# ---- full_bist ----
Fig. 1: full_bist, clock wires, drivers and flops
Bar = 100 um.
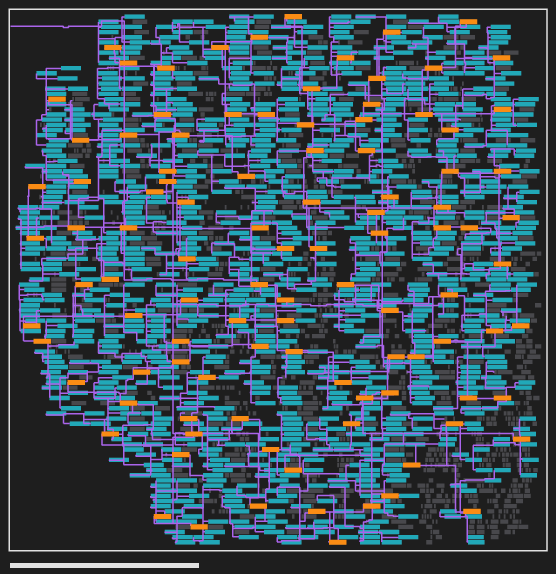

[src/rtl/full_bist_pkg.sv]
// rtl/full_bist_pkg.sv - shared encodings, counts and march element table for full_bist
// Ports: none (package).
package full_bist_pkg;

  // Mode select encodings; every other value is treated as normal access.
  localparam logic [2:0] MODE_NORMAL  = 3'd0;
  localparam logic [2:0] MODE_MATS    = 3'd1;
  localparam logic [2:0] MODE_MARCH_C = 3'd2;
  localparam logic [2:0] MODE_CHECKER = 3'd3;

  typedef logic [1:0] state_t;
  localparam state_t ST_IDLE = 2'd0;
  localparam state_t ST_RUN  = 2'd1;
  localparam state_t ST_PASS = 2'd2;
  localparam state_t ST_FAIL = 2'd3;

  localparam logic [11:0] OPS_MATS    = 12'd1280;
  localparam logic [11:0] OPS_MARCH_C = 12'd2560;
  localparam logic [11:0] OPS_CHECKER = 12'd1024;

  localparam logic [3:0] CB_EVEN = 4'b1010;
  localparam logic [3:0] CB_ODD  = 4'b0101;

  typedef enum logic [1:0] {K_ZERO, K_ONE, K_PAT, K_NPAT} data_kind_e;

  // One march element: address direction plus one or two operations per address.
  typedef struct packed {
    logic       down;
    logic       two_ops;
    logic       rd0;
    data_kind_e k0;
    logic       rd1;
    data_kind_e k1;
  } elem_t;

  function automatic logic is_test_mode(input logic [2:0] m);
    return (m == MODE_MATS) || (m == MODE_MARCH_C) || (m == MODE_CHECKER);
  endfunction

  function automatic logic [11:0] op_total(input logic [2:0] m);
    case (m)
      MODE_MATS:    return OPS_MATS;
      MODE_MARCH_C: return OPS_MARCH_C;
      MODE_CHECKER: return OPS_CHECKER;
      default:      return 12'd0;
    endcase
  endfunction

  function automatic logic [3:0] kind_data(input data_kind_e k, input logic [7:0] a);
    case (k)
      K_ZERO:  return 4'b0000;
      K_ONE:   return 4'b1111;
      K_PAT:   return a[0] ? CB_ODD : CB_EVEN;
      default: return a[0] ? ~CB_ODD : ~CB_EVEN;
    endcase
  endfunction

  function automatic elem_t mk_elem(input logic down, input logic two_ops,
                                    input logic rd0, input data_kind_e k0,
                                    input logic rd1, input data_kind_e k1);
    elem_t e;
    e.down    = down;
    e.two_ops = two_ops;
    e.rd0     = rd0;
    e.k0      = k0;
    e.rd1     = rd1;
    e.k1      = k1;
    return e;
  endfunction

  // Element table; "any" order elements run upward.
  function automatic elem_t get_elem(input logic [2:0] m, input logic [2:0] idx);
    elem_t e;
    e = mk_elem(1'b0, 1'b0, 1'b0, K_ZERO, 1'b0, K_ZERO);
    case (m)
      MODE_MATS: begin
        case (idx)
          3'd0:    e = mk_elem(1'b0, 1'b0, 1'b0, K_ZERO, 1'b0, K_ZERO);
          3'd1:    e = mk_elem(1'b0, 1'b1, 1'b1, K_ZERO, 1'b0, K_ONE);
          default: e = mk_elem(1'b1, 1'b1, 1'b1, K_ONE,  1'b0, K_ZERO);
        endcase
      end
      MODE_MARCH_C: begin
        case (idx)
          3'd0:    e = mk_elem(1'b0, 1'b0, 1'b0, K_ZERO, 1'b0, K_ZERO);
          3'd1:    e = mk_elem(1'b0, 1'b1, 1'b1, K_ZERO, 1'b0, K_ONE);
          3'd2:    e = mk_elem(1'b0, 1'b1, 1'b1, K_ONE,  1'b0, K_ZERO);
          3'd3:    e = mk_elem(1'b1, 1'b1, 1'b1, K_ZERO, 1'b0, K_ONE);
          3'd4:    e = mk_elem(1'b1, 1'b1, 1'b1, K_ONE,  1'b0, K_ZERO);
          default: e = mk_elem(1'b0, 1'b0, 1'b1, K_ZERO, 1'b0, K_ZERO);
        endcase
      end
      MODE_CHECKER: begin
        case (idx)
          3'd0:    e = mk_elem(1'b0, 1'b0, 1'b0, K_PAT,  1'b0, K_ZERO);
          3'd1:    e = mk_elem(1'b0, 1'b0, 1'b1, K_PAT,  1'b0, K_ZERO);
          3'd2:    e = mk_elem(1'b0, 1'b0, 1'b0, K_NPAT, 1'b0, K_ZERO);
          default: e = mk_elem(1'b0, 1'b0, 1'b1, K_NPAT, 1'b0, K_ZERO);
        endcase
      end
      default: e = mk_elem(1'b0, 1'b0, 1'b0, K_ZERO, 1'b0, K_ZERO);
    endcase
    return e;
  endfunction

endpackage

[src/rtl/full_bist_sram_256x4.sv]
// rtl/full_bist_sram_256x4.sv - 256x4 storage array, synchronous write, combinational read
// Ports: clk (write clock), we (write enable), addr[7:0], din[3:0] (write data),
//        dout[3:0] (combinational read of addr). Contents are never reset.
module sram_256x4 (
  input  logic       clk,
  input  logic       we,
  input  logic [7:0] addr,
  input  logic [3:0] din,
  output logic [3:0] dout
);

  logic [3:0] mem_q [256];
  logic [3:0] rd_word;

  always_ff @(posedge clk) begin
    if (we) begin
      mem_q[addr] <= din;
    end
  end

  assign rd_word = mem_q[addr];
  assign dout    = rd_word;

endmodule

[src/rtl/full_bist.sv]
// rtl/full_bist.sv - SRAM wrapper with MATS+, March C- and checkerboard BIST engine
// Ports: clk, rst_n (async active-low), What_Do_You_Want_To_Check[2:0] (mode select),
//        WE/Address[7:0]/Data_Input[3:0] (user access, normal mode only),
//        Data_output[3:0] (word at the active address), GoNoGo (1 only after a passing test).
module full_bist
  import full_bist_pkg::*;
(
  input  logic       clk,
  input  logic       rst_n,
  input  logic [2:0] What_Do_You_Want_To_Check,
  input  logic       WE,
  input  logic [7:0] Address,
  input  logic [3:0] Data_Input,
  output logic [3:0] Data_output,
  output logic       GoNoGo
);

  logic [2:0]  mode_q, mode_d;
  state_t      state_q, state_d;
  logic [2:0]  elem_q, elem_d;
  logic [7:0]  addr_q, addr_d;
  logic        op_q, op_d;
  logic        err_q, err_d;
  logic [11:0] cnt_q, cnt_d;

  logic        start;
  logic        run_op;
  elem_t       elem;
  elem_t       nxt_elem;
  elem_t       first_elem;
  logic        cur_rd;
  data_kind_e  cur_kind;
  logic [3:0]  exp_data;
  logic        mismatch;
  logic        at_end;
  logic        last_op;
  logic        user_owns;
  logic        mem_we;
  logic [7:0]  mem_addr;
  logic [3:0]  mem_din;
  logic [3:0]  mem_dout;

  assign start      = (What_Do_You_Want_To_Check != mode_q);
  // A pending restart suppresses the operation of the test being aborted.
  assign run_op     = (state_q == ST_RUN) && !start;
  assign elem       = get_elem(mode_q, elem_q);
  assign nxt_elem   = get_elem(mode_q, elem_q + 3'd1);
  assign first_elem = get_elem(What_Do_You_Want_To_Check, 3'd0);
  assign cur_rd     = op_q ? elem.rd1 : elem.rd0;
  assign cur_kind   = op_q ? elem.k1 : elem.k0;
  assign exp_data   = kind_data(cur_kind, addr_q);
  assign mismatch   = run_op && cur_rd && (mem_dout != exp_data);
  assign at_end     = elem.down ? (addr_q == 8'h00) : (addr_q == 8'hFF);
  assign last_op    = (cnt_q == (op_total(mode_q) - 12'd1));

  // The user owns the array only while idle, and loses it as soon as a test is selected.
  assign user_owns  = (state_q == ST_IDLE);
  assign mem_addr   = user_owns ? Address : addr_q;
  assign mem_din    = user_owns ? Data_Input : exp_data;
  assign mem_we     = user_owns ? (WE && !is_test_mode(What_Do_You_Want_To_Check))
                                : (run_op && !cur_rd);

  sram_256x4 u_sram (
    .clk  (clk),
    .we   (mem_we),
    .addr (mem_addr),
    .din  (mem_din),
    .dout (mem_dout)
  );

  assign Data_output = mem_dout;
  assign GoNoGo      = (state_q == ST_PASS);

  always_comb begin
    mode_d  = What_Do_You_Want_To_Check;
    state_d = state_q;
    elem_d  = elem_q;
    addr_d  = addr_q;
    op_d    = op_q;
    err_d   = err_q | mismatch;
    cnt_d   = cnt_q;
    if (start) begin
      err_d  = 1'b0;
      op_d   = 1'b0;
      elem_d = 3'd0;
      cnt_d  = 12'd0;
      if (is_test_mode(What_Do_You_Want_To_Check)) begin
        state_d = ST_RUN;
        addr_d  = first_elem.down ? 8'hFF : 8'h00;
      end else begin
        state_d = ST_IDLE;
        addr_d  = 8'h00;
      end
    end else if (run_op) begin
      cnt_d = cnt_q + 12'd1;
      if (elem.two_ops && !op_q) begin
        op_d = 1'b1;
      end else begin
        op_d = 1'b0;
        if (!at_end) begin
          addr_d = elem.down ? (addr_q - 8'd1) : (addr_q + 8'd1);
        end else begin
          elem_d = elem_q + 3'd1;
          addr_d = nxt_elem.down ? 8'hFF : 8'h00;
        end
      end
      if (last_op) begin
        state_d = (err_q || mismatch) ? ST_FAIL : ST_PASS;
      end
    end
  end

  always_ff @(posedge clk or negedge rst_n) begin
    if (!rst_n) begin
      mode_q  <= MODE_NORMAL;
      state_q <= ST_IDLE;
      elem_q  <= 3'd0;
      addr_q  <= 8'h00;
      op_q    <= 1'b0;
      err_q   <= 1'b0;
      cnt_q   <= 12'd0;
    end else begin
      mode_q  <= mode_d;
      state_q <= state_d;
      elem_q  <= elem_d;
      addr_q  <= addr_d;
      op_q    <= op_d;
      err_q   <= err_d;
      cnt_q   <= cnt_d;
    end
  end

endmodule

[config.mk]
export PLATFORM = sky130hd
export DESIGN_NAME = full_bist
export DESIGN_NICKNAME = d
export VERILOG_FILES = /design/src/rtl/full_bist_pkg.sv /design/src/rtl/full_bist_sram_256x4.sv /design/src/rtl/full_bist.sv
export SDC_FILE = /design/constraint.sdc
export NUM_CORES = 1
export LEC_CHECK = 0
export CORE_AREA = 2 2 281 283
export CTS_BUF_LIST = sky130_fd_sc_hd__clkbuf_16
export DETAILED_ROUTE_END_ITERATION = 8
export DIE_AREA = 0 0 283 285
export PLACE_DENSITY_LB_ADDON = 0.12
export SYNTH_ARGS = -nofsm -noshare
export SYNTH_HDL_FRONTEND = slang
export SYNTH_HIERARCHICAL = 1
export SYNTH_SLANG_ARGS = --single-unit
[constraint.sdc]
create_clock -name clk -period 6.5 [get_ports clk]
set_input_delay 1.3 -clock clk [delete_from_list [all_inputs] [get_ports clk]]
set_output_delay 1.3 -clock clk [all_outputs]
set_load 0.03 [all_outputs]
# ---- spi_master_sequencer ----
<file path="src/rtl/spi_master_sequencer.sv">
// SPI mode-0 master byte sequencer: CS setup/hold spacing, divided S_CLK,
// MSB-first shift out on MOSI and shift in from MISO, with byte bursts.
module spi_master_sequencer #(
    parameter int CLK_DIV  = 4,
    parameter int CS_SETUP = 2,
    parameter int CS_HOLD  = 2
) (
    input  logic       CLK,
    input  logic       CLR,
    input  logic       START,
    input  logic       LAST,
    input  logic [7:0] TX_DATA,
    input  logic       ABORT,
    output logic       READY,
    output logic       BUSY,
    output logic [7:0] RX_DATA,
    output logic       RX_VALID,
    output logic       DONE,
    output logic       S_CLK,
    output logic       MOSI,
    input  logic       MISO,
    output logic       CS
);

    localparam int M1   = (CLK_DIV > CS_SETUP) ? CLK_DIV : CS_SETUP;
    localparam int MAXC = (M1 > CS_HOLD) ? M1 : CS_HOLD;
    localparam int CW   = $clog2(MAXC + 1);

    localparam logic [CW-1:0] DIV_END   = CW'(CLK_DIV - 1);
    localparam logic [CW-1:0] SETUP_END = CW'(CS_SETUP - 1);
    localparam logic [CW-1:0] HOLD_END  = CW'(CS_HOLD - 1);

    typedef enum logic [2:0] {
        IDLE, SETUP, LOW_PH, HIGH_PH, GAP, HOLD
    } state_t;

    state_t        state;
    logic [CW-1:0] cnt;
    logic [2:0]    bit_cnt;
    logic [7:0]    tx;
    logic [7:0]    rx;
    logic          last_q;
    logic [7:0]    rx_next;

    // MISO is captured once, in the first cycle of each high phase
    always_comb begin
        rx_next = rx;
        if (cnt == '0)
            rx_next = {rx[6:0], MISO};
    end

    always_ff @(posedge CLK) begin
        RX_VALID <= 1'b0;
        DONE     <= 1'b0;
        if (CLR) begin
            state   <= IDLE;
            cnt     <= '0;
            bit_cnt <= '0;
            tx      <= '0;
            rx      <= '0;
            last_q  <= 1'b0;
            CS      <= 1'b1;
            S_CLK   <= 1'b0;
            MOSI    <= 1'b0;
            READY   <= 1'b1;
            BUSY    <= 1'b0;
            RX_DATA <= '0;
        end else if (ABORT) begin
            state   <= IDLE;
            cnt     <= '0;
            bit_cnt <= '0;
            CS      <= 1'b1;
            S_CLK   <= 1'b0;
            MOSI    <= 1'b0;
            READY   <= 1'b1;
            BUSY    <= 1'b0;
        end else begin
            unique case (state)
                IDLE: begin
                    if (START) begin
                        tx     <= TX_DATA;
                        last_q <= LAST;
                        MOSI   <= TX_DATA[7];
                        cnt    <= '0;
                        CS     <= 1'b0;
                        BUSY   <= 1'b1;
                        READY  <= 1'b0;
                        state  <= SETUP;
                    end
                end
                SETUP: begin
                    if (cnt == SETUP_END) begin
                        cnt     <= '0;
                        bit_cnt <= '0;
                        state   <= LOW_PH;
                    end else begin
                        cnt <= cnt + 1'b1;
                    end
                end
                LOW_PH: begin
                    if (cnt == DIV_END) begin
                        cnt   <= '0;
                        S_CLK <= 1'b1;
                        state <= HIGH_PH;
                    end else begin
                        cnt <= cnt + 1'b1;
                    end
                end
                HIGH_PH: begin
                    rx <= rx_next;
                    if (cnt == DIV_END) begin
                        cnt   <= '0;
                        S_CLK <= 1'b0;
                        if (bit_cnt != 3'd7) begin
                            bit_cnt <= bit_cnt + 1'b1;
                            tx      <= {tx[6:0], tx[7]};
                            MOSI    <= tx[6];
                            state   <= LOW_PH;
                        end else begin
                            RX_DATA  <= rx_next;
                            RX_VALID <= 1'b1;
                            if (last_q) begin
                                state <= HOLD;
                            end else begin
                                READY <= 1'b1;
                                state <= GAP;
                            end
                        end
                    end else begin
                        cnt <= cnt + 1'b1;
                    end
                end
                GAP: begin
                    // burst continuation skips the CS setup spacing
                    if (START) begin
                        tx      <= TX_DATA;
                        last_q  <= LAST;
                        MOSI    <= TX_DATA[7];
                        cnt     <= '0;
                        bit_cnt <= '0;
                        READY   <= 1'b0;
                        state   <= LOW_PH;
                    end
                end
                HOLD: begin
                    if (cnt == HOLD_END) begin
                        cnt   <= '0;
                        CS    <= 1'b1;
                        BUSY  <= 1'b0;
                        READY <= 1'b1;
                        MOSI  <= 1'b0;
                        DONE  <= 1'b1;
                        state <= IDLE;
                    end else begin
                        cnt <= cnt + 1'b1;
                    end
                end
                default: state <= IDLE;
            endcase
        end
    end

endmodule

</file>
<file path="config.mk">
export PLATFORM = sky130hd
export DESIGN_NAME = spi_master_sequencer
export DESIGN_NICKNAME = d
export VERILOG_FILES = /design/src/rtl/spi_master_sequencer.sv
export SDC_FILE = /design/constraint.sdc
export NUM_CORES = 1
export LEC_CHECK = 0
export ABC_CLOCK_PERIOD_IN_PS = 4400
export CORE_ASPECT_RATIO = 1.75
export CORE_MARGIN = 10
export CORE_UTILIZATION = 57
export CTS_CLUSTER_SIZE = 40
export DETAILED_ROUTE_END_ITERATION = 6
export GPL_ROUTABILITY_DRIVEN = 1
export PLACE_DENSITY = 0.8
export SLEW_MARGIN = 0
export SYNTH_ARGS = -nofsm -noshare
export SYNTH_HDL_FRONTEND = slang
export SYNTH_SLANG_ARGS = --single-unit
</file>
<file path="constraint.sdc">
create_clock -name CLK -period 4.4 [get_ports CLK]
set_clock_uncertainty 0.15 [all_clocks]
set_input_delay 1.1 -clock CLK [delete_from_list [all_inputs] [get_ports CLK]]
set_output_delay 1.1 -clock CLK [all_outputs]
set_load 0.1 [all_outputs]
</file>
# ---- aes_key_expand ----
==> config.mk <==
export PLATFORM = sky130hd
export DESIGN_NAME = aes_key_expand
export DESIGN_NICKNAME = d
export VERILOG_FILES = /design/src/rtl/aes_pkg.sv /design/src/rtl/aes_sub_word.sv /design/src/rtl/aes_key_expand.sv
export SDC_FILE = /design/constraint.sdc
export NUM_CORES = 2
export LEC_CHECK = 0
export ABC_AREA = 1
export CAP_MARGIN = 10
export CORE_AREA = 5 5 640 642
export CTS_BUF_LIST = sky130_fd_sc_hd__clkbuf_16
export DETAILED_ROUTE_END_ITERATION = 6
export DIE_AREA = 0 0 645 647
export SYNTH_ARGS = -nofsm -noshare
export SYNTH_HDL_FRONTEND = slang
export SYNTH_HIERARCHICAL = 1
export SYNTH_SLANG_ARGS = --single-unit
==> constraint.sdc <==
create_clock -name clk -period 49.4 [get_ports clk]
set_input_delay 9.88 -clock clk [delete_from_list [all_inputs] [get_ports clk]]
set_output_delay 9.88 -clock clk [all_outputs]
set_load 0.02 [all_outputs]
==> src/rtl/aes_pkg.sv <==
// aes_pkg: shared AES-128 constants, types and round-key packing helper
package aes_pkg;
  localparam int KEY_W = 128;
  localparam int WORD_W = 32;
  localparam int NR = 10;
  localparam logic [3:0] LAST = 4'(NR);
  typedef enum logic {IDLE, EXPAND} state_t;
  localparam logic [0:255][7:0] SBOX = {
    128'h637c777bf26b6fc53001672bfed7ab76,
    128'hca82c97dfa5947f0add4a2af9ca472c0,
    128'hb7fd9326363ff7cc34a5e5f171d83115,
    128'h04c723c31896059a071280e2eb27b275,
    128'h09832c1a1b6e5aa0523bd6b329e32f84,
    128'h53d100ed20fcb15b6acbbe394a4c58cf,
    128'hd0efaafb434d338545f9027f503c9fa8,
    128'h51a3408f929d38f5bcb6da2110fff3d2,
    128'hcd0c13ec5f974417c4a77e3d645d1973,
    128'h60814fdc222a908846eeb814de5e0bdb,
    128'he0323a0a4906245cc2d3ac629195e479,
    128'he7c8376d8dd54ea96c56f4ea657aae08,
    128'hba78252e1ca6b4c6e8dd741f4bbd8b8a,
    128'h703eb5664803f60e613557b986c11d9e,
    128'he1f8981169d98e949b1e87e9ce5528df,
    128'h8ca1890dbfe6426841992d0fb054bb16
  };
  localparam logic [0:15][7:0] RCON = {
    8'h00, 8'h01, 8'h02, 8'h04, 8'h08, 8'h10, 8'h20, 8'h40, 8'h80, 8'h1b, 8'h36, 40'h0
  };
  function automatic int rk_lsb(input logic [3:0] i);
    return KEY_W * int'(i);
  endfunction
endpackage

==> src/rtl/aes_sub_word.sv <==
// aes_sub_word: four parallel S-box lookups on a 32-bit word
module aes_sub_word
  import aes_pkg::*;
(
  input  logic [WORD_W-1:0] word,
  output logic [WORD_W-1:0] sub
);
  // byte-wise substitution, MSB byte first
  always_comb sub = {SBOX[word[31:24]], SBOX[word[23:16]], SBOX[word[15:8]], SBOX[word[7:0]]};
endmodule

==> src/rtl/aes_key_expand.sv <==
// aes_key_expand: sequential AES-128 key schedule, one round key per cycle
module aes_key_expand
  import aes_pkg::*;
(
  input  logic                      clk,
  input  logic                      rst,
  input  logic [KEY_W-1:0]          key_in,
  input  logic                      key_valid,
  output logic                      key_ready,
  output logic                      rk_valid,
  output logic [3:0]                rk_index,
  output logic [KEY_W-1:0]          rk_out,
  output logic [KEY_W*(NR+1)-1:0]   round_keys,
  output logic                      keys_valid,
  output logic                      done
);
  state_t state, state_next;
  logic [KEY_W-1:0] w, w_next;
  logic [3:0] idx;
  logic [WORD_W-1:0] rot, sub, t, w0n, w1n, w2n, w3n;
  logic accept, step, last;
  logic [NR:0] we;
  assign rot = {w[23:0], w[31:24]};
  aes_sub_word u_sub (.word(rot), .sub(sub));
  // next round key from the current one
  always_comb begin
    t = sub ^ {RCON[idx + 4'd1], 24'h0};
    w0n = w[127:96] ^ t;
    w1n = w[95:64] ^ w0n;
    w2n = w[63:32] ^ w1n;
    w3n = w[31:0] ^ w2n;
    w_next = {w0n, w1n, w2n, w3n};
  end
  // handshake, step control and next state
  always_comb begin
    last = state == EXPAND && idx == LAST;
    accept = state == IDLE && key_valid;
    step = state == EXPAND && idx != LAST;
    state_next = accept ? EXPAND : last ? IDLE : state;
  end
  assign key_ready = state == IDLE;
  assign rk_valid = state == EXPAND;
  assign rk_index = idx;
  assign rk_out = w;
  assign done = last;
  // state register
  always_ff @(posedge clk or posedge rst)
    if (rst) state <= IDLE;
    else state <= state_next;
  // working key and round counter
  always_ff @(posedge clk or posedge rst)
    if (rst) begin
      w <= '0;
      idx <= '0;
    end else if (accept) begin
      w <= key_in;
      idx <= '0;
    end else if (step) begin
      w <= w_next;
      idx <= idx + 4'd1;
    end
  // packed-bus slice enables decoded from the round counter
  always_comb begin
    we = '0;
    for (int i = 0; i <= NR; i++) we[i] = i == 0 ? accept : step && idx == 4'(i - 1);
  end
  // packed round-key bus
  always_ff @(posedge clk or posedge rst)
    if (rst) round_keys <= '0;
    else for (int i = 0; i <= NR; i++) if (we[i]) round_keys[rk_lsb(4'(i)) +: KEY_W] <= i == 0 ? key_in : w_next;
  // schedule-complete flag, cleared by a new key
  always_ff @(posedge clk or posedge rst)
    if (rst) keys_valid <= 1'b0;
    else if (accept) keys_valid <= 1'b0;
    else if (last) keys_valid <= 1'b1;
endmodule

# ---- bht_predictor ----
==> config.mk <==
export PLATFORM = sky130hd
export DESIGN_NAME = bht_predictor
export DESIGN_NICKNAME = d
export VERILOG_FILES = /design/src/rtl/bp_pkg.sv /design/src/rtl/bp_fifo.sv /design/src/rtl/bht_predictor.sv
export SDC_FILE = /design/constraint.sdc
export NUM_CORES = 1
export LEC_CHECK = 0
export CAP_MARGIN = 20
export CORE_MARGIN = 2
export CORE_UTILIZATION = 30
export CTS_CLUSTER_SIZE = 14
export DETAILED_ROUTE_END_ITERATION = 10
export PLACE_DENSITY = 0.46
export REMOVE_ABC_BUFFERS = 1
export SLEW_MARGIN = 0
export SYNTH_ARGS = -nofsm -noshare
export SYNTH_HDL_FRONTEND = slang
export SYNTH_SLANG_ARGS = --single-unit
==> constraint.sdc <==
create_clock -name clk_i -period 9.9 [get_ports clk_i]
set_input_delay 1.98 -clock clk_i [delete_from_list [all_inputs] [get_ports clk_i]]
set_output_delay 1.98 -clock clk_i [all_outputs]
set_load 0.05 [all_outputs]
==> src/rtl/bp_pkg.sv <==
// Shared types for the branch predictor: 2-bit counter encoding, in-flight queue
// entry layout and saturating counter helpers.
package bp_pkg;

    localparam int BP_BHT_ENTRIES = 64;
    localparam int BP_IDX_W       = $clog2(BP_BHT_ENTRIES);

    typedef enum logic [1:0] {
        SNT = 2'd0,
        WNT = 2'd1,
        WT  = 2'd2,
        ST  = 2'd3
    } cnt_t;

    // Queue entries carry the exact index that predicted, so training lands on
    // the same counter even when the index is history-hashed.
    typedef struct packed {
        logic [BP_IDX_W-1:0] idx;
        logic                pred;
    } bp_q_entry_t;

    function automatic cnt_t sat_inc(input cnt_t c);
        return (c == ST) ? ST : cnt_t'(c + 2'd1);
    endfunction

    function automatic cnt_t sat_dec(input cnt_t c);
        return (c == SNT) ? SNT : cnt_t'(c - 2'd1);
    endfunction

endpackage

==> src/rtl/bp_fifo.sv <==
// In-order in-flight branch queue. Flush discards everything younger than the
// entry popped in the same cycle; a same-cycle push is dropped on flush.
module bp_fifo
    import bp_pkg::*;
#(
    parameter int DEPTH = 4
) (
    input  logic        clk_i,
    input  logic        rst_i,
    input  logic        push_i,
    input  logic        pop_i,
    input  logic        flush_i,
    input  bp_q_entry_t data_i,
    output logic        full_o,
    output logic        empty_o,
    output bp_q_entry_t head_o
);

    localparam int PTR_W = $clog2(DEPTH);
    localparam int CNT_W = PTR_W + 1;

    bp_q_entry_t      mem_q [DEPTH];
    logic [PTR_W-1:0] rd_q, rd_d;
    logic [PTR_W-1:0] wr_q, wr_d;
    logic [CNT_W-1:0] cnt_q, cnt_d;
    logic             push_ok;
    logic             pop_ok;

    assign full_o  = (cnt_q == CNT_W'(DEPTH));
    assign empty_o = (cnt_q == '0);
    assign head_o  = mem_q[rd_q];

    assign pop_ok  = pop_i & ~empty_o;
    assign push_ok = push_i & ~full_o & ~flush_i;

    // NOTE: every output of this block gets a default first, so no path leaves
    // a value unassigned and no latch is inferred.
    always_comb begin
        rd_d  = rd_q + PTR_W'(pop_ok);
        wr_d  = wr_q;
        cnt_d = cnt_q;
        if (flush_i) begin
            wr_d  = rd_d;
            cnt_d = '0;
        end else begin
            wr_d = wr_q + PTR_W'(push_ok);
            case ({push_ok, pop_ok})
                2'b10:   cnt_d = cnt_q + 1'b1;
                2'b01:   cnt_d = cnt_q - 1'b1;
                default: cnt_d = cnt_q;
            endcase
        end
    end

    // NOTE: state registers use non-blocking assignments so every flop samples
    // the pre-edge values of its neighbours.
    always_ff @(posedge clk_i or posedge rst_i) begin
        if (rst_i) begin
            rd_q  <= '0;
            wr_q  <= '0;
            cnt_q <= '0;
        end else begin
            rd_q  <= rd_d;
            wr_q  <= wr_d;
            cnt_q <= cnt_d;
        end
    end

    // NOTE: queue storage is deliberately not reset; an entry is only visible
    // once the count covers it, and consumers gate head data with empty_o.
    always_ff @(posedge clk_i) begin
        if (push_ok) begin
            mem_q[wr_q] <= data_i;
        end
    end

endmodule

==> src/rtl/bht_predictor.sv <==
// 2-bit-counter branch direction predictor with an in-order training queue.
// Optional BHT_GSHARE_EN hashes the index with a non-speculative global history.
module bht_predictor
    import bp_pkg::*;
#(
    parameter int   PC_WIDTH    = 32,
    parameter int   BHT_ENTRIES = BP_BHT_ENTRIES,
    parameter int   Q_DEPTH     = 4,
    parameter cnt_t CNT_INIT    = WNT
) (
    input  logic                clk_i,
    input  logic                rst_i,
    input  logic [PC_WIDTH-1:0] F_PC_i,
    input  logic                F_branch_i,
    input  logic                F_train_valid_i,
    output logic                F_pred_taken_o,
    output logic                F_stall_o,
    input  logic                E_resolve_valid_i,
    input  logic                E_taken_i,
    input  logic                E_flush_i,
    output logic                E_head_valid_o,
    output logic                E_head_pred_o,
    output logic                E_underflow_o
);

    localparam int IDX_W = $clog2(BHT_ENTRIES);

    cnt_t             cnt_q [BHT_ENTRIES];
    cnt_t             cnt_upd;
    logic [IDX_W-1:0] pc_idx;
    logic [IDX_W-1:0] f_idx;
    logic [IDX_W-1:0] train_idx;
    logic             push;
    logic             pop;
    logic             fifo_empty;
    bp_q_entry_t      push_entry;
    bp_q_entry_t      head_entry;
    logic             underflow_q, underflow_d;
    logic             unused_pc_bits;

    assign pc_idx         = F_PC_i[IDX_W+1:2];
    assign unused_pc_bits = ^{F_PC_i[PC_WIDTH-1:IDX_W+2], F_PC_i[1:0]};

`ifdef BHT_GSHARE_EN
    logic [IDX_W-1:0] ghr_q, ghr_d;

    assign f_idx = pc_idx ^ ghr_q;
    assign ghr_d = pop ? {ghr_q[IDX_W-2:0], E_taken_i} : ghr_q;

    always_ff @(posedge clk_i or posedge rst_i) begin
        if (rst_i) begin
            ghr_q <= '0;
        end else begin
            ghr_q <= ghr_d;
        end
    end
`else
    assign f_idx = pc_idx;
`endif

    // Fetch reads the registered counter; a same-edge update is not bypassed.
    assign F_pred_taken_o = F_branch_i & (cnt_q[f_idx] inside {WT, ST});

    assign push            = F_train_valid_i & ~F_stall_o & ~E_flush_i;
    assign pop             = E_resolve_valid_i & E_head_valid_o;
    assign push_entry.idx  = BP_IDX_W'(f_idx);
    assign push_entry.pred = F_pred_taken_o;

    bp_fifo #(
        .DEPTH (Q_DEPTH)
    ) u_fifo (
        .clk_i   (clk_i),
        .rst_i   (rst_i),
        .push_i  (push),
        .pop_i   (pop),
        .flush_i (E_flush_i),
        .data_i  (push_entry),
        .full_o  (F_stall_o),
        .empty_o (fifo_empty),
        .head_o  (head_entry)
    );

    assign E_head_valid_o = ~fifo_empty;
    assign E_head_pred_o  = E_head_valid_o & head_entry.pred;
    assign train_idx      = IDX_W'(head_entry.idx);

    assign cnt_upd     = E_taken_i ? sat_inc(cnt_q[train_idx]) : sat_dec(cnt_q[train_idx]);
    assign underflow_d = underflow_q | (E_resolve_valid_i & fifo_empty);

    always_ff @(posedge clk_i or posedge rst_i) begin
        if (rst_i) begin
            for (int i = 0; i < BHT_ENTRIES; i++) begin
                cnt_q[i] <= CNT_INIT;
            end
        end else if (pop) begin
            cnt_q[train_idx] <= cnt_upd;
        end
    end

    always_ff @(posedge clk_i or posedge rst_i) begin
        if (rst_i) begin
            underflow_q <= 1'b0;
        end else begin
            underflow_q <= underflow_d;
        end
    end

    assign E_underflow_o = underflow_q;

endmodule

Fig. 2: aes_key_expand, clock wires, drivers and flops
Bar = 200 um.
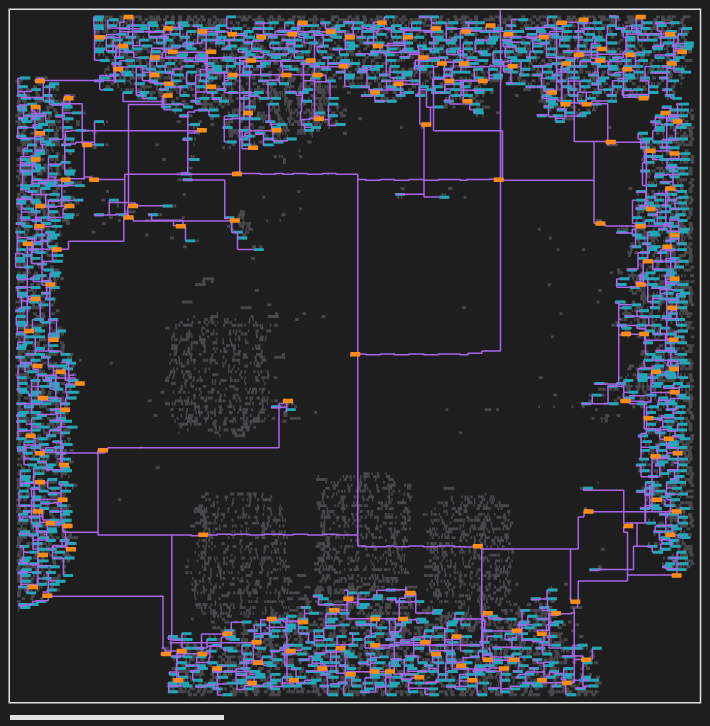
legend:
  orange:
    item: clock drivers
    count: 182
  purple:
    item: clock wires
    length: 23.6 mm
  cyan:
    item: flip-flops
    count: 1,542
routed clock nets: 183
flops lie: widely spread
clk ins delay skew pair: 0.91 ns

==> results_slide.txt, aes_key_expand <==
Implementation Results

Placement
  • Placed insts: between 10,000 and 15,000
  • DP Worst Slack: between 30 and 40 ns

Synthesis
  • Syn nets: 8,432
  • Fa+ha+maj area frac: under 10%
  • Main synth FF type: dfrtp_1
  • Max-area cell share: about 56%
  • Mapped Cells: 8,236
  • Ys Warns: 6

Clock tree
  • TritonCTS clock tree: yes
  • Root Driver: clkbuf_16
  • Clk slew on worst S/H paths: about 0.06 ns

Final layout
  • Fin nets: 9,875
  • Layout area overhead: 41.5%
  • Buffering overhead: 18.8%
  • Multi-In Gates: between 5,000 and 6,000
  • # diodes: 59
  • Non-clk bufs: between 1,500 and 2,000

Worst setup path
  • Cell depth of the worst flop-to-flop path: 20
  • Critical path depth: 8
  • CP max FO: between 150 and 200

Run status
  • Status: completed

Global route
  • Initial antenna violation count: approximately 70
  • Vias in the first global route: ~64,000
aes_key_expand: registers in the layout, summed over array words and instances, names as in the netlist:
name and count:
keys_valid 1, rk_index 4, rk_out 128, rk_valid 1
round_keys 1408
aes_key_expand: worst max path at each step:
| stage | end |
|---|---|
| 6_report | rk_out[27]$_DFFE_PP0P_ |
| 5_1_grt | rk_out[26]$_DFFE_PP0P_ |
| 4_1_cts | rk_out[26]$_DFFE_PP0P_ |
| 3_5_place_dp | rk_out[26]$_DFFE_PP0P_ |
| 3_3_place_gp | rk_out[27]$_DFFE_PP0P_ |
| 2_1_floorplan | keys_valid$_DFFE_PP0P_ |
aes_key_expand: layer usage:
layer	vias up	track usage, %	share of wire [%]
li1	30000	-	-
met1	33800	24.5	38
met2	3880	31.7	45
met3	781	5.44	9.4
met4	12	12.5	7.3
met5	-	0	0.018
aes_key_expand: worst min-delay path: stages, from the launching register on:
cell,delay (ns)
dfrtp_1,0.34
nand2_1,0.05
nand2_1,0.05
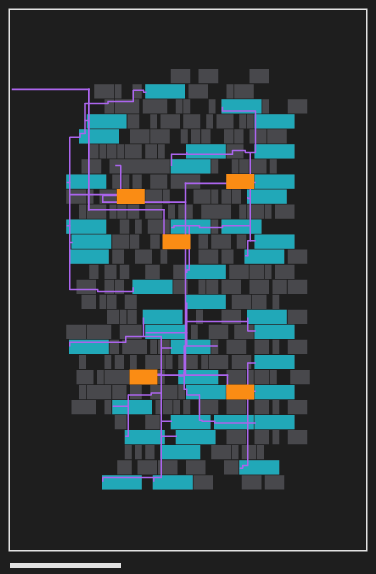
Fig. 3. Clock wires, drivers and flops (spi_master_sequencer).
Bar = 20 um.
legend:
  orange:
    item: clock drivers
    count: 5
  purple:
    item: clock wires
    length: 475 um
  cyan:
    item: flip-flops
    count: 41
routed clock nets: 6

==> results_slide.txt, spi_master_sequencer <==
Implementation Results

Final layout
  • Layout area overhead: 18.8%
  • Finished Cell Area: roughly 2300 sq um
  • Top cells excl fill/tap: dfxtp_1 (41), clkdlybuf4s50_1 (28), nor2_1 (26)
  • # diodes: 0
  • Final core utilization: between 60% and 70%
  • Multi-In Gates: between 150 and 200
  • Top class by area: logic gates
  • Combinational Area: 1020 sq um

Placement
  • DP Worst Slack: between 1 and 1.5 ns
  • DP Area: 2220 sq um
  • I/O Buffers: 28

Drt
  • DRT Pass-1 Iters: 4
  • DRT iter0 DRCs: 81
  • Drt drc: 0
  • Vias: roughly 1,600

Global route
  • Vias in the first global route: 1,626
  • First-pass GRT wire length: between 7000 and 8000 um

Clock tree
  • Post-CTS Hold Buffers: 0
  • Clk ins delay skew pair: between 0.2 and 0.3 ns
  • Sink Count: roughly 41
  • TritonCTS clock tree: yes
  • Clk slew on worst S/H paths: approximately 0.080 ns
  • Root Driver: clkbuf_8

Final timing
  • Post-layout min period: just over 3 ns
  • Unrepaired setup endpoints after global routing: false
  • Hold WS: about 0.32 ns
  • Max Clk Rate: roughly 330 MHz
  • Final hold violation count: 0
  • Tcrit/Tclk final: between 60% and 70%
  • Setup violators final: 0

Worst setup path
  • Highest cell delay on the worst timing path: around 1.2 ns
  • Reg2Reg Setup Slack: 2.14 ns
  • Crit path launch: READY$_SDFFE_PP1P_
  • Critical path's top delay family: buffers and inverters
  • Worst setup EP type: output port
  • Req. time, crit path: roughly 3.2 ns
  • Critical path class: flop to output port

Synthesis
  • Distinct lib cells: about 40
  • Yosys synthesis chip area: slightly below 2000 sq um
  • Mapped Cells: approximately 220
  • Async S/R FF share, synth: 0%
  • Flip-flops with a built-in enable: 0
  • Compound Share, Synth: about a fifth
  • Syn nets: roughly 240
  • Yosys xor share: 0%

Min path
  • Min-delay src: CS$_SDFFE_PP1P_

Run status
  • Status: completed

Floorplanning
  • # Taps: 45
  • Die extent in y: 97.7 um
-- spi_master_sequencer: layer usage --
layer  global-route usage (%)  vias to the layer above  wire, um
li1                         -                      825         -
met1                     15.6                      743      1730
met2                     23.2                       45      2200
met3                     4.62                       10       241
met4                     6.62                        0        84
met5                        0                        -         0
-- spi_master_sequencer: sequential cells by signal, indices dropped and copies added (netlist names), 3 cells and up --
register,flops
cnt,3
RX_DATA,8
bit_cnt,3
rx,8
state,3
tx,8
-- spi_master_sequencer: Yosys cell counts (all sizes together) (2+ instances only) --
cell type,count
clkbuf,6
o21ai,4
nand2,25
and2,2
o221ai,2
inv,8
a211oi,10
nor2b,2
a21oi,18
ha,7
or3b,2
nand3,3
o22ai,2
nor3,5
a311oi,8
or2,2
mux2i,20
buf,9
nor2,26
o21a,2
nand2b,3
dfxtp,41
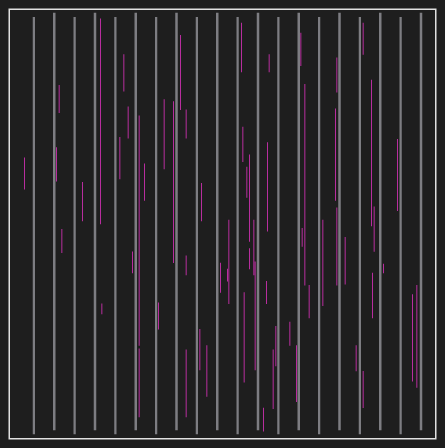
Fig. 4. Metal 4 (full_bist).
Supply wires on this layer in grey.
longest straight run: 153 um
nets with wire on the layer: 31
main direction: vertical
share of all routed wire: 2.4%

## Picture notes: Fig. 1
legend:
  purple:
    item: clock wires
    length: 11,500 um
  cyan:
    item: flip-flops
    count: 1,054
  orange:
    item: clock drivers
    count: 103
flops lie: widely spread
clk ins delay skew pair: 0.66 ns
skew final: 0.0186 ns

==> results_slide.txt, full_bist <==
Implementation Results

Worst setup path
  • Cell depth of the worst flop-to-flop path: 14
  • Req. time, crit path: roughly 5.2 ns
  • Reg-to-reg startpoint: state_q[0]$_DFFE_PN0P_
  • Crit start category: primary input
  • CP max FO: 19
  • Critical path class: primary input to output port

Synthesis
  • Post-synthesis average cell area: roughly 19 sq um
  • Syn nets: ~2,300
  • Top cells by area: edfxtp_1 (73%), mux4_2 (14%), a22oi_1 (2.3%)
  • Synth area leader: edfxtp_1
  • Comb area leader: multiplexers
  • Post-synthesis simple-gate area fraction: between 4 and 5%
  • Yosys xor share: less than 1%
  • Mapped cell area: between 40,000 and 50,000 sq um
  • Ys Warns: 6

Final timing
  • Unrepaired setup endpoints after global routing: false
  • Rel. slew slack: approximately 18%
  • Max Clk Rate: around 160 MHz
  • Slew Viols, Final: 0

Global route
  • Largest net degree at the start of global routing: 257
  • First-pass GRT wire length: approximately 150,000 um
  • Grt peak-use layer: met2
  • Grt met3 use: approximately 4.2%

Min path
  • Min-Delay Endpoint: err_q$_DFF_PN0_

Final layout
  • Finished Cell Area: about 47,000 sq um
  • Reg area: between 30,000 and 40,000 sq um
  • Layout area overhead: 12.4%
  • Layout cell share with drive strength beyond 1: 22.3%

Placement
  • Placed insts: ~3,200

Clock tree
  • Post-cts sizing count: 0
  • Setup bufs post-CTS: 0
  • Sink Count: 1,054

Run status
  • Status: completed

Floorplanning
  • I/O pin count: 23
  • Initial core utilization: 54.2%

Job
  • Maxcap violations: 0

Drt
  • DRT Pass-1 Iters: 6
## full_bist: critical path: stages
cell,delay [ns]
clkdlybuf4s50_1,0.45
nand2_1,0.08
nand2_4,0.15
buf_12,0.19
buf_4,0.38
mux4_2,0.56
a22oi_1,0.26
a21oi_1,0.16
o41ai_1,0.69
nand4_1,0.49
buf_4,0.32
## full_bist: synthesized netlist by cell type, drive strengths merged, types with 3 or more instances
cell type	number
a21o	9
a21oi	84
a22oi	128
and2	5
buf	57
clkbuf	92
dfrtp	30
edfxtp	1024
ha	14
inv	16
mux2i	4
mux4	256
nand2	73
nand2b	9
nand3	18
nand4	11
nor2	256
nor2b	10
nor3	34
o21a	6
o21ai	13
o21bai	3
o41ai	14
or2	3
or4	4
xnor2	14
xor2	7
## full_bist: state kept, by name (all words and copies together), names as in the netlist
name,count
cnt_q,12
addr_q,8
u_sram/mem_q,1024
state_q,2
mode_q,3
elem_q,3
err_q,1
op_q,1
## full_bist: cell type report
cell class | count | area share, %
Clock buffer | 104 | 5.48
Multi-Input combinational cell | 1007 | 21.2
Inverter | 16 | 0.126
Tap cell | 1050 | 2.77
Clock inverter | 78 | 1.68
Sequential cell | 1054 | 66.3
Timing Repair Buffer | 117 | 2.45
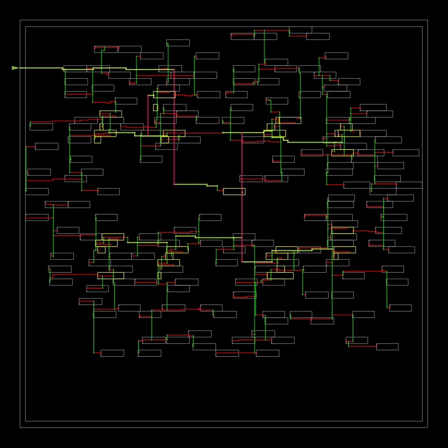
Fig. 5. Clock wiring as the flow saved it (bht_predictor).
Sink Count: 164
skew final: 0.00864 ns

==> results_slide.txt, bht_predictor <==
Implementation Results

Synthesis
  • Synth area leader: dfrtp_1
  • Synth top cell by count: nor2_1
  • Async S/R FF share, synth: between 80 and 90%
  • Comb area leader: AND-OR/OR-AND gates

Global route
  • Initial antenna violation count: 0
  • Grt peak-use layer: met2

Final layout
  • Filler cells: between 2,000 and 3,000
  • Layout cell share with drive strength beyond 1: 19.9%
  • Most numerous logic cell after layout: nor2_1
  • Final core utilization: between 30% and 40%

Floorplanning
  • Initial core utilization: a little under a third
  • Die extent in y: between 150 and 200 um
  • Die area: ~29,000 sq um

Worst setup path
  • Worst setup EP type: output port
  • Crit path DAT: about 5.6 ns
  • CP max FO: 20
  • Reg-to-reg startpoint: u_fifo.rd_q[1]$_DFF_PP0_

Final timing
  • Slew Viols, Final: 0
  • Setup violators final: 0
  • Rel. slew slack: roughly a quarter

Drt
  • DRT Pass-1 Iters: 5

Clock tree
  • Post-CTS Hold Buffers: 0
  • Htree depth: 4

Placement
  • DP HPWL: approximately 16,000 um

Run status
  • Status: completed
==> bht_predictor: cells by family after synthesis <==
logic type               count (synthesis)
AND-OR/OR-AND                          201
XOR/XNOR                                 5
adder cells (fa/ha/maj)                  3
buffers and inverters                   57
flip-flops                             164
multiplexers                            73
AND/OR/NAND/NOR                        277
==> bht_predictor: area by class of cell <==
| type | instances | area [sq um] | area share (%) |
|---|---|---|---|
| Clock buffer | 18 | 439 | 4.64 |
| Clock inverter | 14 | 136 | 1.44 |
| Inverter | 3 | 16.3 | 0.172 |
| Multi-Input combinational cell | 559 | 3840 | 40.6 |
| Sequential cell | 164 | 4320 | 45.7 |
| Tap cell | 378 | 473 | 5.00 |
| Timing Repair Buffer | 26 | 238 | 2.51 |
==> bht_predictor: worst max-delay path, stage by stage <==
cell and delay [ns]:
clkdlybuf4s50_1 1.18, mux4_2 0.43, mux4_2 0.55, mux4_2 0.51, and2_1 0.22, clkdlybuf4s50_1 0.71
==> bht_predictor: state kept, by name (all words and copies together) (netlist names) <==
name and flops:
u_fifo.cnt_q 3, u_fifo.mem_q 28, u_fifo.wr_q 2, cnt_q 128, E_underflow_o 1, u_fifo.rd_q 2

==> notes/layouts.md <==
Pictures saved along the way, in no particular order.

Register map, names as in the netlist.
Other sequential cells in the stronger grey, the rest of the logic in the fainter grey.
picture 1
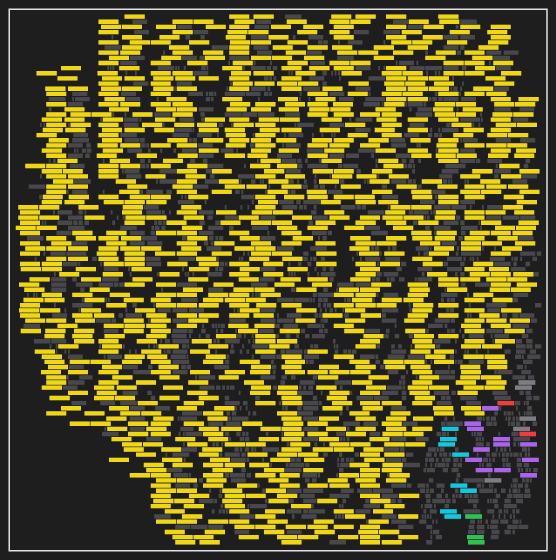
picture 2
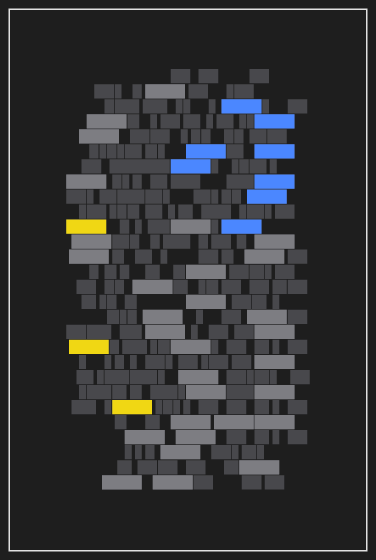
picture 3
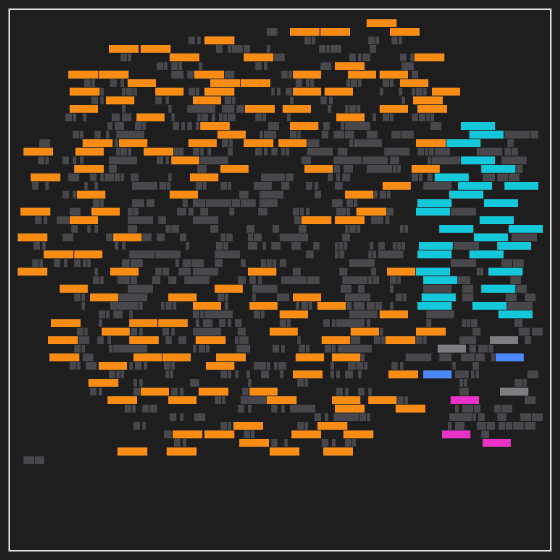
picture 4
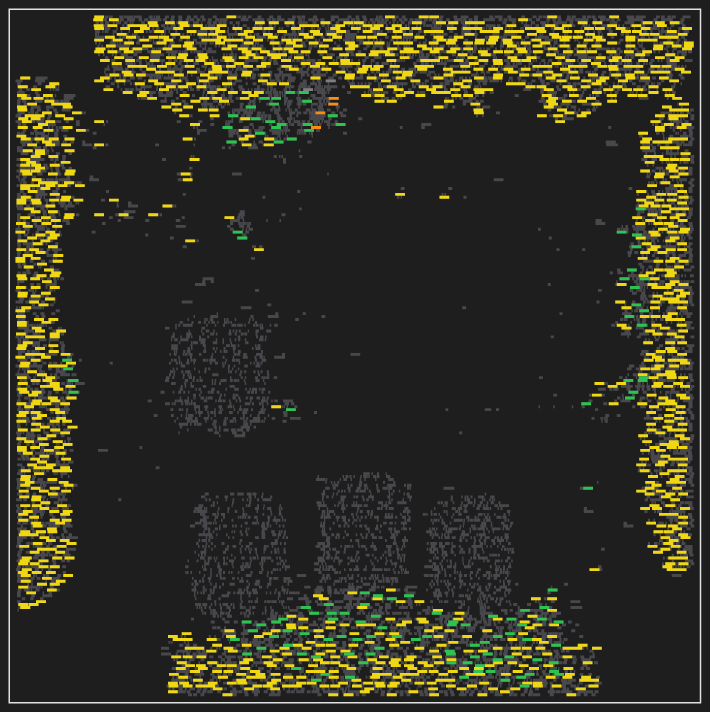
Of these, fewest cells: picture 2
| from | picture |
|---|---|
| bht_predictor | picture 3 |
| full_bist | picture 1 |
| aes_key_expand | picture 4 |
| spi_master_sequencer | picture 2 |


# ---- adder_result_serializer ----
Fig. 6: adder_result_serializer, register map, names as in the netlist
Other sequential cells in the stronger grey, the rest of the logic in the fainter grey.
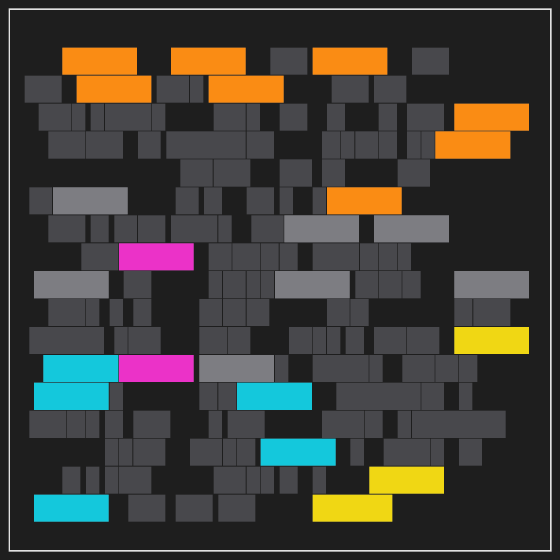

**src/rtl/adder_result_serializer.sv**
```systemverilog
// Serializes one {cout, sum} adder result per handshake onto a single wire:
// start bit, data LSB first, even parity, stop bit, each held BIT_CYCLES clocks.
module adder_result_serializer #(
  parameter int WIDTH      = 4,
  parameter int BIT_CYCLES = 2
) (
  input  logic             clk,
  input  logic             rst,
  input  logic             in_valid,
  input  logic             cout,
  input  logic [WIDTH-1:0] sum,
  output logic             in_ready,
  output logic             tx,
  output logic             busy,
  output logic             done,
  output logic [7:0]       frame_cnt
);
  localparam int CW = $clog2(BIT_CYCLES) + 1;
  localparam int IW = (WIDTH + 1 > 1) ? $clog2(WIDTH + 1) : 1;
  localparam logic [CW-1:0] CNT_RELOAD = CW'(BIT_CYCLES - 1);
  localparam logic [IW-1:0] LAST_IDX   = IW'(WIDTH);

  typedef enum logic [2:0] {IDLE, START, DATA, PARITY, STOP} state_t;

  state_t          state;
  logic [WIDTH:0]  word;
  logic            par;
  logic [CW-1:0]   bit_cnt;
  logic [IW-1:0]   bit_idx;
  logic [IW-1:0]   nxt_idx;

  assign in_ready = (state == IDLE);
  assign nxt_idx  = bit_idx + IW'(1);

  always_ff @(posedge clk) begin
    if (rst) begin
      state     <= IDLE;
      tx        <= 1'b1;
      busy      <= 1'b0;
      done      <= 1'b0;
      frame_cnt <= 8'd0;
      word      <= '0;
      par       <= 1'b0;
      bit_cnt   <= '0;
      bit_idx   <= '0;
    end else begin
      done <= 1'b0;
      if (state == IDLE) begin
        if (in_valid) begin
          word    <= {cout, sum};
          par     <= ^{cout, sum};
          state   <= START;
          tx      <= 1'b0;
          busy    <= 1'b1;
          bit_cnt <= CNT_RELOAD;
        end
      end else if (bit_cnt != '0) begin
        bit_cnt <= bit_cnt - CW'(1);
      end else begin
        // bit-period boundary: reload and present the next line value
        bit_cnt <= CNT_RELOAD;
        case (state)
          START: begin
            state   <= DATA;
            bit_idx <= '0;
            tx      <= word[0];
          end
          DATA: begin
            if (bit_idx == LAST_IDX) begin
              state <= PARITY;
              tx    <= par;
            end else begin
              bit_idx <= nxt_idx;
              tx      <= word[nxt_idx];
            end
          end
          PARITY: begin
            state <= STOP;
            tx    <= 1'b1;
          end
          STOP: begin
            state     <= IDLE;
            tx        <= 1'b1;
            busy      <= 1'b0;
            done      <= 1'b1;
            frame_cnt <= frame_cnt + 8'd1;
          end
          default: begin
            state <= IDLE;
            tx    <= 1'b1;
            busy  <= 1'b0;
          end
        endcase
      end
    end
  end
endmodule

```
**config.mk**
```make
export PLATFORM = sky130hd
export DESIGN_NAME = adder_result_serializer
export DESIGN_NICKNAME = d
export VERILOG_FILES = /design/src/rtl/adder_result_serializer.sv
export SDC_FILE = /design/constraint.sdc
export NUM_CORES = 1
export LEC_CHECK = 0
export CORE_UTILIZATION = 46
export DETAILED_ROUTE_END_ITERATION = 6
export PLACE_DENSITY = 0.72
export SLEW_MARGIN = 20
export SYNTH_ARGS = -nofsm -noshare
export SYNTH_HDL_FRONTEND = slang
export SYNTH_SLANG_ARGS = --single-unit
```
**constraint.sdc**
```tcl
create_clock -name clk -period 2.1 [get_ports clk]
set_input_delay 0.42 -clock clk [delete_from_list [all_inputs] [get_ports clk]]
set_output_delay 0.42 -clock clk [all_outputs]
set_load 0.05 [all_outputs]
```
# ---- fifo_stream_reader ----
===== src/rtl/fifo_stream_reader.sv =====
// Read-side consumer for the dual-clock FIFO: drains the FIFO read port into a
// valid/ready stream through a 2-entry skid buffer and frames packets with O_last.
module fifo_stream_reader #(
    parameter int unsigned DATAWIDTH = 32,
    parameter int unsigned PKT_LEN   = 16,
    parameter int unsigned CNTWIDTH  = 16
) (
    input  logic                 clk_rd,
    input  logic                 rrst_n,
    input  logic                 I_enable,
    input  logic                 I_empty,
    output logic                 O_rden,
    input  logic [DATAWIDTH-1:0] I_rdata,
    output logic                 O_valid,
    input  logic                 I_ready,
    output logic [DATAWIDTH-1:0] O_data,
    output logic                 O_last,
    output logic                 O_busy,
    output logic [CNTWIDTH-1:0]  O_word_cnt
);

    localparam int unsigned IDXW = (PKT_LEN > 1) ? $clog2(PKT_LEN) : 1;
    localparam logic [IDXW-1:0] LAST_IDX = IDXW'(PKT_LEN - 1);

    typedef enum logic [1:0] {
        IDLE  = 2'd0,
        RUN   = 2'd1,
        DRAIN = 2'd2
    } state_t;

    state_t               state;
    state_t               state_nxt;
    logic [DATAWIDTH-1:0] slot0;
    logic [DATAWIDTH-1:0] slot1;
    logic [DATAWIDTH-1:0] slot0_nxt;
    logic [DATAWIDTH-1:0] slot1_nxt;
    logic [1:0]           occ;
    logic                 inflight;
    logic [IDXW-1:0]      idx;
    logic [CNTWIDTH-1:0]  word_cnt;
    logic                 pop;
    logic [1:0]           pending;
    logic [1:0]           tail;

    assign O_valid    = (occ != 2'd0);
    assign O_data     = slot0;
    assign O_last     = O_valid & (idx == LAST_IDX);
    assign O_busy     = (state != IDLE);
    assign O_word_cnt = word_cnt;
    assign pop        = O_valid & I_ready;

    // Words still owed to the buffer after this cycle; also the next occupancy.
    assign pending = occ + {1'b0, inflight} - {1'b0, pop};
    assign tail    = occ - {1'b0, pop};
    assign O_rden  = rrst_n & I_enable & ~I_empty & (pending < 2'd2);

    // Shift on pop, then land the in-flight word at the new tail.
    always_comb begin
        slot0_nxt = slot0;
        slot1_nxt = slot1;
        if (pop) begin
            slot0_nxt = slot1;
        end
        if (inflight) begin
            if (tail == 2'd0) begin
                slot0_nxt = I_rdata;
            end else begin
                slot1_nxt = I_rdata;
            end
        end
    end

    always_ff @(posedge clk_rd) begin
        if (!rrst_n) begin
            slot0    <= '0;
            slot1    <= '0;
            occ      <= 2'd0;
            inflight <= 1'b0;
            idx      <= '0;
            word_cnt <= '0;
        end else begin
            slot0    <= slot0_nxt;
            slot1    <= slot1_nxt;
            occ      <= pending;
            inflight <= O_rden;
            if (pop) begin
                word_cnt <= word_cnt + CNTWIDTH'(1);
                idx      <= O_last ? '0 : idx + IDXW'(1);
            end
        end
    end

    always_ff @(posedge clk_rd) begin
        if (!rrst_n) begin
            state <= IDLE;
        end else begin
            state <= state_nxt;
        end
    end

    // Reads are disabled whenever I_enable is low, so pending alone tells us
    // whether anything is still owed when leaving RUN or DRAIN.
    always_comb begin
        state_nxt = state;
        case (state)
            IDLE: begin
                if (I_enable) begin
                    state_nxt = RUN;
                end
            end
            RUN: begin
                if (!I_enable) begin
                    state_nxt = (pending != 2'd0) ? DRAIN : IDLE;
                end
            end
            DRAIN: begin
                if (I_enable) begin
                    state_nxt = RUN;
                end else if (pending == 2'd0) begin
                    state_nxt = IDLE;
                end
            end
            default: state_nxt = IDLE;
        endcase
    end

    always_ff @(posedge clk_rd) begin
        if (rrst_n) begin
            assert ({1'b0, occ} + {2'b00, inflight} <= 3'd2)
                else $error("skid buffer overflow: occ=%0d inflight=%0d", occ, inflight);
        end
    end

endmodule


===== config.mk =====
export PLATFORM = sky130hd
export DESIGN_NAME = fifo_stream_reader
export DESIGN_NICKNAME = d
export VERILOG_FILES = /design/src/rtl/fifo_stream_reader.sv
export SDC_FILE = /design/constraint.sdc
export NUM_CORES = 1
export LEC_CHECK = 0
export ABC_CLOCK_PERIOD_IN_PS = 7500
export CAP_MARGIN = 30
export CORE_UTILIZATION = 53
export DETAILED_ROUTE_END_ITERATION = 6
export PLACE_DENSITY_LB_ADDON = 0.2
export SLEW_MARGIN = 0
export SYNTH_ARGS = -nofsm -noshare
export SYNTH_HDL_FRONTEND = slang
export SYNTH_SLANG_ARGS = --single-unit

===== constraint.sdc =====
create_clock -name clk_rd -period 7.5 [get_ports clk_rd]
set_clock_uncertainty 0.15 [all_clocks]
set_input_delay 2.25 -clock clk_rd [delete_from_list [all_inputs] [get_ports clk_rd]]
set_output_delay 2.25 -clock clk_rd [all_outputs]
set_load 0.01 [all_outputs]

# ---- eth_fcs_tx_ctrl ----
<file path="src/rtl/eth_fcs_tx_ctrl_pkg.sv">
// Shared constants and types for the Ethernet TX FCS sequencer and CRC helper.
package eth_fcs_tx_ctrl_pkg;

  localparam int datalen = 8;
  localparam int crc_len = 32;

  // Reflected CRC-32 polynomial (LSB-first form of 32'h04C11DB7)
  localparam logic [crc_len-1:0] CRC_POLY_REFL = 32'hEDB88320;
  localparam logic [crc_len-1:0] CRC_PRESET    = 32'hFFFFFFFF;

  typedef enum logic [1:0] {
    IDLE    = 2'd0,
    PAYLOAD = 2'd1,
    PAD     = 2'd2,
    FCS     = 2'd3
  } fcs_state_t;

endpackage

</file>
<file path="src/rtl/eth_fcs_tx_ctrl_crc32_byte_update.sv">
// Combinational one-byte update of a reflected CRC-32 register.
// Processes data[0] first; shared with the RX checker.
module crc32_byte_update
  import eth_fcs_tx_ctrl_pkg::*;
(
  input  logic [crc_len-1:0] crc_in,
  input  logic [datalen-1:0] data,
  output logic [crc_len-1:0] crc_out
);

  logic [crc_len-1:0] crc_v;

  // Eight unrolled shift/xor steps, one per data bit, LSB first
  always_comb begin
    crc_v = crc_in;
    for (int i = 0; i < datalen; i++) begin
      if (crc_v[0] ^ data[i]) begin
        crc_v = (crc_v >> 1) ^ CRC_POLY_REFL;
      end else begin
        crc_v = crc_v >> 1;
      end
    end
    crc_out = crc_v;
  end

endmodule

</file>
<file path="src/rtl/eth_fcs_tx_ctrl.sv">
// TX sequencer: forwards payload bytes, zero-pads short frames to MIN_LEN,
// then appends the 4-byte Ethernet FCS through one registered output stage.
module eth_fcs_tx_ctrl
  import eth_fcs_tx_ctrl_pkg::*;
#(
  parameter int MIN_LEN = 60,
  parameter int CNT_W   = 12
) (
  input  logic               clk,
  input  logic               rst,
  input  logic [datalen-1:0] s_data,
  input  logic               s_valid,
  input  logic               s_last,
  output logic               s_ready,
  output logic [7:0]         m_data,
  output logic               m_valid,
  output logic               m_last,
  input  logic               m_ready,
  output logic               busy,
  output logic               tx_done
);

  localparam logic [CNT_W:0] MIN_LEN_W = (CNT_W+1)'(MIN_LEN);

  fcs_state_t         state_q;
  logic [CNT_W-1:0]   byte_cnt_q;
  logic [1:0]         fcs_idx_q;
  logic [crc_len-1:0] crc_q;
  logic [7:0]         m_data_q;
  logic               m_valid_q;
  logic               m_last_q;
  logic               tx_done_q;

  logic               adv;
  logic               in_payload;
  logic [datalen-1:0] crc_din;
  logic [crc_len-1:0] crc_d;
  logic [crc_len-1:0] fcs_val;
  logic [7:0]         fcs_byte;
  logic               cnt_sat;
  logic [CNT_W-1:0]   cnt_inc;
  logic [CNT_W:0]     cnt_plus1;
  logic               pad_needed;
  logic               pad_finish;

  // The output register may load when empty or when its byte is taken
  assign adv        = !m_valid_q || m_ready;
  assign in_payload = (state_q == IDLE) || (state_q == PAYLOAD);
  assign s_ready    = adv && in_payload;

  // Padding feeds zero bytes into the CRC; otherwise the accepted payload byte
  assign crc_din = (state_q == PAD) ? '0 : s_data;

  crc32_byte_update u_crc (
    .crc_in  (crc_q),
    .data    (crc_din),
    .crc_out (crc_d)
  );

  // Counter saturates so very long frames never wrap back into padding
  assign cnt_sat    = &byte_cnt_q;
  assign cnt_inc    = cnt_sat ? byte_cnt_q : byte_cnt_q + CNT_W'(1);
  assign cnt_plus1  = {1'b0, byte_cnt_q} + {{CNT_W{1'b0}}, 1'b1};
  assign pad_needed = !cnt_sat && (cnt_plus1 < MIN_LEN_W);
  assign pad_finish = cnt_sat || (cnt_plus1 >= MIN_LEN_W);

  assign fcs_val = ~crc_q;

  // Select FCS byte, least significant byte goes out first
  always_comb begin
    fcs_byte = fcs_val[7:0];
    case (fcs_idx_q)
      2'd1:    fcs_byte = fcs_val[15:8];
      2'd2:    fcs_byte = fcs_val[23:16];
      2'd3:    fcs_byte = fcs_val[31:24];
      default: fcs_byte = fcs_val[7:0];
    endcase
  end

  // Frame sequencer and registered output stage
  always_ff @(posedge clk) begin
    if (rst) begin
      state_q    <= IDLE;
      byte_cnt_q <= '0;
      fcs_idx_q  <= '0;
      crc_q      <= CRC_PRESET;
      m_data_q   <= '0;
      m_valid_q  <= 1'b0;
      m_last_q   <= 1'b0;
      tx_done_q  <= 1'b0;
    end else begin
      tx_done_q <= m_valid_q && m_ready && m_last_q;
      if (adv) begin
        m_valid_q <= 1'b0;
        m_last_q  <= 1'b0;
        case (state_q)
          IDLE, PAYLOAD: begin
            if (s_valid) begin
              m_data_q   <= s_data;
              m_valid_q  <= 1'b1;
              crc_q      <= crc_d;
              byte_cnt_q <= cnt_inc;
              if (s_last) begin
                if (pad_needed) begin
                  state_q <= PAD;
                end else begin
                  state_q   <= FCS;
                  fcs_idx_q <= '0;
                end
              end else begin
                state_q <= PAYLOAD;
              end
            end
          end
          PAD: begin
            m_data_q   <= 8'h00;
            m_valid_q  <= 1'b1;
            crc_q      <= crc_d;
            byte_cnt_q <= cnt_inc;
            if (pad_finish) begin
              state_q   <= FCS;
              fcs_idx_q <= '0;
            end
          end
          FCS: begin
            m_data_q  <= fcs_byte;
            m_valid_q <= 1'b1;
            fcs_idx_q <= fcs_idx_q + 2'd1;
            if (fcs_idx_q == 2'd3) begin
              m_last_q   <= 1'b1;
              crc_q      <= CRC_PRESET;
              byte_cnt_q <= '0;
              state_q    <= IDLE;
            end
          end
          default: state_q <= IDLE;
        endcase
      end
    end
  end

  assign m_data  = m_data_q;
  assign m_valid = m_valid_q;
  assign m_last  = m_last_q;
  assign tx_done = tx_done_q;
  assign busy    = (state_q != IDLE);

endmodule

</file>
<file path="config.mk">
export PLATFORM = sky130hd
export DESIGN_NAME = eth_fcs_tx_ctrl
export DESIGN_NICKNAME = d
export VERILOG_FILES = /design/src/rtl/eth_fcs_tx_ctrl_pkg.sv /design/src/rtl/eth_fcs_tx_ctrl_crc32_byte_update.sv /design/src/rtl/eth_fcs_tx_ctrl.sv
export SDC_FILE = /design/constraint.sdc
export NUM_CORES = 1
export LEC_CHECK = 0
export CORE_ASPECT_RATIO = 0.5
export CORE_UTILIZATION = 60
export CTS_BUF_LIST = sky130_fd_sc_hd__clkbuf_8
export CTS_CLUSTER_DIAMETER = 50
export DETAILED_ROUTE_END_ITERATION = 7
export PLACE_DENSITY = 0.81
export SYNTH_ARGS = -nofsm -noshare
export SYNTH_HDL_FRONTEND = slang
export SYNTH_SLANG_ARGS = --single-unit
export TNS_END_PERCENT = 5
</file>
<file path="constraint.sdc">
create_clock -name clk -period 3.7 [get_ports clk]
set_input_delay 0.74 -clock clk [delete_from_list [all_inputs] [get_ports clk]]
set_output_delay 0.74 -clock clk [all_outputs]
set_load 0.03 [all_outputs]
</file>
Fig. 7: eth_fcs_tx_ctrl, clock wires, drivers and flops
Bar = 20 um.
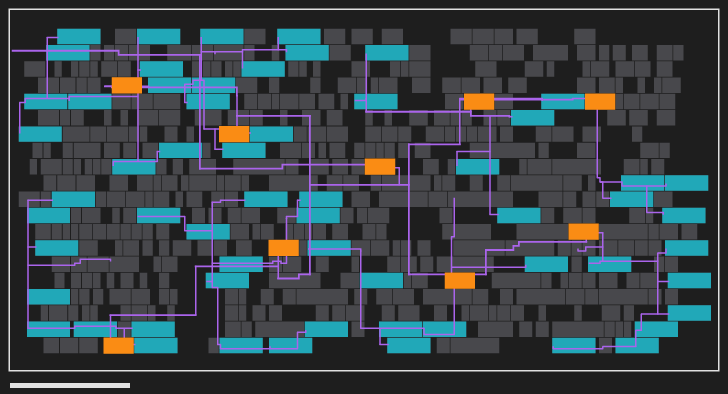
legend:
  cyan:
    item: flip-flops
    count: 59
  purple:
    item: clock wires
    length: 875 um
  orange:
    item: clock drivers
    count: 9
routed clock nets: 10
flops lie: widely spread
clock power share: 18.5%
clk ins delay skew pair: 0.37 ns
Clk. pwr: 0.683 mW
skew final: 0.00994 ns

==> results_slide.txt, eth_fcs_tx_ctrl <==
Implementation Results

Run status
  • Status: completed

Synthesis
  • Mapped Cells: about 470
  • Syn nets: a little under 500
  • Top cells by count, synth: dfxtp_1 (59), nor2_1 (37), nand2_1 (29)
  • Comb area leader: AND-OR/OR-AND gates

Final layout
  • Multi-In Gates: about 360
  • Proportion of cell area spent on the clock network: 4.95%
  • Layout area overhead: 12.0%

Final timing
  • Setup violators final: 0
  • TNS Setup: 0 ns
  • Tcrit/Tclk final: between 70% and 80%
  • Final hold violation count: 0

Worst setup path
  • Worst path bufs/invs: 0
  • Crit path DAT: 3.15 ns
  • Reg2Reg Setup Slack: around 0.80 ns

Clock tree
  • Post-CTS Hold Buffers: 0
  • Htree depth: 3

Global route
  • Vias in the first global route: 3,576
[eth_fcs_tx_ctrl: sequential cells by signal, summed over array words and instances, names as in the netlist]
| register | cells |
|---|---|
| byte_cnt_q | 12 |
| tx_done | 1 |
| crc_q | 32 |
| m_valid | 1 |
| m_data | 8 |
| fcs_idx_q | 2 |
| m_last | 1 |
| state_q | 2 |
[eth_fcs_tx_ctrl: placed cells by master (no fill, tap or decap), types with 8 or more instances in the layout]
cell and n:
a211oi_1 8, a21oi_1 17, a221oi_1 8, clkbuf_8 11, clkdlybuf4s50_1 24, dfxtp_1 59, inv_1 11, nand2_1 29
nand2b_1 25, nand3_1 11, nor2_1 37, nor2b_1 10, nor3_1 21, o21ai_0 14, o22ai_1 26, xnor2_1 22
xnor3_1 14, xor2_1 9
[eth_fcs_tx_ctrl: logic make-up (layout without fill, tap and decap cells)]
family          after synthesis  count (layout)
fa+ha+maj                     6               6
compound gates              128             128
xor+xnor                     54              54
buf+inv                      45              59
flops                        59              59
simple gates                168             168
mux                           5               5
[eth_fcs_tx_ctrl: routing by layer]
metal / global-route usage [%] / vias up
met5: 0 / -
met4: 18.1 / 0
met3: 13.3 / 40
met2: 54.0 / 202
met1: 42.9 / 1779
li1: - / 1729
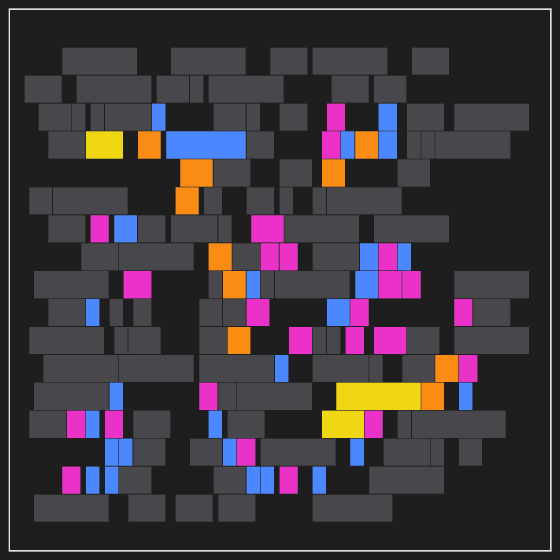
Fig. 8. Gate-type map (adder_result_serializer).
legend:
  orange:
    family: AND and OR gates
    cells: 10
  magenta:
    family: inverting AOI/OAI gates
    cells: 24
  yellow:
    family: multiplexers
    cells: 3
  blue:
    family: NAND gates
    cells: 26
most numerous logic cell after layout: dfxtp_1
logic share of the area: 44.9%
Final Non-Filler Cells: 184

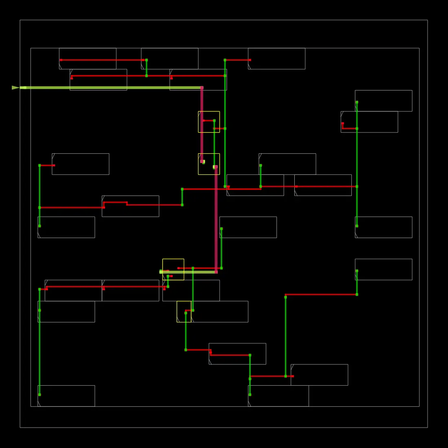
Fig. 9. Clock wiring as the flow saved it (adder_result_serializer).
clk ins delay skew pair: 0.32 ns
FFs & Latches: 25
Sink Count: 25

## Picture notes: Fig. 6
legend:
  cyan:
    netlist_name: word
    sequential_cells: 5
  magenta:
    netlist_name: bit_cnt
    sequential_cells: 2
  orange:
    netlist_name: frame_cnt
    sequential_cells: 8
  yellow:
    netlist_name: bit_idx
    sequential_cells: 3
not coloured: 7
sequential fraction of total cell area: 34.5%
Seq. pwr: 0.521 mW

==> results_slide.txt, adder_result_serializer <==
Implementation Results

Global route
  • Global route overflow: 0
  • First-pass GRT wire length: 3970 um
  • Largest net degree at the start of global routing: 24
  • Grt met3 use: 3.48%
  • Grt peak-use layer: met2
  • Overall Global Routing Usage: approximately a fifth

Placement
  • DP Worst Slack: 0.0573 ns
  • DP HPWL: 1680 um

Final timing
  • TNS Setup: 0 ns
  • Slew @ Worst Pin: 0.524 ns
  • Worst setup margin: about 0.064 ns
  • Hold WS: around 0.47 ns
  • Rel. slew slack: approximately two thirds
  • Skew final: approximately 0.0071 ns
  • Slew Viols, Final: 0
  • Unrepaired setup endpoints after global routing: false

Clock tree
  • Setup bufs post-CTS: 0
  • Root Driver: clkbuf_4
  • Htree depth: 1
  • Clock buffer count from CTS: 3

Synthesis
  • Distinct lib cells: 31
  • Top cells by count, synth: dfxtp_1 (25), nand2_1 (19), nor2_1 (15)
  • Mapped cell area: between 1000 and 1500 sq um
  • Max-area cell share: about 43%
  • Post-synthesis average cell area: 8.66 sq um
  • Synth top cell by count: dfxtp_1
  • Flip-flops with a built-in enable: 0
  • Mapped Cells: 136

Worst setup path
  • Reg2Reg Setup Slack: roughly 0.17 ns
  • Worst path bufs/invs: 1
  • Worst-path cell chain: clkdlybuf4s50_1
  • Crit start category: flop
  • Critical path depth: 1
  • Highest cell delay on the worst timing path: around 0.85 ns
  • Worst setup EP type: output port
  • Worst-path cell with the longest stage delay: clkdlybuf4s50_1

Drt
  • DRT iter0 DRCs: 18
  • Vias: 981

Final layout
  • Fin nets: around 170
  • Combinational Area: between 600 and 700 sq um
  • Non-clk bufs: 22
  • Filler cells: ~200
  • Buffering overhead: between 10% and 20%
  • # diodes: 0
  • Finished Cell Area: about 1500 sq um
  • Clkbuf count: 3
  • Proportion of cell area spent on the clock network: about 1.9%

Floorplanning
  • # Taps: 28

Run status
  • Status: completed
==> adder_result_serializer: worst min path at each step <==
stage,cells after the start,endpoint,slack [ns],from
after floorplan,2,par$_SDFFE_PP0P_,0.43,par$_SDFFE_PP0P_
after global placement,2,par$_SDFFE_PP0P_,0.45,par$_SDFFE_PP0P_
after detailed placement,2,word[4]$_SDFFE_PP0P_,0.45,word[4]$_SDFFE_PP0P_
after CTS,2,word[4]$_SDFFE_PP0P_,0.47,word[4]$_SDFFE_PP0P_
after global routing,2,par$_SDFFE_PP0P_,0.50,par$_SDFFE_PP0P_
final,2,word[4]$_SDFFE_PP0P_,0.47,word[4]$_SDFFE_PP0P_
==> adder_result_serializer: cells by family after synthesis <==
family                     after synthesis
AOI/OAI and AO/OA                       25
xor gates and xnor gates                11
adders and majority gates                3
buffers and inverters                    9
DFF                                     25
muxes                                    3
and+or+nand+nor                         60
==> adder_result_serializer: power by group <==
group	internal, mW	switching [mW]	total [mW]
clock network	0.0713	0.141	0.213
logic	0.0844	0.102	0.186
registers	0.497	0.0236	0.521
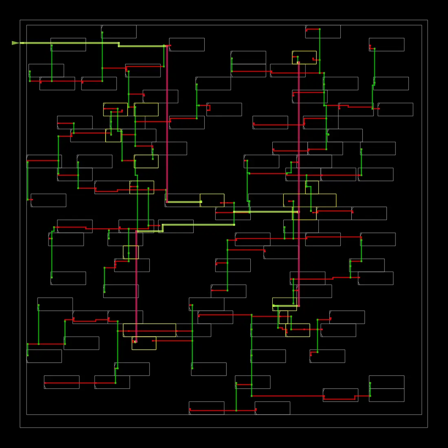
Fig. 10. Clock wiring as the flow saved it (fifo_stream_reader).
clkbuf count: 10
clock buffer count from CTS: 9
FFs & Latches: 89
clk ins delay skew pair: 0.35 ns

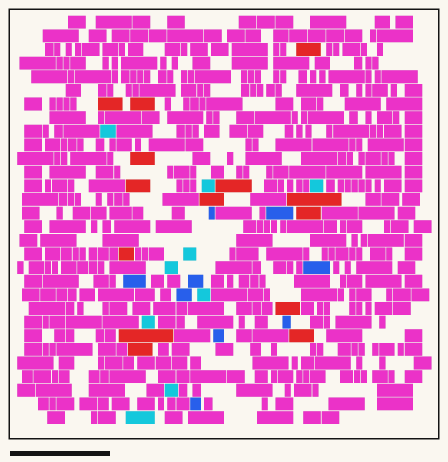
Fig. 11. Drive-strength map (fifo_stream_reader).
Bar = 20 um.
legend:
  magenta:
    size: _0 and _1 cells
    cells: 497
    share: 94%
    most_used: nand2_1
  blue:
    size: _2 cells
    cells: 9
    share: 1.7%
  cyan:
    size: _3 and _4 cells
    cells: 9
    share: 1.7%
    most_used: buf_4
  red:
    size: _6 and larger
    cells: 14
    share: 2.6%
    most_used: clkbuf_8
worst setup margin: 0.806 ns
Layout area overhead: 30.7%
Finished Cell Area: 4820 sq um
Non-clk bufs: 95

==> results_slide.txt, fifo_stream_reader <==
Implementation Results

Final layout
  • Buffering overhead: between 10% and 20%
  • Fin nets: 564
  • # diodes: 0
  • Final Non-Filler Cells: between 600 and 700
  • Proportion of cell area spent on the clock network: ~4.7%
  • Filler cells: between 500 and 600

Final timing
  • Setup violators final: 0
  • Hold WS: approximately 0.30 ns
  • Slew Viols, Final: 0

Placement
  • DP Area: 4590 sq um
  • Placed insts: roughly 600
  • I/O Buffers: 88

Synthesis
  • Post-synthesis simple-gate area fraction: between 20 and 30%
  • Top cells by area: dfxtp_1 (48%), nand2_1 (15%), a311oi_1 (7.4%)
  • Mux share: roughly 1.4%
  • Compound Share, Synth: 16.9%
  • Yosys xor share: between 2 and 3%
  • Mapped cell area: ~3700 sq um
  • Sequential fraction of the synthesis area: about half
  • Async S/R FF share, synth: 0%
  • Ys Warns: 0
  • Post-synthesis average cell area: approximately 8.2 sq um
  • Synth top cell by count: nand2_1
  • Distinct lib cells: 38

Min path
  • Min-delay src: state[1]$_SDFFE_PN0P_

Floorplanning
  • Core area: roughly 6800 sq um
  • Initial core utilization: a little over half

Worst setup path
  • Reg-to-Reg End: idx[3]$_SDFFE_PN0P_
  • Cell depth of the worst flop-to-flop path: 5
  • Crit start category: primary input
  • CP max FO: 7
  • Highest cell delay on the worst timing path: approximately 0.66 ns

Drt
  • DRT Pass-1 Iters: 4
  • DRT iter0 DRCs: 158

Global route
  • First-pass GRT wire length: around 14,000 um
  • Overall Global Routing Usage: a little under a quarter
  • Initial antenna violation count: 0

Run status
  • Status: completed

Pwr
  • Comb group: approximately 0.23 mW
  • Cell Pwr Density: ~240 nW/um^2

Job
  • Maxcap violations: 0

Clock tree
  • TritonCTS clock tree: yes
==> fifo_stream_reader: logic make-up after synthesis <==
kind of cell / count (synthesis)
simple gates: 223
flops: 89
compound gates: 85
buf+inv: 32
xor+xnor: 11
mux: 5
fa+ha+maj: 3
==> fifo_stream_reader: routing by layer <==
metal  part of all wire (%)  vias up  wire length, um  GRT usage [%]
met2                     48       73             3880           40.8
met3                    4.7       11              382           4.67
li1                       -     1672                -              -
met5                      0        -                0              0
met4                    1.8        0              146           11.2
met1                     46     1567             3740           28.6
==> fifo_stream_reader: worst max path at each step <==
| stage | startpoint | to | slack, ns | cells past startpoint |
|---|---|---|---|---|
| final | I_ready | O_rden | 0.81 | 7 |
| after global routing | I_ready | O_rden | 0.75 | 7 |
| after CTS | I_ready | O_rden | 0.83 | 7 |
| after detailed placement | I_ready | O_rden | 0.86 | 7 |
| after global placement | I_ready | O_rden | 0.90 | 7 |
| after floorplan | I_ready | O_rden | 1.66 | 6 |
==> fifo_stream_reader: state kept, by name (all words and copies together), names as in the netlist <==
register    cells
O_word_cnt     16
O_data         32
slot1          32
inflight        1
state           2
occ             2
idx             4

# ---- maxunpool_1 ----
Fig. 12: maxunpool_1, clock wires, drivers and flops
Bar = 50 um.
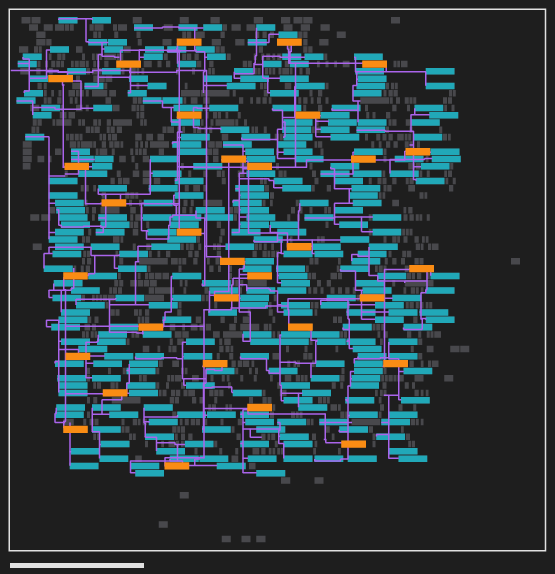

[config.mk]
export PLATFORM = sky130hd
export DESIGN_NAME = maxunpool_1
export DESIGN_NICKNAME = d
export VERILOG_FILES = /design/src/rtl/maxpool_pkg.sv /design/src/rtl/unpool_line_buf.sv /design/src/rtl/maxunpool_1.sv
export SDC_FILE = /design/constraint.sdc
export NUM_CORES = 1
export LEC_CHECK = 0
export ABC_AREA = 1
export CAP_MARGIN = 20
export CORE_AREA = 2 2 197 199
export DETAILED_ROUTE_END_ITERATION = 10
export DIE_AREA = 0 0 199 201
export PLACE_DENSITY = 0.53
export SYNTH_ARGS = -nofsm -noshare
export SYNTH_HDL_FRONTEND = slang
export SYNTH_SLANG_ARGS = --single-unit
export TNS_END_PERCENT = 1
[constraint.sdc]
create_clock -name clk -period 2.4 [get_ports clk]
set_input_delay 0.48 -clock clk [delete_from_list [all_inputs] [get_ports clk]]
set_output_delay 0.48 -clock clk [all_outputs]
set_load 0.01 [all_outputs]
[src/rtl/maxpool_pkg.sv]
// Shared types and sizes for the 2x2 max-pool / max-unpool feature path.
package maxpool_pkg;

  localparam int BITWIDTH = 16;
  localparam int POOL_DIM = 14;
  localparam int FMAP_DIM = 2 * POOL_DIM;
  localparam int NUM_CH   = 2;

  // Argmax position inside a 2x2 window, encoded as {col lsb, row lsb}.
  typedef enum logic [1:0] {
    POS_TL = 2'd0,
    POS_BL = 2'd1,
    POS_TR = 2'd2,
    POS_BR = 2'd3
  } pos_t;

  typedef enum logic {
    TOP = 1'b0,
    BOT = 1'b1
  } phase_t;

  typedef struct packed {
    logic signed [BITWIDTH-1:0] value;
    pos_t                       idx;
  } lb_entry_t;

  function automatic pos_t pos_of(input logic row_lsb, input logic col_lsb);
    return pos_t'({col_lsb, row_lsb});
  endfunction

endpackage

[src/rtl/unpool_line_buf.sv]
// One pooled row of {value, idx} entries: registered write, combinational read.
// Latency: write visible on the read port the cycle after it is clocked in; no backpressure.
module unpool_line_buf #(
  parameter int depth = 14,
  parameter int width = 18,
  parameter int aw    = 4
) (
  input  logic             clk,
  input  logic             we,
  input  logic [aw-1:0]    waddr,
  input  logic [width-1:0] wdata,
  input  logic [aw-1:0]    raddr,
  output logic [width-1:0] rdata
);

  logic [width-1:0] mem [depth];

  always_ff @(posedge clk) begin
    if (we) mem[waddr] <= wdata;
  end

  assign rdata = mem[raddr];

endmodule

[src/rtl/maxunpool_1.sv]
// Streaming 2x2 max-unpool, 14x14 pooled -> 28x28 raster per channel; one output register stage.
// Input accepted only at even row/even col with a free output slot; MAXUNPOOL_NEAREST_EN replicates values.
module maxunpool_1
  import maxpool_pkg::*;
#(
  parameter int bitwidth = BITWIDTH,
  parameter int pool_dim = POOL_DIM,
  parameter int num_ch   = NUM_CH
) (
  input  logic                       clk,
  input  logic                       rst,
  input  logic                       in_valid,
  output logic                       in_ready,
  input  logic signed [bitwidth-1:0] in_data,
  input  logic [1:0]                 in_idx,
  output logic                       out_valid,
  input  logic                       out_ready,
  output logic signed [bitwidth-1:0] out_data,
  output logic                       out_ch,
  output logic [4:0]                 out_row,
  output logic [4:0]                 out_col,
  output logic                       out_last
);

  localparam logic [4:0] COL_LAST = 5'(2 * pool_dim - 1);
  localparam logic [3:0] I_LAST   = 4'(pool_dim - 1);
  localparam logic       CH_LAST  = 1'(num_ch - 1);

  typedef struct packed {
    logic signed [bitwidth-1:0] value;
    pos_t                       idx;
  } entry_t;

  phase_t     state;
  logic [3:0] i;
  logic [4:0] col;
  logic       ch;

  entry_t                   wr_ent, rd_ent, beat_ent;
  logic [$bits(entry_t)-1:0] rd_raw;
  logic slot_free, top_even, accept, load, match;

  assign slot_free = !out_valid || out_ready;
  assign top_even  = (state == TOP) && !col[0];
  assign in_ready  = top_even && slot_free && !rst;
  assign accept    = in_valid && in_ready;
  // Even-col beats of a TOP row come straight from the input; all others replay the line buffer.
  assign load      = top_even ? accept : slot_free;

  assign wr_ent   = '{value: in_data, idx: pos_t'(in_idx)};
  assign rd_ent   = entry_t'(rd_raw);
  assign beat_ent = top_even ? wr_ent : rd_ent;

`ifdef MAXUNPOOL_NEAREST_EN
  assign match = 1'b1;
`else
  assign match = (beat_ent.idx == pos_of(state == BOT, col[0]));
`endif

  unpool_line_buf #(
    .depth (pool_dim),
    .width ($bits(entry_t)),
    .aw    (4)
  ) u_line_buf (
    .clk   (clk),
    .we    (accept),
    .waddr (col[4:1]),
    .wdata (wr_ent),
    .raddr (col[4:1]),
    .rdata (rd_raw)
  );

  always_ff @(posedge clk) begin
    if (rst) begin
      state     <= TOP;
      i         <= '0;
      col       <= '0;
      ch        <= 1'b0;
      out_valid <= 1'b0;
      out_data  <= '0;
      out_ch    <= 1'b0;
      out_row   <= '0;
      out_col   <= '0;
      out_last  <= 1'b0;
    end else if (load) begin
      out_valid <= 1'b1;
      out_data  <= match ? beat_ent.value : '0;
      out_ch    <= ch;
      out_row   <= {i, state == BOT};
      out_col   <= col;
      out_last  <= (ch == CH_LAST) && (i == I_LAST) && (state == BOT) && (col == COL_LAST);
      if (col == COL_LAST) begin
        col <= '0;
        if (state == TOP) begin
          state <= BOT;
        end else begin
          state <= TOP;
          if (i == I_LAST) begin
            i  <= '0;
            ch <= (ch == CH_LAST) ? 1'b0 : ch + 1'b1;
          end else begin
            i <= i + 4'd1;
          end
        end
      end else begin
        col <= col + 5'd1;
      end
    end else if (out_ready) begin
      out_valid <= 1'b0;
    end
  end

endmodule

# ---- mux_scan_ctrl ----
$ cat src/rtl/mux_scan_ctrl.sv
// mux_scan_ctrl
//   Steps the select lines of an 8:1 mux through channels 0..7. On each
//   channel it waits SETTLE cycles and then samples the mux output Z. The
//   eight samples are packed into a byte and presented with a one-cycle
//   done pulse.
//
// Ports
//   clk        system clock, rising edge
//   rst        asynchronous reset, active high
//   start      scan request, only looked at while idle
//   abort      cancel the scan in progress, no done is produced
//   cont       continuous mode, looked at in DONE to restart the scan
//   Z          mux output
//   S2,S1,S0   registered mux select, S2 is the MSB
//   busy       high in SETTLE and SAMPLE
//   done       one-cycle pulse while in DONE
//   data       captured byte, data[i] = Z sampled on channel i
//   valid      sticky, set by the first completed scan after reset
//
// state  | meaning
// IDLE   | waiting for start, select holds its last value
// SETTLE | select stable, counting settle cycles
// SAMPLE | capture Z into shadow bit sel, then next channel or DONE
// DONE   | done pulse, data already updated; restart if cont

module mux_scan_ctrl #(
  parameter int unsigned SETTLE = 2
) (
  input  logic       clk,
  input  logic       rst,
  input  logic       start,
  input  logic       abort,
  input  logic       cont,
  input  logic       Z,
  output logic       S2,
  output logic       S1,
  output logic       S0,
  output logic       busy,
  output logic       done,
  output logic [7:0] data,
  output logic       valid
);

  localparam logic [1:0] ST_IDLE   = 2'd0;
  localparam logic [1:0] ST_SETTLE = 2'd1;
  localparam logic [1:0] ST_SAMPLE = 2'd2;
  localparam logic [1:0] ST_DONE   = 2'd3;

  localparam logic [3:0] CNT_LAST = 4'(SETTLE - 1);

  logic [1:0] state;
  logic [2:0] sel;
  logic [3:0] cnt;
  logic [7:0] shd;
  logic [7:0] shd_next;

  // shadow with the current channel's sample merged in; data is loaded from
  // this on the SAMPLE->DONE edge so it is visible together with done
  always_comb begin
    shd_next      = shd;
    shd_next[sel] = Z;
  end

  always_ff @(posedge clk or posedge rst) begin
    if (rst) begin
      state <= ST_IDLE;
      sel   <= 3'd0;
      cnt   <= 4'd0;
      shd   <= 8'h00;
      data  <= 8'h00;
      valid <= 1'b0;
    end else begin
      case (state)
        ST_IDLE: begin
          if (start && !abort) begin
            state <= ST_SETTLE;
            sel   <= 3'd0;
            cnt   <= 4'd0;
          end
        end
        ST_SETTLE: begin
          if (abort) begin
            state <= ST_IDLE;
            sel   <= 3'd0;
            shd   <= 8'h00;
          end else begin
            cnt <= cnt + 4'd1;
            if (cnt == CNT_LAST) state <= ST_SAMPLE;
          end
        end
        ST_SAMPLE: begin
          if (abort) begin
            state <= ST_IDLE;
            sel   <= 3'd0;
            shd   <= 8'h00;
          end else begin
            shd <= shd_next;
            if (sel == 3'd7) begin
              state <= ST_DONE;
              data  <= shd_next;
              valid <= 1'b1;
            end else begin
              sel   <= sel + 3'd1;
              cnt   <= 4'd0;
              state <= ST_SETTLE;
            end
          end
        end
        default: begin
          // DONE: the pulse itself always completes; abort only blocks restart
          if (abort) begin
            state <= ST_IDLE;
            sel   <= 3'd0;
            shd   <= 8'h00;
          end else if (cont) begin
            state <= ST_SETTLE;
            sel   <= 3'd0;
            cnt   <= 4'd0;
          end else begin
            state <= ST_IDLE;
          end
        end
      endcase
    end
  end

  assign {S2, S1, S0} = sel;
  assign busy = (state == ST_SETTLE) || (state == ST_SAMPLE);
  assign done = (state == ST_DONE);

endmodule

$ cat config.mk
export PLATFORM = sky130hd
export DESIGN_NAME = mux_scan_ctrl
export DESIGN_NICKNAME = d
export VERILOG_FILES = /design/src/rtl/mux_scan_ctrl.sv
export SDC_FILE = /design/constraint.sdc
export NUM_CORES = 1
export LEC_CHECK = 0
export ABC_AREA = 1
export CAP_MARGIN = 15
export CORE_MARGIN = 1
export CORE_UTILIZATION = 61
export CTS_CLUSTER_SIZE = 8
export DETAILED_ROUTE_END_ITERATION = 6
export DONT_BUFFER_PORTS = 1
export HOLD_SLACK_MARGIN = 0.03
export PLACE_DENSITY = 0.77
export SYNTH_ARGS = -nofsm -noshare
export SYNTH_HDL_FRONTEND = slang
export SYNTH_SLANG_ARGS = --single-unit
export TNS_END_PERCENT = 10
$ cat constraint.sdc
create_clock -name clk -period 2 [get_ports clk]
set_clock_uncertainty 0.1 [all_clocks]
set_input_delay 0.2 -clock clk [delete_from_list [all_inputs] [get_ports clk]]
set_output_delay 0.2 -clock clk [all_outputs]
set_load 0.1 [all_outputs]

==> screenshots <==
Register map, names as in the netlist.
Other sequential cells in the stronger grey, the rest of the logic in the fainter grey.
shot_01.png
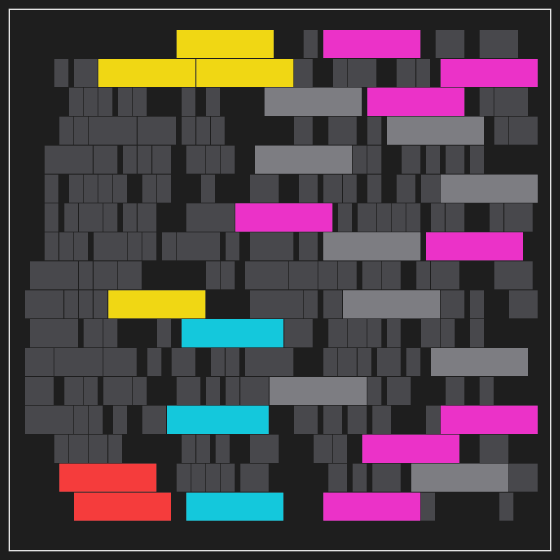
shot_02.png
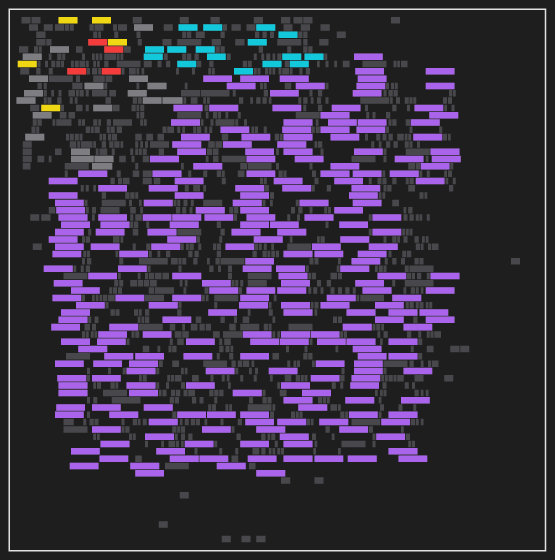
Of these, most sequential cells: shot_02.png
Of these, most cells: shot_02.png
mux_scan_ctrl is shot_01.png.
maxunpool_1 is shot_02.png.

Key to shot_02.png:
legend:
  red:
    netlist_name: i
    sequential_cells: 4
    where: north-west
  purple:
    netlist_name: u_line_buf.mem
    sequential_cells: 252
  cyan:
    netlist_name: out_data
    sequential_cells: 16
    where: north
  yellow:
    netlist_name: out_row
    sequential_cells: 5
    where: north-west
not coloured: 19

Fig. 13: maxunpool_1, drive-strength map
Bar = 50 um.
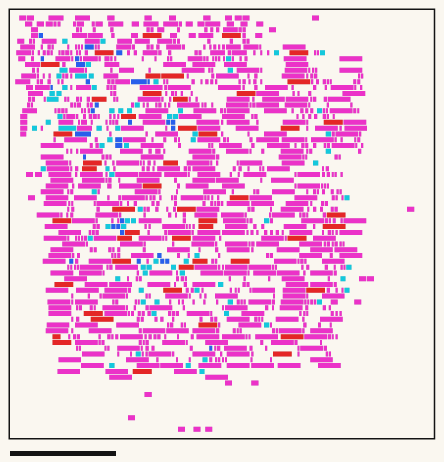
legend:
  blue:
    size: _2 cells
    cells: 30
    share: 2.5%
    most_used: nor2_2
  magenta:
    size: _0 and _1 cells
    cells: 1,067
    share: 87%
    most_used: nand2_1
  red:
    size: _6 and larger
    cells: 49
    share: 4.0%
    most_used: clkbuf_16
  cyan:
    size: _3 and _4 cells
    cells: 78
    share: 6.4%
    most_used: buf_4
Finished Cell Area: 14,700 sq um
Non-clk bufs: 133
Layout area overhead: 21.9%

## Picture notes: Fig. 12
legend:
  orange:
    item: clock drivers
    count: 31
  cyan:
    item: flip-flops
    count: 296
  purple:
    item: clock wires
    length: 3,470 um
routed clock nets: 32
skew final: 0.00906 ns
clk ins delay skew pair: 0.56 ns
Clk. pwr: 4.91 mW
clock power share: 42.0%

==> results_slide.txt, maxunpool_1 <==
Implementation Results

Run status
  • Status: completed

Final timing
  • Post-layout min period: 2.22 ns
  • Rel. slew slack: between 70% and 80%
  • Worst setup margin: approximately 0.18 ns

Final layout
  • Most numerous logic cell after layout: nand2_1

Worst setup path
  • Worst setup EP type: output port
  • Req. time, crit path: ~1.9 ns
  • Reg2Reg Setup Slack: a little under 0.3 ns

Drt
  • Wire length per cell: 18.5 um
  • Post-Route WL: around 32,000 um

Clock tree
  • Root Driver: clkbuf_16
  • TritonCTS clock tree: yes
  • Clk slew on worst S/H paths: ~0.06 ns

Synthesis
  • Distinct lib cells: 30
  • Post-synthesis average cell area: 10.9 sq um

Pwr
  • Total power: roughly 12 mW
  • Leak: 5.20 nW
maxunpool_1: cell families after synthesis:
family	after synthesis	synth area share (%)
AOI/OAI and AO/OA	164	7.06
buffers and inverters	111	4.55
DFF	296	70.2
and+or+nand+nor	527	18.1
adders and majority gates	1	0.104
xor gates and xnor gates	1	0.0727
maxunpool_1: cell usage after synthesis (6+ instances only):
cell | count | area (sq um)
inv_1 | 45 | 169
clkbuf_1 | 19 | 71.3
nor2_1 | 111 | 417
edfxtp_1 | 252 | 7570
o21ai_0 | 74 | 370
nand2_1 | 283 | 1060
dfxtp_1 | 44 | 881
a21oi_1 | 77 | 385
buf_4 | 12 | 90.1
nand3_1 | 106 | 531
buf_6 | 6 | 67.6
nor3_1 | 18 | 90.1
o21ai_1 | 6 | 30.0
buf_2 | 22 | 110
maxunpool_1: routing by layer:
layer	wire (um)	share of wire (%)	track usage [%]
met5	0	0	0
met4	856	2.7	4.72
met3	1350	4.2	1.80
met2	15500	48	27.2
met1	14500	45	22.3
maxunpool_1: power breakdown:
part,switching (mW),leakage [nW],internal [mW]
clock network,1.93,0.499,2.98
logic,0.691,2.07,0.396
registers,0.0410,2.63,5.66
total,2.66,5.20,9.04
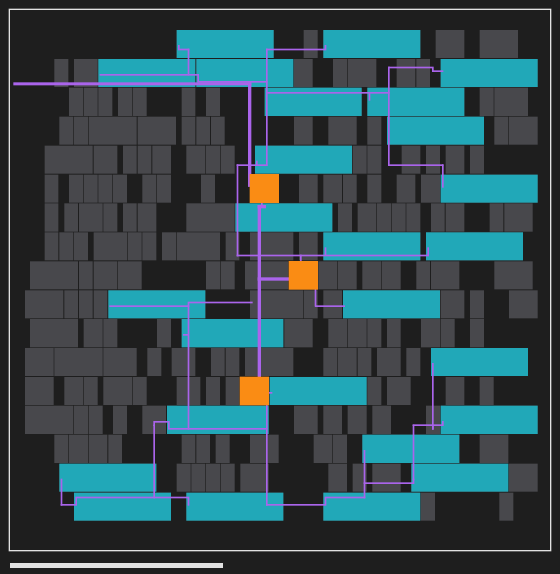
Fig. 14. Clock wires, drivers and flops (mux_scan_ctrl).
Bar = 20 um.
legend:
  orange:
    item: clock drivers
    count: 3
  purple:
    item: clock wires
    length: 271 um
  cyan:
    item: flip-flops
    count: 26
routed clock nets: 4
flops lie: widely spread

==> results_slide.txt, mux_scan_ctrl <==
Implementation Results

Final layout
  • Fin nets: around 220

Drt
  • Drt drc: 0

Floorplanning
  • Die extent in y: around 51 um
  • I/O pin count: 20
  • Num rows: 17

Worst setup path
  • Reg-to-reg startpoint: state[0]$_DFFE_PP0P_
  • Cell depth of the worst flop-to-flop path: 9
  • Critical path class: flop to output port
  • CP max FO: 6
  • Reg2Reg Setup Slack: 0.24 ns

Synthesis
  • Syn nets: about 200
  • Mapped cell area: about 1500 sq um
  • Mapped Cells: roughly 190
  • Max-area cell share: 44.8%

Clock tree
  • Htree depth: 1
  • Setup bufs post-CTS: 0
  • Clock buffer count from CTS: 3

Min path
  • HP Class: primary input to flop
  • Worst hold path stage count: 2

Pwr
  • Combinational Power Share: between 40% and 50%
  • Seq. pwr: 0.630 mW
  • Seq pwr share: 35.8%

Run status
  • Status: completed

Placement
  • I/O Buffers: 0

Final timing
  • Slew @ Worst Pin: around 0.62 ns
[mux_scan_ctrl: kinds of logic after synthesis]
logic type      count (synthesis)  share of synthesized area (%)
fa+ha+maj                       8                           6.89
simple gates                   94                           28.9
compound gates                 30                           11.5
buf+inv                        29                           8.01
flops                          26                           44.8
[mux_scan_ctrl: area by class of cell]
cell class / instances / share of cell area [%]
Clock buffer: 4 / 2.19
Multi-Input combinational cell: 132 / 41.4
Sequential cell: 26 / 39.4
Inverter: 28 / 6.34
Tap cell: 28 / 2.11
Timing Repair Buffer: 18 / 8.60
[mux_scan_ctrl: stage by stage]
| step | std cells | cell area (sq um) | setup slack [ns] |
|---|---|---|---|
| final | 236 | 1660 | 0.229 |
| after global routing | 236 | 1660 | 0.0475 |
| after CTS | 236 | 1660 | 0.213 |
| after detailed placement | 229 | 1590 | 0.275 |
| after global placement | 229 | 1590 | 0.367 |
| after floorplan | 187 | 1460 | 0.0678 |
[mux_scan_ctrl: registers in the layout, indices dropped and copies added, names as in the netlist]
signal,count
shd,8
state,2
data,8
cnt,4
valid,1
sel,3
[mux_scan_ctrl: what timing repair did]
action	CTS	global route
endpoints found under the setup margin	0	0
hold buffers	3	0
endpoints found under the hold margin	23	0
gates resized	0	0

# ---- mem_port_arbiter_flat ----
File: src/rtl/mem_port_arbiter_pkg.sv
// Shared types for the unified-memory port arbiter: FSM states, owner encoding, default widths.
package mips_mem_pkg;

    localparam int ADDR_W_DEF = 32;
    localparam int DATA_W_DEF = 32;

    typedef enum logic [1:0] {
        IDLE = 2'd0,
        BUSY = 2'd1,
        RESP = 2'd2
    } state_e;

    typedef enum logic {
        OWN_I = 1'b0,
        OWN_D = 1'b1
    } owner_e;

endpackage

File: src/rtl/mem_port_arbiter_if.sv
// Requester (fetch/data) and memory handshake bundle for mem_port_arbiter.
interface mem_port_arbiter_if #(
    parameter int ADDR_W = 32,
    parameter int DATA_W = 32
);

    // Handshake: a requester raises *_req with a stable payload and holds it until the edge that
    // samples its one-cycle *_ack. The arbiter holds m_req with stable m_* until a one-cycle m_ack
    // (m_rdata valid with it) or until its watchdog forces completion; m_ack is ignored when m_req=0.
    logic              i_req;
    logic [ADDR_W-1:0] i_addr;
    logic              i_ack;
    logic [DATA_W-1:0] i_rdata;

    logic              d_req;
    logic              d_we;
    logic [ADDR_W-1:0] d_addr;
    logic [DATA_W-1:0] d_wdata;
    logic              d_ack;
    logic [DATA_W-1:0] d_rdata;

    logic              m_req;
    logic              m_we;
    logic [ADDR_W-1:0] m_addr;
    logic [DATA_W-1:0] m_wdata;
    logic              m_ack;
    logic [DATA_W-1:0] m_rdata;

    modport master (
        input  i_req, i_addr, d_req, d_we, d_addr, d_wdata, m_ack, m_rdata,
        output i_ack, i_rdata, d_ack, d_rdata, m_req, m_we, m_addr, m_wdata
    );

    modport slave (
        output i_req, i_addr, d_req, d_we, d_addr, d_wdata, m_ack, m_rdata,
        input  i_ack, i_rdata, d_ack, d_rdata, m_req, m_we, m_addr, m_wdata
    );

endinterface

File: src/rtl/mem_port_arbiter_watchdog.sv
// Access watchdog: counts enabled cycles from a clear and flags the last allowed cycle.
module mem_arb_watchdog #(
    parameter int TIMEOUT_CYC = 255
) (
    input  logic clk,
    input  logic rst,
    input  logic clear_i,
    input  logic enable_i,
    output logic expire_o
);

    localparam int CW = $clog2(TIMEOUT_CYC);

    logic [CW-1:0] cnt_q, cnt_d;

    always_comb begin
        cnt_d = cnt_q;
        if (clear_i) begin
            cnt_d = '0;
        end else if (enable_i) begin
            cnt_d = cnt_q + 1'b1;
        end
    end

    always_ff @(posedge clk or negedge rst) begin
        if (!rst) begin
            cnt_q <= '0;
        end else begin
            cnt_q <= cnt_d;
        end
    end

    // Counter never wraps: the owner leaves BUSY on the cycle this fires.
    assign expire_o = enable_i && (cnt_q == CW'(TIMEOUT_CYC - 1));

endmodule

File: src/rtl/mem_port_arbiter.sv
// Arbitrates one single-ported memory between fetch (I) and data (D) requesters, data first.
// Optional macro ARB_FAIR_EN: after MAX_DSTREAK data grants with fetch waiting, fetch is granted.
module mem_port_arbiter
    import mips_mem_pkg::*;
#(
    parameter int ADDR_W      = ADDR_W_DEF,
    parameter int DATA_W      = DATA_W_DEF,
    parameter int TIMEOUT_CYC = 255,
    parameter int MAX_DSTREAK = 4
) (
    input  logic               clk,
    input  logic               rst,
    mem_port_arbiter_if.master bus,
    output logic               busy,
    output logic               err,
    output state_e             dbg_state_o
);

    state_e            state_q, state_d;
    owner_e            owner_q, owner_d;
    logic [ADDR_W-1:0] addr_q, addr_d;
    logic              we_q, we_d;
    logic [DATA_W-1:0] wdata_q, wdata_d;
    logic [DATA_W-1:0] i_rdata_q, i_rdata_d;
    logic [DATA_W-1:0] d_rdata_q, d_rdata_d;
    logic              err_q, err_d;
    logic              grant_i, grant_d, force_i;
    logic              wd_clear, wd_en, expire;

    assign wd_clear = (state_q != BUSY);
    assign wd_en    = (state_q == BUSY);

    mem_arb_watchdog #(.TIMEOUT_CYC(TIMEOUT_CYC)) u_watchdog (
        .clk      (clk),
        .rst      (rst),
        .clear_i  (wd_clear),
        .enable_i (wd_en),
        .expire_o (expire)
    );

    // Data normally wins: MEM holds the older instruction.
    assign grant_d = (state_q == IDLE) && bus.d_req && !force_i;
    assign grant_i = (state_q == IDLE) && bus.i_req && !grant_d;

`ifdef ARB_FAIR_EN
    localparam int SW = $clog2(MAX_DSTREAK + 1);

    logic [SW-1:0] streak_q, streak_d;

    always_comb begin
        streak_d = streak_q;
        if (state_q == IDLE) begin
            if (!bus.i_req || grant_i) begin
                streak_d = '0;
            end else if (grant_d) begin
                streak_d = streak_q + 1'b1;
            end
        end
    end

    always_ff @(posedge clk or negedge rst) begin
        if (!rst) begin
            streak_q <= '0;
        end else begin
            streak_q <= streak_d;
        end
    end

    assign force_i = bus.i_req && (streak_q == SW'(MAX_DSTREAK));
`else
    assign force_i = 1'b0;
`endif

    always_comb begin
        state_d   = state_q;
        owner_d   = owner_q;
        addr_d    = addr_q;
        we_d      = we_q;
        wdata_d   = wdata_q;
        i_rdata_d = i_rdata_q;
        d_rdata_d = d_rdata_q;
        err_d     = err_q;
        case (state_q)
            IDLE: begin
                if (grant_d) begin
                    owner_d = OWN_D;
                    addr_d  = bus.d_addr;
                    we_d    = bus.d_we;
                    wdata_d = bus.d_wdata;
                    state_d = BUSY;
                end else if (grant_i) begin
                    owner_d = OWN_I;
                    addr_d  = bus.i_addr;
                    we_d    = 1'b0;
                    wdata_d = '0;
                    state_d = BUSY;
                end
            end
            BUSY: begin
                if (bus.m_ack) begin
                    if (!we_q) begin
                        if (owner_q == OWN_I) i_rdata_d = bus.m_rdata;
                        else                  d_rdata_d = bus.m_rdata;
                    end
                    state_d = RESP;
                end else if (expire) begin
                    err_d = 1'b1;
                    if (!we_q) begin
                        if (owner_q == OWN_I) i_rdata_d = '0;
                        else                  d_rdata_d = '0;
                    end
                    state_d = RESP;
                end
            end
            RESP:    state_d = IDLE;
            default: state_d = IDLE;
        endcase
    end

    always_ff @(posedge clk or negedge rst) begin
        if (!rst) begin
            state_q   <= IDLE;
            owner_q   <= OWN_I;
            addr_q    <= '0;
            we_q      <= 1'b0;
            wdata_q   <= '0;
            i_rdata_q <= '0;
            d_rdata_q <= '0;
            err_q     <= 1'b0;
        end else begin
            state_q   <= state_d;
            owner_q   <= owner_d;
            addr_q    <= addr_d;
            we_q      <= we_d;
            wdata_q   <= wdata_d;
            i_rdata_q <= i_rdata_d;
            d_rdata_q <= d_rdata_d;
            err_q     <= err_d;
        end
    end

    assign bus.m_req   = (state_q == BUSY);
    assign bus.m_we    = we_q;
    assign bus.m_addr  = addr_q;
    assign bus.m_wdata = wdata_q;
    assign bus.i_ack   = (state_q == RESP) && (owner_q == OWN_I);
    assign bus.d_ack   = (state_q == RESP) && (owner_q == OWN_D);
    assign bus.i_rdata = i_rdata_q;
    assign bus.d_rdata = d_rdata_q;
    assign busy        = (state_q != IDLE);
    assign err         = err_q;
    assign dbg_state_o = state_q;

endmodule

File: src/flat_wrapper.sv
// flat-port wrapper written by rule: the top's interface ports become plain ports
module mem_port_arbiter_flat import mips_mem_pkg::*;
#(
    parameter int ADDR_W      = ADDR_W_DEF,
    parameter int DATA_W      = DATA_W_DEF,
    parameter int TIMEOUT_CYC = 255,
    parameter int MAX_DSTREAK = 4
)
  (clk, rst, busy, err, dbg_state_o, bus_i_req, bus_i_addr, bus_d_req, bus_d_we, bus_d_addr, bus_d_wdata, bus_m_ack, bus_m_rdata, bus_i_ack, bus_i_rdata, bus_d_ack, bus_d_rdata, bus_m_req, bus_m_we, bus_m_addr, bus_m_wdata);
  mem_port_arbiter_if #(.ADDR_W(ADDR_W), .DATA_W(DATA_W)) bus_i ();
  input  logic clk;
  input  logic rst;
  output logic busy;
  output logic err;
  output state_e dbg_state_o;
  input wire logic [$bits(bus_i.i_req)-1:0] bus_i_req;
  input wire logic [$bits(bus_i.i_addr)-1:0] bus_i_addr;
  input wire logic [$bits(bus_i.d_req)-1:0] bus_d_req;
  input wire logic [$bits(bus_i.d_we)-1:0] bus_d_we;
  input wire logic [$bits(bus_i.d_addr)-1:0] bus_d_addr;
  input wire logic [$bits(bus_i.d_wdata)-1:0] bus_d_wdata;
  input wire logic [$bits(bus_i.m_ack)-1:0] bus_m_ack;
  input wire logic [$bits(bus_i.m_rdata)-1:0] bus_m_rdata;
  output wire logic [$bits(bus_i.i_ack)-1:0] bus_i_ack;
  output wire logic [$bits(bus_i.i_rdata)-1:0] bus_i_rdata;
  output wire logic [$bits(bus_i.d_ack)-1:0] bus_d_ack;
  output wire logic [$bits(bus_i.d_rdata)-1:0] bus_d_rdata;
  output wire logic [$bits(bus_i.m_req)-1:0] bus_m_req;
  output wire logic [$bits(bus_i.m_we)-1:0] bus_m_we;
  output wire logic [$bits(bus_i.m_addr)-1:0] bus_m_addr;
  output wire logic [$bits(bus_i.m_wdata)-1:0] bus_m_wdata;
  assign bus_i.i_req = bus_i_req;
  assign bus_i.i_addr = bus_i_addr;
  assign bus_i.d_req = bus_d_req;
  assign bus_i.d_we = bus_d_we;
  assign bus_i.d_addr = bus_d_addr;
  assign bus_i.d_wdata = bus_d_wdata;
  assign bus_i.m_ack = bus_m_ack;
  assign bus_i.m_rdata = bus_m_rdata;
  assign bus_i_ack = bus_i.i_ack;
  assign bus_i_rdata = bus_i.i_rdata;
  assign bus_d_ack = bus_i.d_ack;
  assign bus_d_rdata = bus_i.d_rdata;
  assign bus_m_req = bus_i.m_req;
  assign bus_m_we = bus_i.m_we;
  assign bus_m_addr = bus_i.m_addr;
  assign bus_m_wdata = bus_i.m_wdata;
  mem_port_arbiter #(.ADDR_W(ADDR_W), .DATA_W(DATA_W), .TIMEOUT_CYC(TIMEOUT_CYC), .MAX_DSTREAK(MAX_DSTREAK)) u_core (.clk(clk), .rst(rst), .bus(bus_i), .busy(busy), .err(err), .dbg_state_o(dbg_state_o));
endmodule
File: config.mk
export PLATFORM = sky130hd
export DESIGN_NAME = mem_port_arbiter_flat
export DESIGN_NICKNAME = d
export VERILOG_FILES = /design/src/rtl/mem_port_arbiter_pkg.sv /design/src/rtl/mem_port_arbiter_if.sv /design/src/rtl/mem_port_arbiter_watchdog.sv /design/src/rtl/mem_port_arbiter.sv /design/src/flat_wrapper.sv
export SDC_FILE = /design/constraint.sdc
export NUM_CORES = 1
export LEC_CHECK = 0
export CAP_MARGIN = 20
export CORE_UTILIZATION = 39
export CTS_CLUSTER_DIAMETER = 50
export DETAILED_ROUTE_END_ITERATION = 7
export PLACE_DENSITY = 0.79
export SYNTH_ARGS = -nofsm -noshare
export SYNTH_HDL_FRONTEND = slang
export SYNTH_SLANG_ARGS = --single-unit
File: constraint.sdc
create_clock -name clk -period 1.7 [get_ports clk]
set_clock_uncertainty 0.2 [all_clocks]
set_input_delay 0.17 -clock clk [delete_from_list [all_inputs] [get_ports clk]]
set_output_delay 0.17 -clock clk [all_outputs]
set_load 0.03 [all_outputs]
# ---- multiply_seq ----
$ cat src/rtl/multiply_seq.sv
// Sequential shift-add multiplier: one operand pair per start/done transaction,
// unsigned or two's-complement signed, WIDTH cycles of accumulation per product.
module multiply_seq #(
  parameter int WIDTH = 8,
  parameter int CNT_W = 4
) (
  input  logic               clk,
  input  logic               reset_n,
  input  logic               start,
  input  logic               is_signed,
  input  logic [WIDTH-1:0]   in0,
  input  logic [WIDTH-1:0]   in1,
  output logic               busy,
  output logic               done,
  output logic [2*WIDTH-1:0] out
);

  localparam int PROD_W = 2 * WIDTH;
  localparam logic [CNT_W-1:0] LAST_CNT = CNT_W'(WIDTH - 1);

  typedef enum logic [1:0] {
    ST_IDLE = 2'd0,
    ST_CALC = 2'd1,
    ST_DONE = 2'd2
  } state_e;

  // Magnitude of an operand; the most negative value maps onto itself, which is
  // still correct when read back as unsigned (2**(WIDTH-1)).
  function automatic logic [WIDTH-1:0] magnitude(input logic [WIDTH-1:0] v,
                                                 input logic             sgn);
    logic [WIDTH-1:0] m;
    if (sgn && v[WIDTH-1]) begin
      m = ~v + WIDTH'(1);
    end else begin
      m = v;
    end
    return m;
  endfunction

  state_e              state_q, state_d;
  logic [WIDTH-1:0]    mcand_q, mcand_d;
  logic [WIDTH-1:0]    mplier_q, mplier_d;
  logic                sign_q, sign_d;
  logic [PROD_W-1:0]   acc_q, acc_d;
  logic [CNT_W-1:0]    cnt_q, cnt_d;
  logic                busy_q, busy_d;
  logic                done_q, done_d;
  logic [PROD_W-1:0]   out_q, out_d;
  logic [PROD_W-1:0]   result_s;

  // State register.
  always_ff @(posedge clk or negedge reset_n) begin
    if (!reset_n) begin
      state_q <= ST_IDLE;
    end else begin
      state_q <= state_d;
    end
  end

  // Next-state logic; CALC runs exactly WIDTH cycles regardless of data.
  always_comb begin
    state_d = state_q;
    case (state_q)
      ST_IDLE: begin
        if (start) begin
          state_d = ST_CALC;
        end else begin
          state_d = ST_IDLE;
        end
      end
      ST_CALC: begin
        if (cnt_q == LAST_CNT) begin
          state_d = ST_DONE;
        end else begin
          state_d = ST_CALC;
        end
      end
      ST_DONE: state_d = ST_IDLE;
      default: state_d = ST_IDLE;
    endcase
  end

  // Operand capture and shift-add datapath.
  always_comb begin
    mcand_d  = mcand_q;
    mplier_d = mplier_q;
    sign_d   = sign_q;
    acc_d    = acc_q;
    cnt_d    = cnt_q;
    case (state_q)
      ST_IDLE: begin
        if (start) begin
          mcand_d  = magnitude(in0, is_signed);
          mplier_d = magnitude(in1, is_signed);
          sign_d   = is_signed & (in0[WIDTH-1] ^ in1[WIDTH-1]);
          acc_d    = '0;
          cnt_d    = '0;
        end else begin
          mcand_d  = mcand_q;
          mplier_d = mplier_q;
        end
      end
      ST_CALC: begin
        if (mplier_q[0]) begin
          acc_d = acc_q + (PROD_W'(mcand_q) << cnt_q);
        end else begin
          acc_d = acc_q;
        end
        mplier_d = mplier_q >> 1;
        cnt_d    = cnt_q + CNT_W'(1);
      end
      default: begin
        acc_d = acc_q;
      end
    endcase
  end

  // Sign restoration; negating zero yields zero, so no negative-zero case.
  always_comb begin
    if (sign_q) begin
      result_s = ~acc_q + PROD_W'(1);
    end else begin
      result_s = acc_q;
    end
  end

  // Output logic: busy follows the next state, done and out update on leaving DONE.
  always_comb begin
    busy_d = (state_d != ST_IDLE);
    done_d = 1'b0;
    out_d  = out_q;
    if (state_q == ST_DONE) begin
      done_d = 1'b1;
      out_d  = result_s;
    end else begin
      done_d = 1'b0;
      out_d  = out_q;
    end
  end

  // Datapath and output registers.
  always_ff @(posedge clk or negedge reset_n) begin
    if (!reset_n) begin
      mcand_q  <= '0;
      mplier_q <= '0;
      sign_q   <= 1'b0;
      acc_q    <= '0;
      cnt_q    <= '0;
      busy_q   <= 1'b0;
      done_q   <= 1'b0;
      out_q    <= '0;
    end else begin
      mcand_q  <= mcand_d;
      mplier_q <= mplier_d;
      sign_q   <= sign_d;
      acc_q    <= acc_d;
      cnt_q    <= cnt_d;
      busy_q   <= busy_d;
      done_q   <= done_d;
      out_q    <= out_d;
    end
  end

  assign busy = busy_q;
  assign done = done_q;
  assign out  = out_q;

endmodule

$ cat config.mk
export PLATFORM = sky130hd
export DESIGN_NAME = multiply_seq
export DESIGN_NICKNAME = d
export VERILOG_FILES = /design/src/rtl/multiply_seq.sv
export SDC_FILE = /design/constraint.sdc
export NUM_CORES = 1
export LEC_CHECK = 0
export CAP_MARGIN = 20
export CORE_UTILIZATION = 43
export CTS_CLUSTER_DIAMETER = 60
export DETAILED_ROUTE_END_ITERATION = 12
export PLACE_DENSITY = 0.62
export SYNTH_ARGS = -nofsm -noshare
export SYNTH_HDL_FRONTEND = slang
export SYNTH_SLANG_ARGS = --single-unit
$ cat constraint.sdc
create_clock -name clk -period 3.03 [get_ports clk]
set_input_delay 0.606 -clock clk [delete_from_list [all_inputs] [get_ports clk]]
set_output_delay 0.606 -clock clk [all_outputs]
set_load 0.1 [all_outputs]
Fig. 15: mem_port_arbiter_flat, clock wires, drivers and flops
Bar = 50 um.
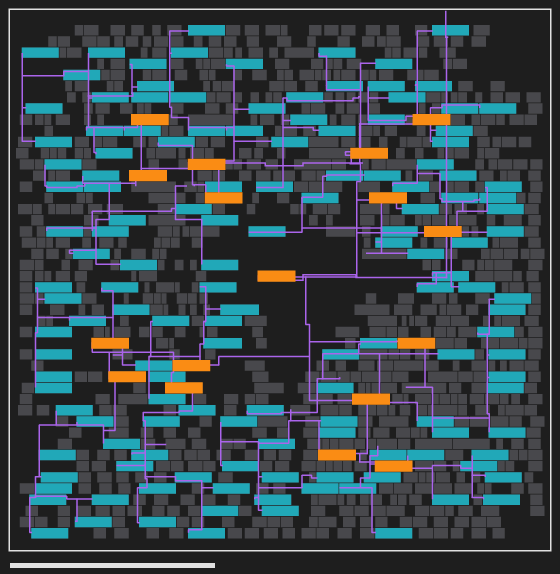
legend:
  purple:
    item: clock wires
    length: 1,880 um
  orange:
    item: clock drivers
    count: 17
  cyan:
    item: flip-flops
    count: 141
flops lie: widely spread

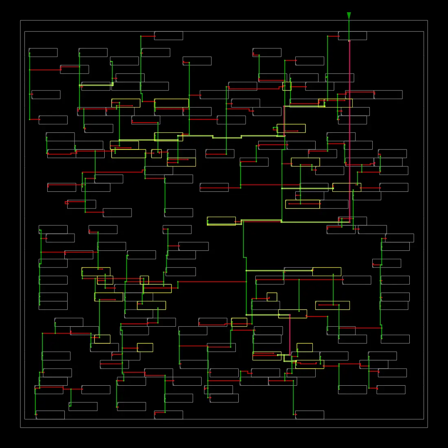
Fig. 16. Clock wiring as the flow saved it (mem_port_arbiter_flat).
FFs & Latches: 141
clkbuf count: 22
Clk. pwr: 4.08 mW
clk ins delay skew pair: 0.41 ns
Sink Count: 141

==> results_slide.txt, mem_port_arbiter_flat <==
Implementation Results

Synthesis
  • Post-synthesis average cell area: roughly 11 sq um

Run status
  • Status: finished, violations left
  • Failing checks: negative setup slack

Final timing
  • Worst setup margin: -0.120 ns
  • Setup violators final: around 100
  • TNS Setup: -4.21 ns

Worst setup path
  • Worst-path cell chain: buf_8 -> or3b_1 -> buf_6 -> o22ai_1 -> a21oi_1
  • Worst path bufs/invs: 2

Global route
  • First-pass GRT wire length: approximately 32,000 um
  • Overall Global Routing Usage: about a quarter
  • Global route overflow: 0
  • Met2 usage: between 30% and 40%

Pwr
  • Pint: approximately 12 mW

Job
  • Tool warnings: 30

Clock tree
  • Post-cts sizing count: about 150

Final layout
  • Fin nets: 1,022

Floorplanning
  • Core area: roughly 16,000 sq um
-- mem_port_arbiter_flat: power by group through the flow --
stage	Clock (mW)	Sequential [mW]	Combinational, mW
2_1_floorplan	0	8.69	3.53
3_5_place_dp	0	6.00	10.6
4_1_cts	4.14	5.90	10.2
6_report	4.08	5.97	10.9
5_1_grt	4.30	6.18	11.5
3_3_place_gp	0	5.96	10.5
-- mem_port_arbiter_flat: worst paths after layout --
check	startpoint	end	slack [ns]
min in group clk	bus_d_addr[20]	u_core.bus.m_addr[20]$_DFFE_PN0P_	0.15
max reg2reg	u_core.dbg_state_o[1]$_DFFE_PN0P_	u_core.bus.m_addr[13]$_DFFE_PN0P_	-0.12
max in group asynchronous	rst	u_core.bus.d_rdata[22]$_DFFE_PN0P_	0.62
min reg2reg	u_core.err$_DFFE_PN0P_	u_core.err$_DFFE_PN0P_	0.26
max	u_core.dbg_state_o[1]$_DFFE_PN0P_	u_core.bus.m_addr[13]$_DFFE_PN0P_	-0.12
min	rst	u_core.bus.i_rdata[4]$_DFFE_PN0P_	0.05
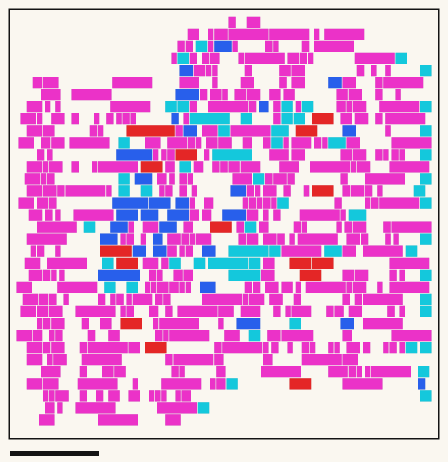
Fig. 17. Drive-strength map (multiply_seq).
Bar = 20 um.
legend:
  blue:
    size: _2 cells
    cells: 30
    share: 5.9%
  magenta:
    size: _0 and _1 cells
    cells: 409
    share: 80%
    most_used: nand2_1
  red:
    size: _6 and larger
    cells: 15
    share: 2.9%
    most_used: clkbuf_8
  cyan:
    size: _3 and _4 cells
    cells: 57
    share: 11%
    most_used: buf_4

==> results_slide.txt, multiply_seq <==
Implementation Results

Placement
  • DP HPWL: 6580 um

Drt
  • Met2 routed wirelength: around 4400 um
  • Met3 WL: roughly 240 um
  • Wire length per cell: ~14 um

Final timing
  • Setup violators final: 0
  • Tcrit/Tclk final: 97.8%
  • Slew Viols, Final: 0
  • Max Clk Rate: roughly 340 MHz
  • Slew @ Worst Pin: between 0.9 and 1 ns

Job
  • Tool warnings: 27

Pwr
  • Switching power: approximately 2.9 mW
  • Total power: approximately 6 mW
  • Comb group: between 3 and 4 mW

Synthesis
  • Synth Register Bits: between 50 and 60
  • Mapped Cells: 448
  • Distinct lib cells: 53
  • Syn nets: 488
  • Main synth FF type: dfrtp_1

Global route
  • First-pass GRT wire length: approximately 15,000 um
  • Largest net degree at the start of global routing: 34

Worst setup path
  • Crit path DAT: between 3 and 4 ns
  • Reg-to-Reg End: acc_q[15]$_DFFE_PN0P_
  • Worst Setup EP: acc_q[15]$_DFFE_PN0P_
  • Highest cell delay on the worst timing path: between 0.4 and 0.5 ns
  • Req. time, crit path: approximately 3.3 ns
  • CP most frequent cell: mux2i_1
  • Worst path bufs/invs: 2

Floorplanning
  • Core area: roughly 8700 sq um

Final layout
  • Filler cells: slightly above 800
  • Finished Cell Area: about 4800 sq um
  • Sequential fraction of total cell area: roughly 30%
  • Reg area: between 1000 and 1500 sq um
  • Multi-In Gates: between 300 and 400
  • Top class by area: logic gates

Run status
  • Status: completed

Clock tree
  • TritonCTS clock tree: yes
multiply_seq: cell usage in the layout (no fill, tap or decap), drive strengths merged, types with 2 or more instances in the layout:
cell type      instances
a32o                   2
o21ai                 70
mux2                   5
inv                   12
clkdlybuf4s50         18
xor2                  25
a21oi                 18
or3                    7
clkbuf                13
a31oi                  2
dfrtp                 57
nor2                  20
a21o                   5
nor2b                  8
and2                   3
ha                    19
o22ai                  3
a22oi                  7
nor3                   9
nand3                 12
buf                   50
nand2                 79
xnor2                 11
mux4                   2
mux2i                 11
o21a                   4
o21bai                 3
nand2b                 4
or4                    2
nand4                  3
o31ai                  8
multiply_seq: worst register-to-register path, delay by kind of cell (launching register included):
family,cells,cell delay [ns]
fa+ha+maj,1,0.23
buf+inv,2,0.31
compound gates,5,0.78
flops,1,0.42
mux,4,0.74
simple gates,1,0.37
multiply_seq: cells by family after synthesis:
| logic type | count (synthesis) | share of synthesized area [%] |
|---|---|---|
| adders and majority gates | 20 | 6.69 |
| and+or+nand+nor | 154 | 18.6 |
| buffers and inverters | 32 | 3.61 |
| DFF | 57 | 37.0 |
| xor gates and xnor gates | 36 | 8.19 |
| AOI/OAI and AO/OA | 131 | 20.4 |
| muxes | 18 | 5.49 |


==> screenshots <==
Drive-strength map.
Plate I
Bar = 50 um.
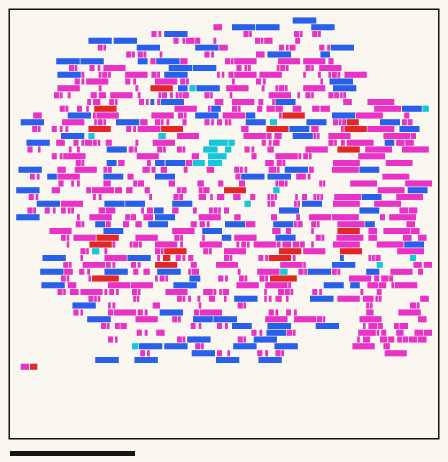
Plate II
Bar = 20 um.
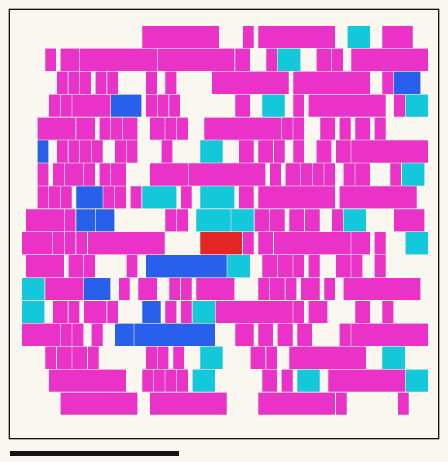
Plate III
Bar = 20 um.
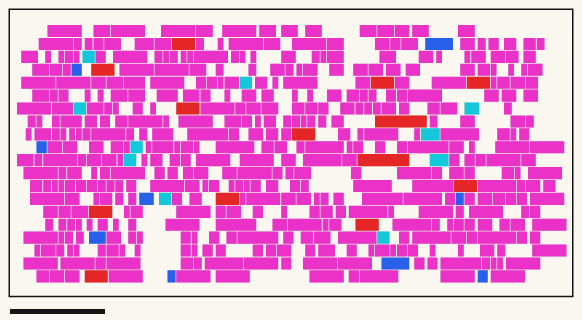
Plate IV
Bar = 20 um.
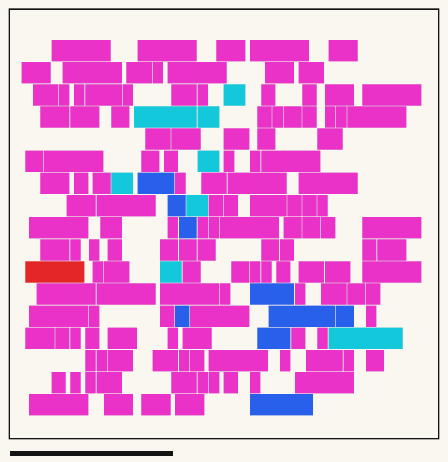
Plate V
Bar = 100 um.
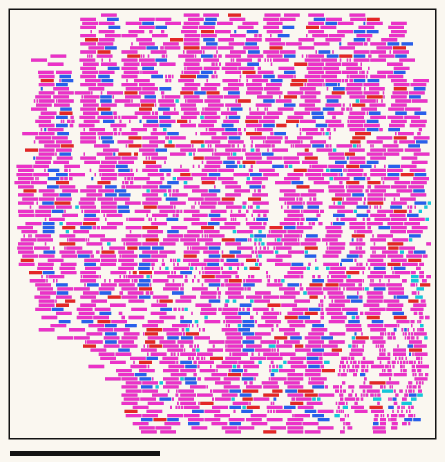
Plate VI
Bar = 50 um.
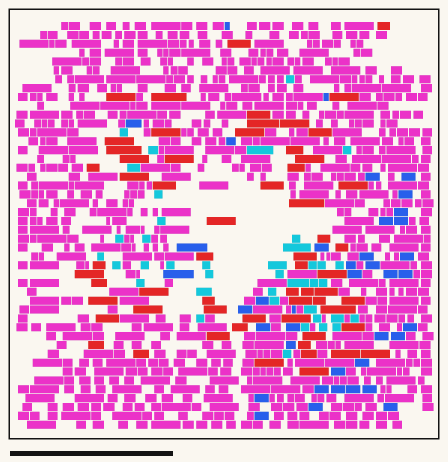
bht_predictor: Plate I
eth_fcs_tx_ctrl: Plate III
adder_result_serializer: Plate IV
full_bist: Plate V
mem_port_arbiter_flat: Plate VI
mux_scan_ctrl: Plate II


==> screenshots <==
Register map, names as in the netlist.
Other sequential cells in the stronger grey, the rest of the logic in the fainter grey.
image #1
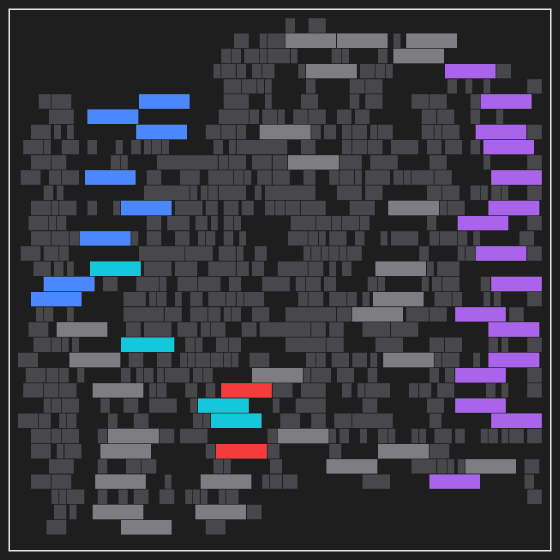
image #2
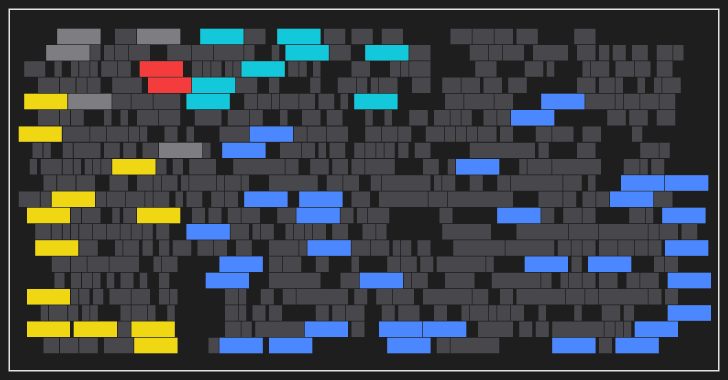
image #3
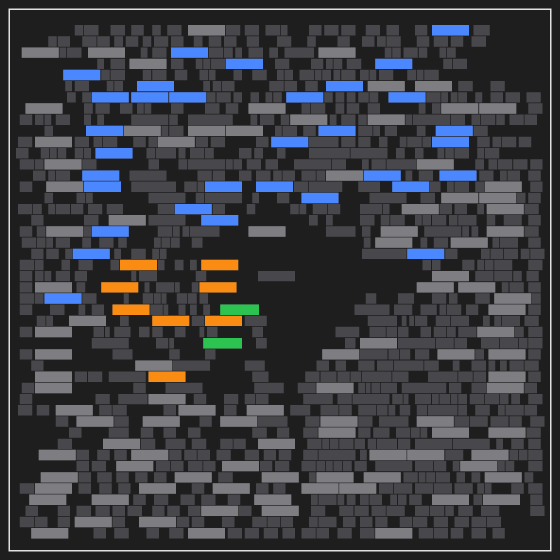
image #4
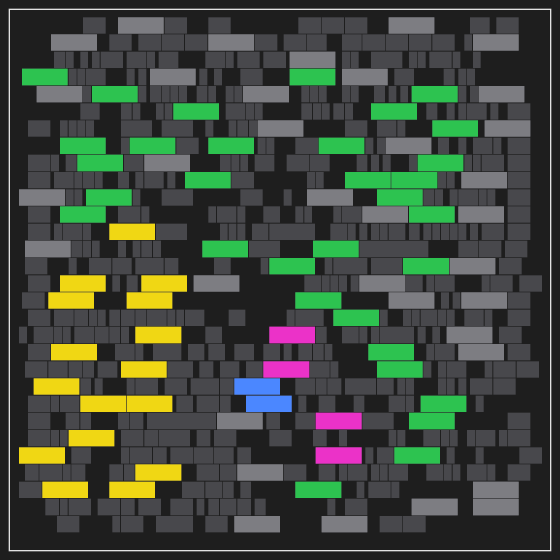
- image #1 = multiply_seq
- image #4 = fifo_stream_reader
- image #2 = eth_fcs_tx_ctrl
- image #3 = mem_port_arbiter_flat

Power and IR drop assume default switching activity.
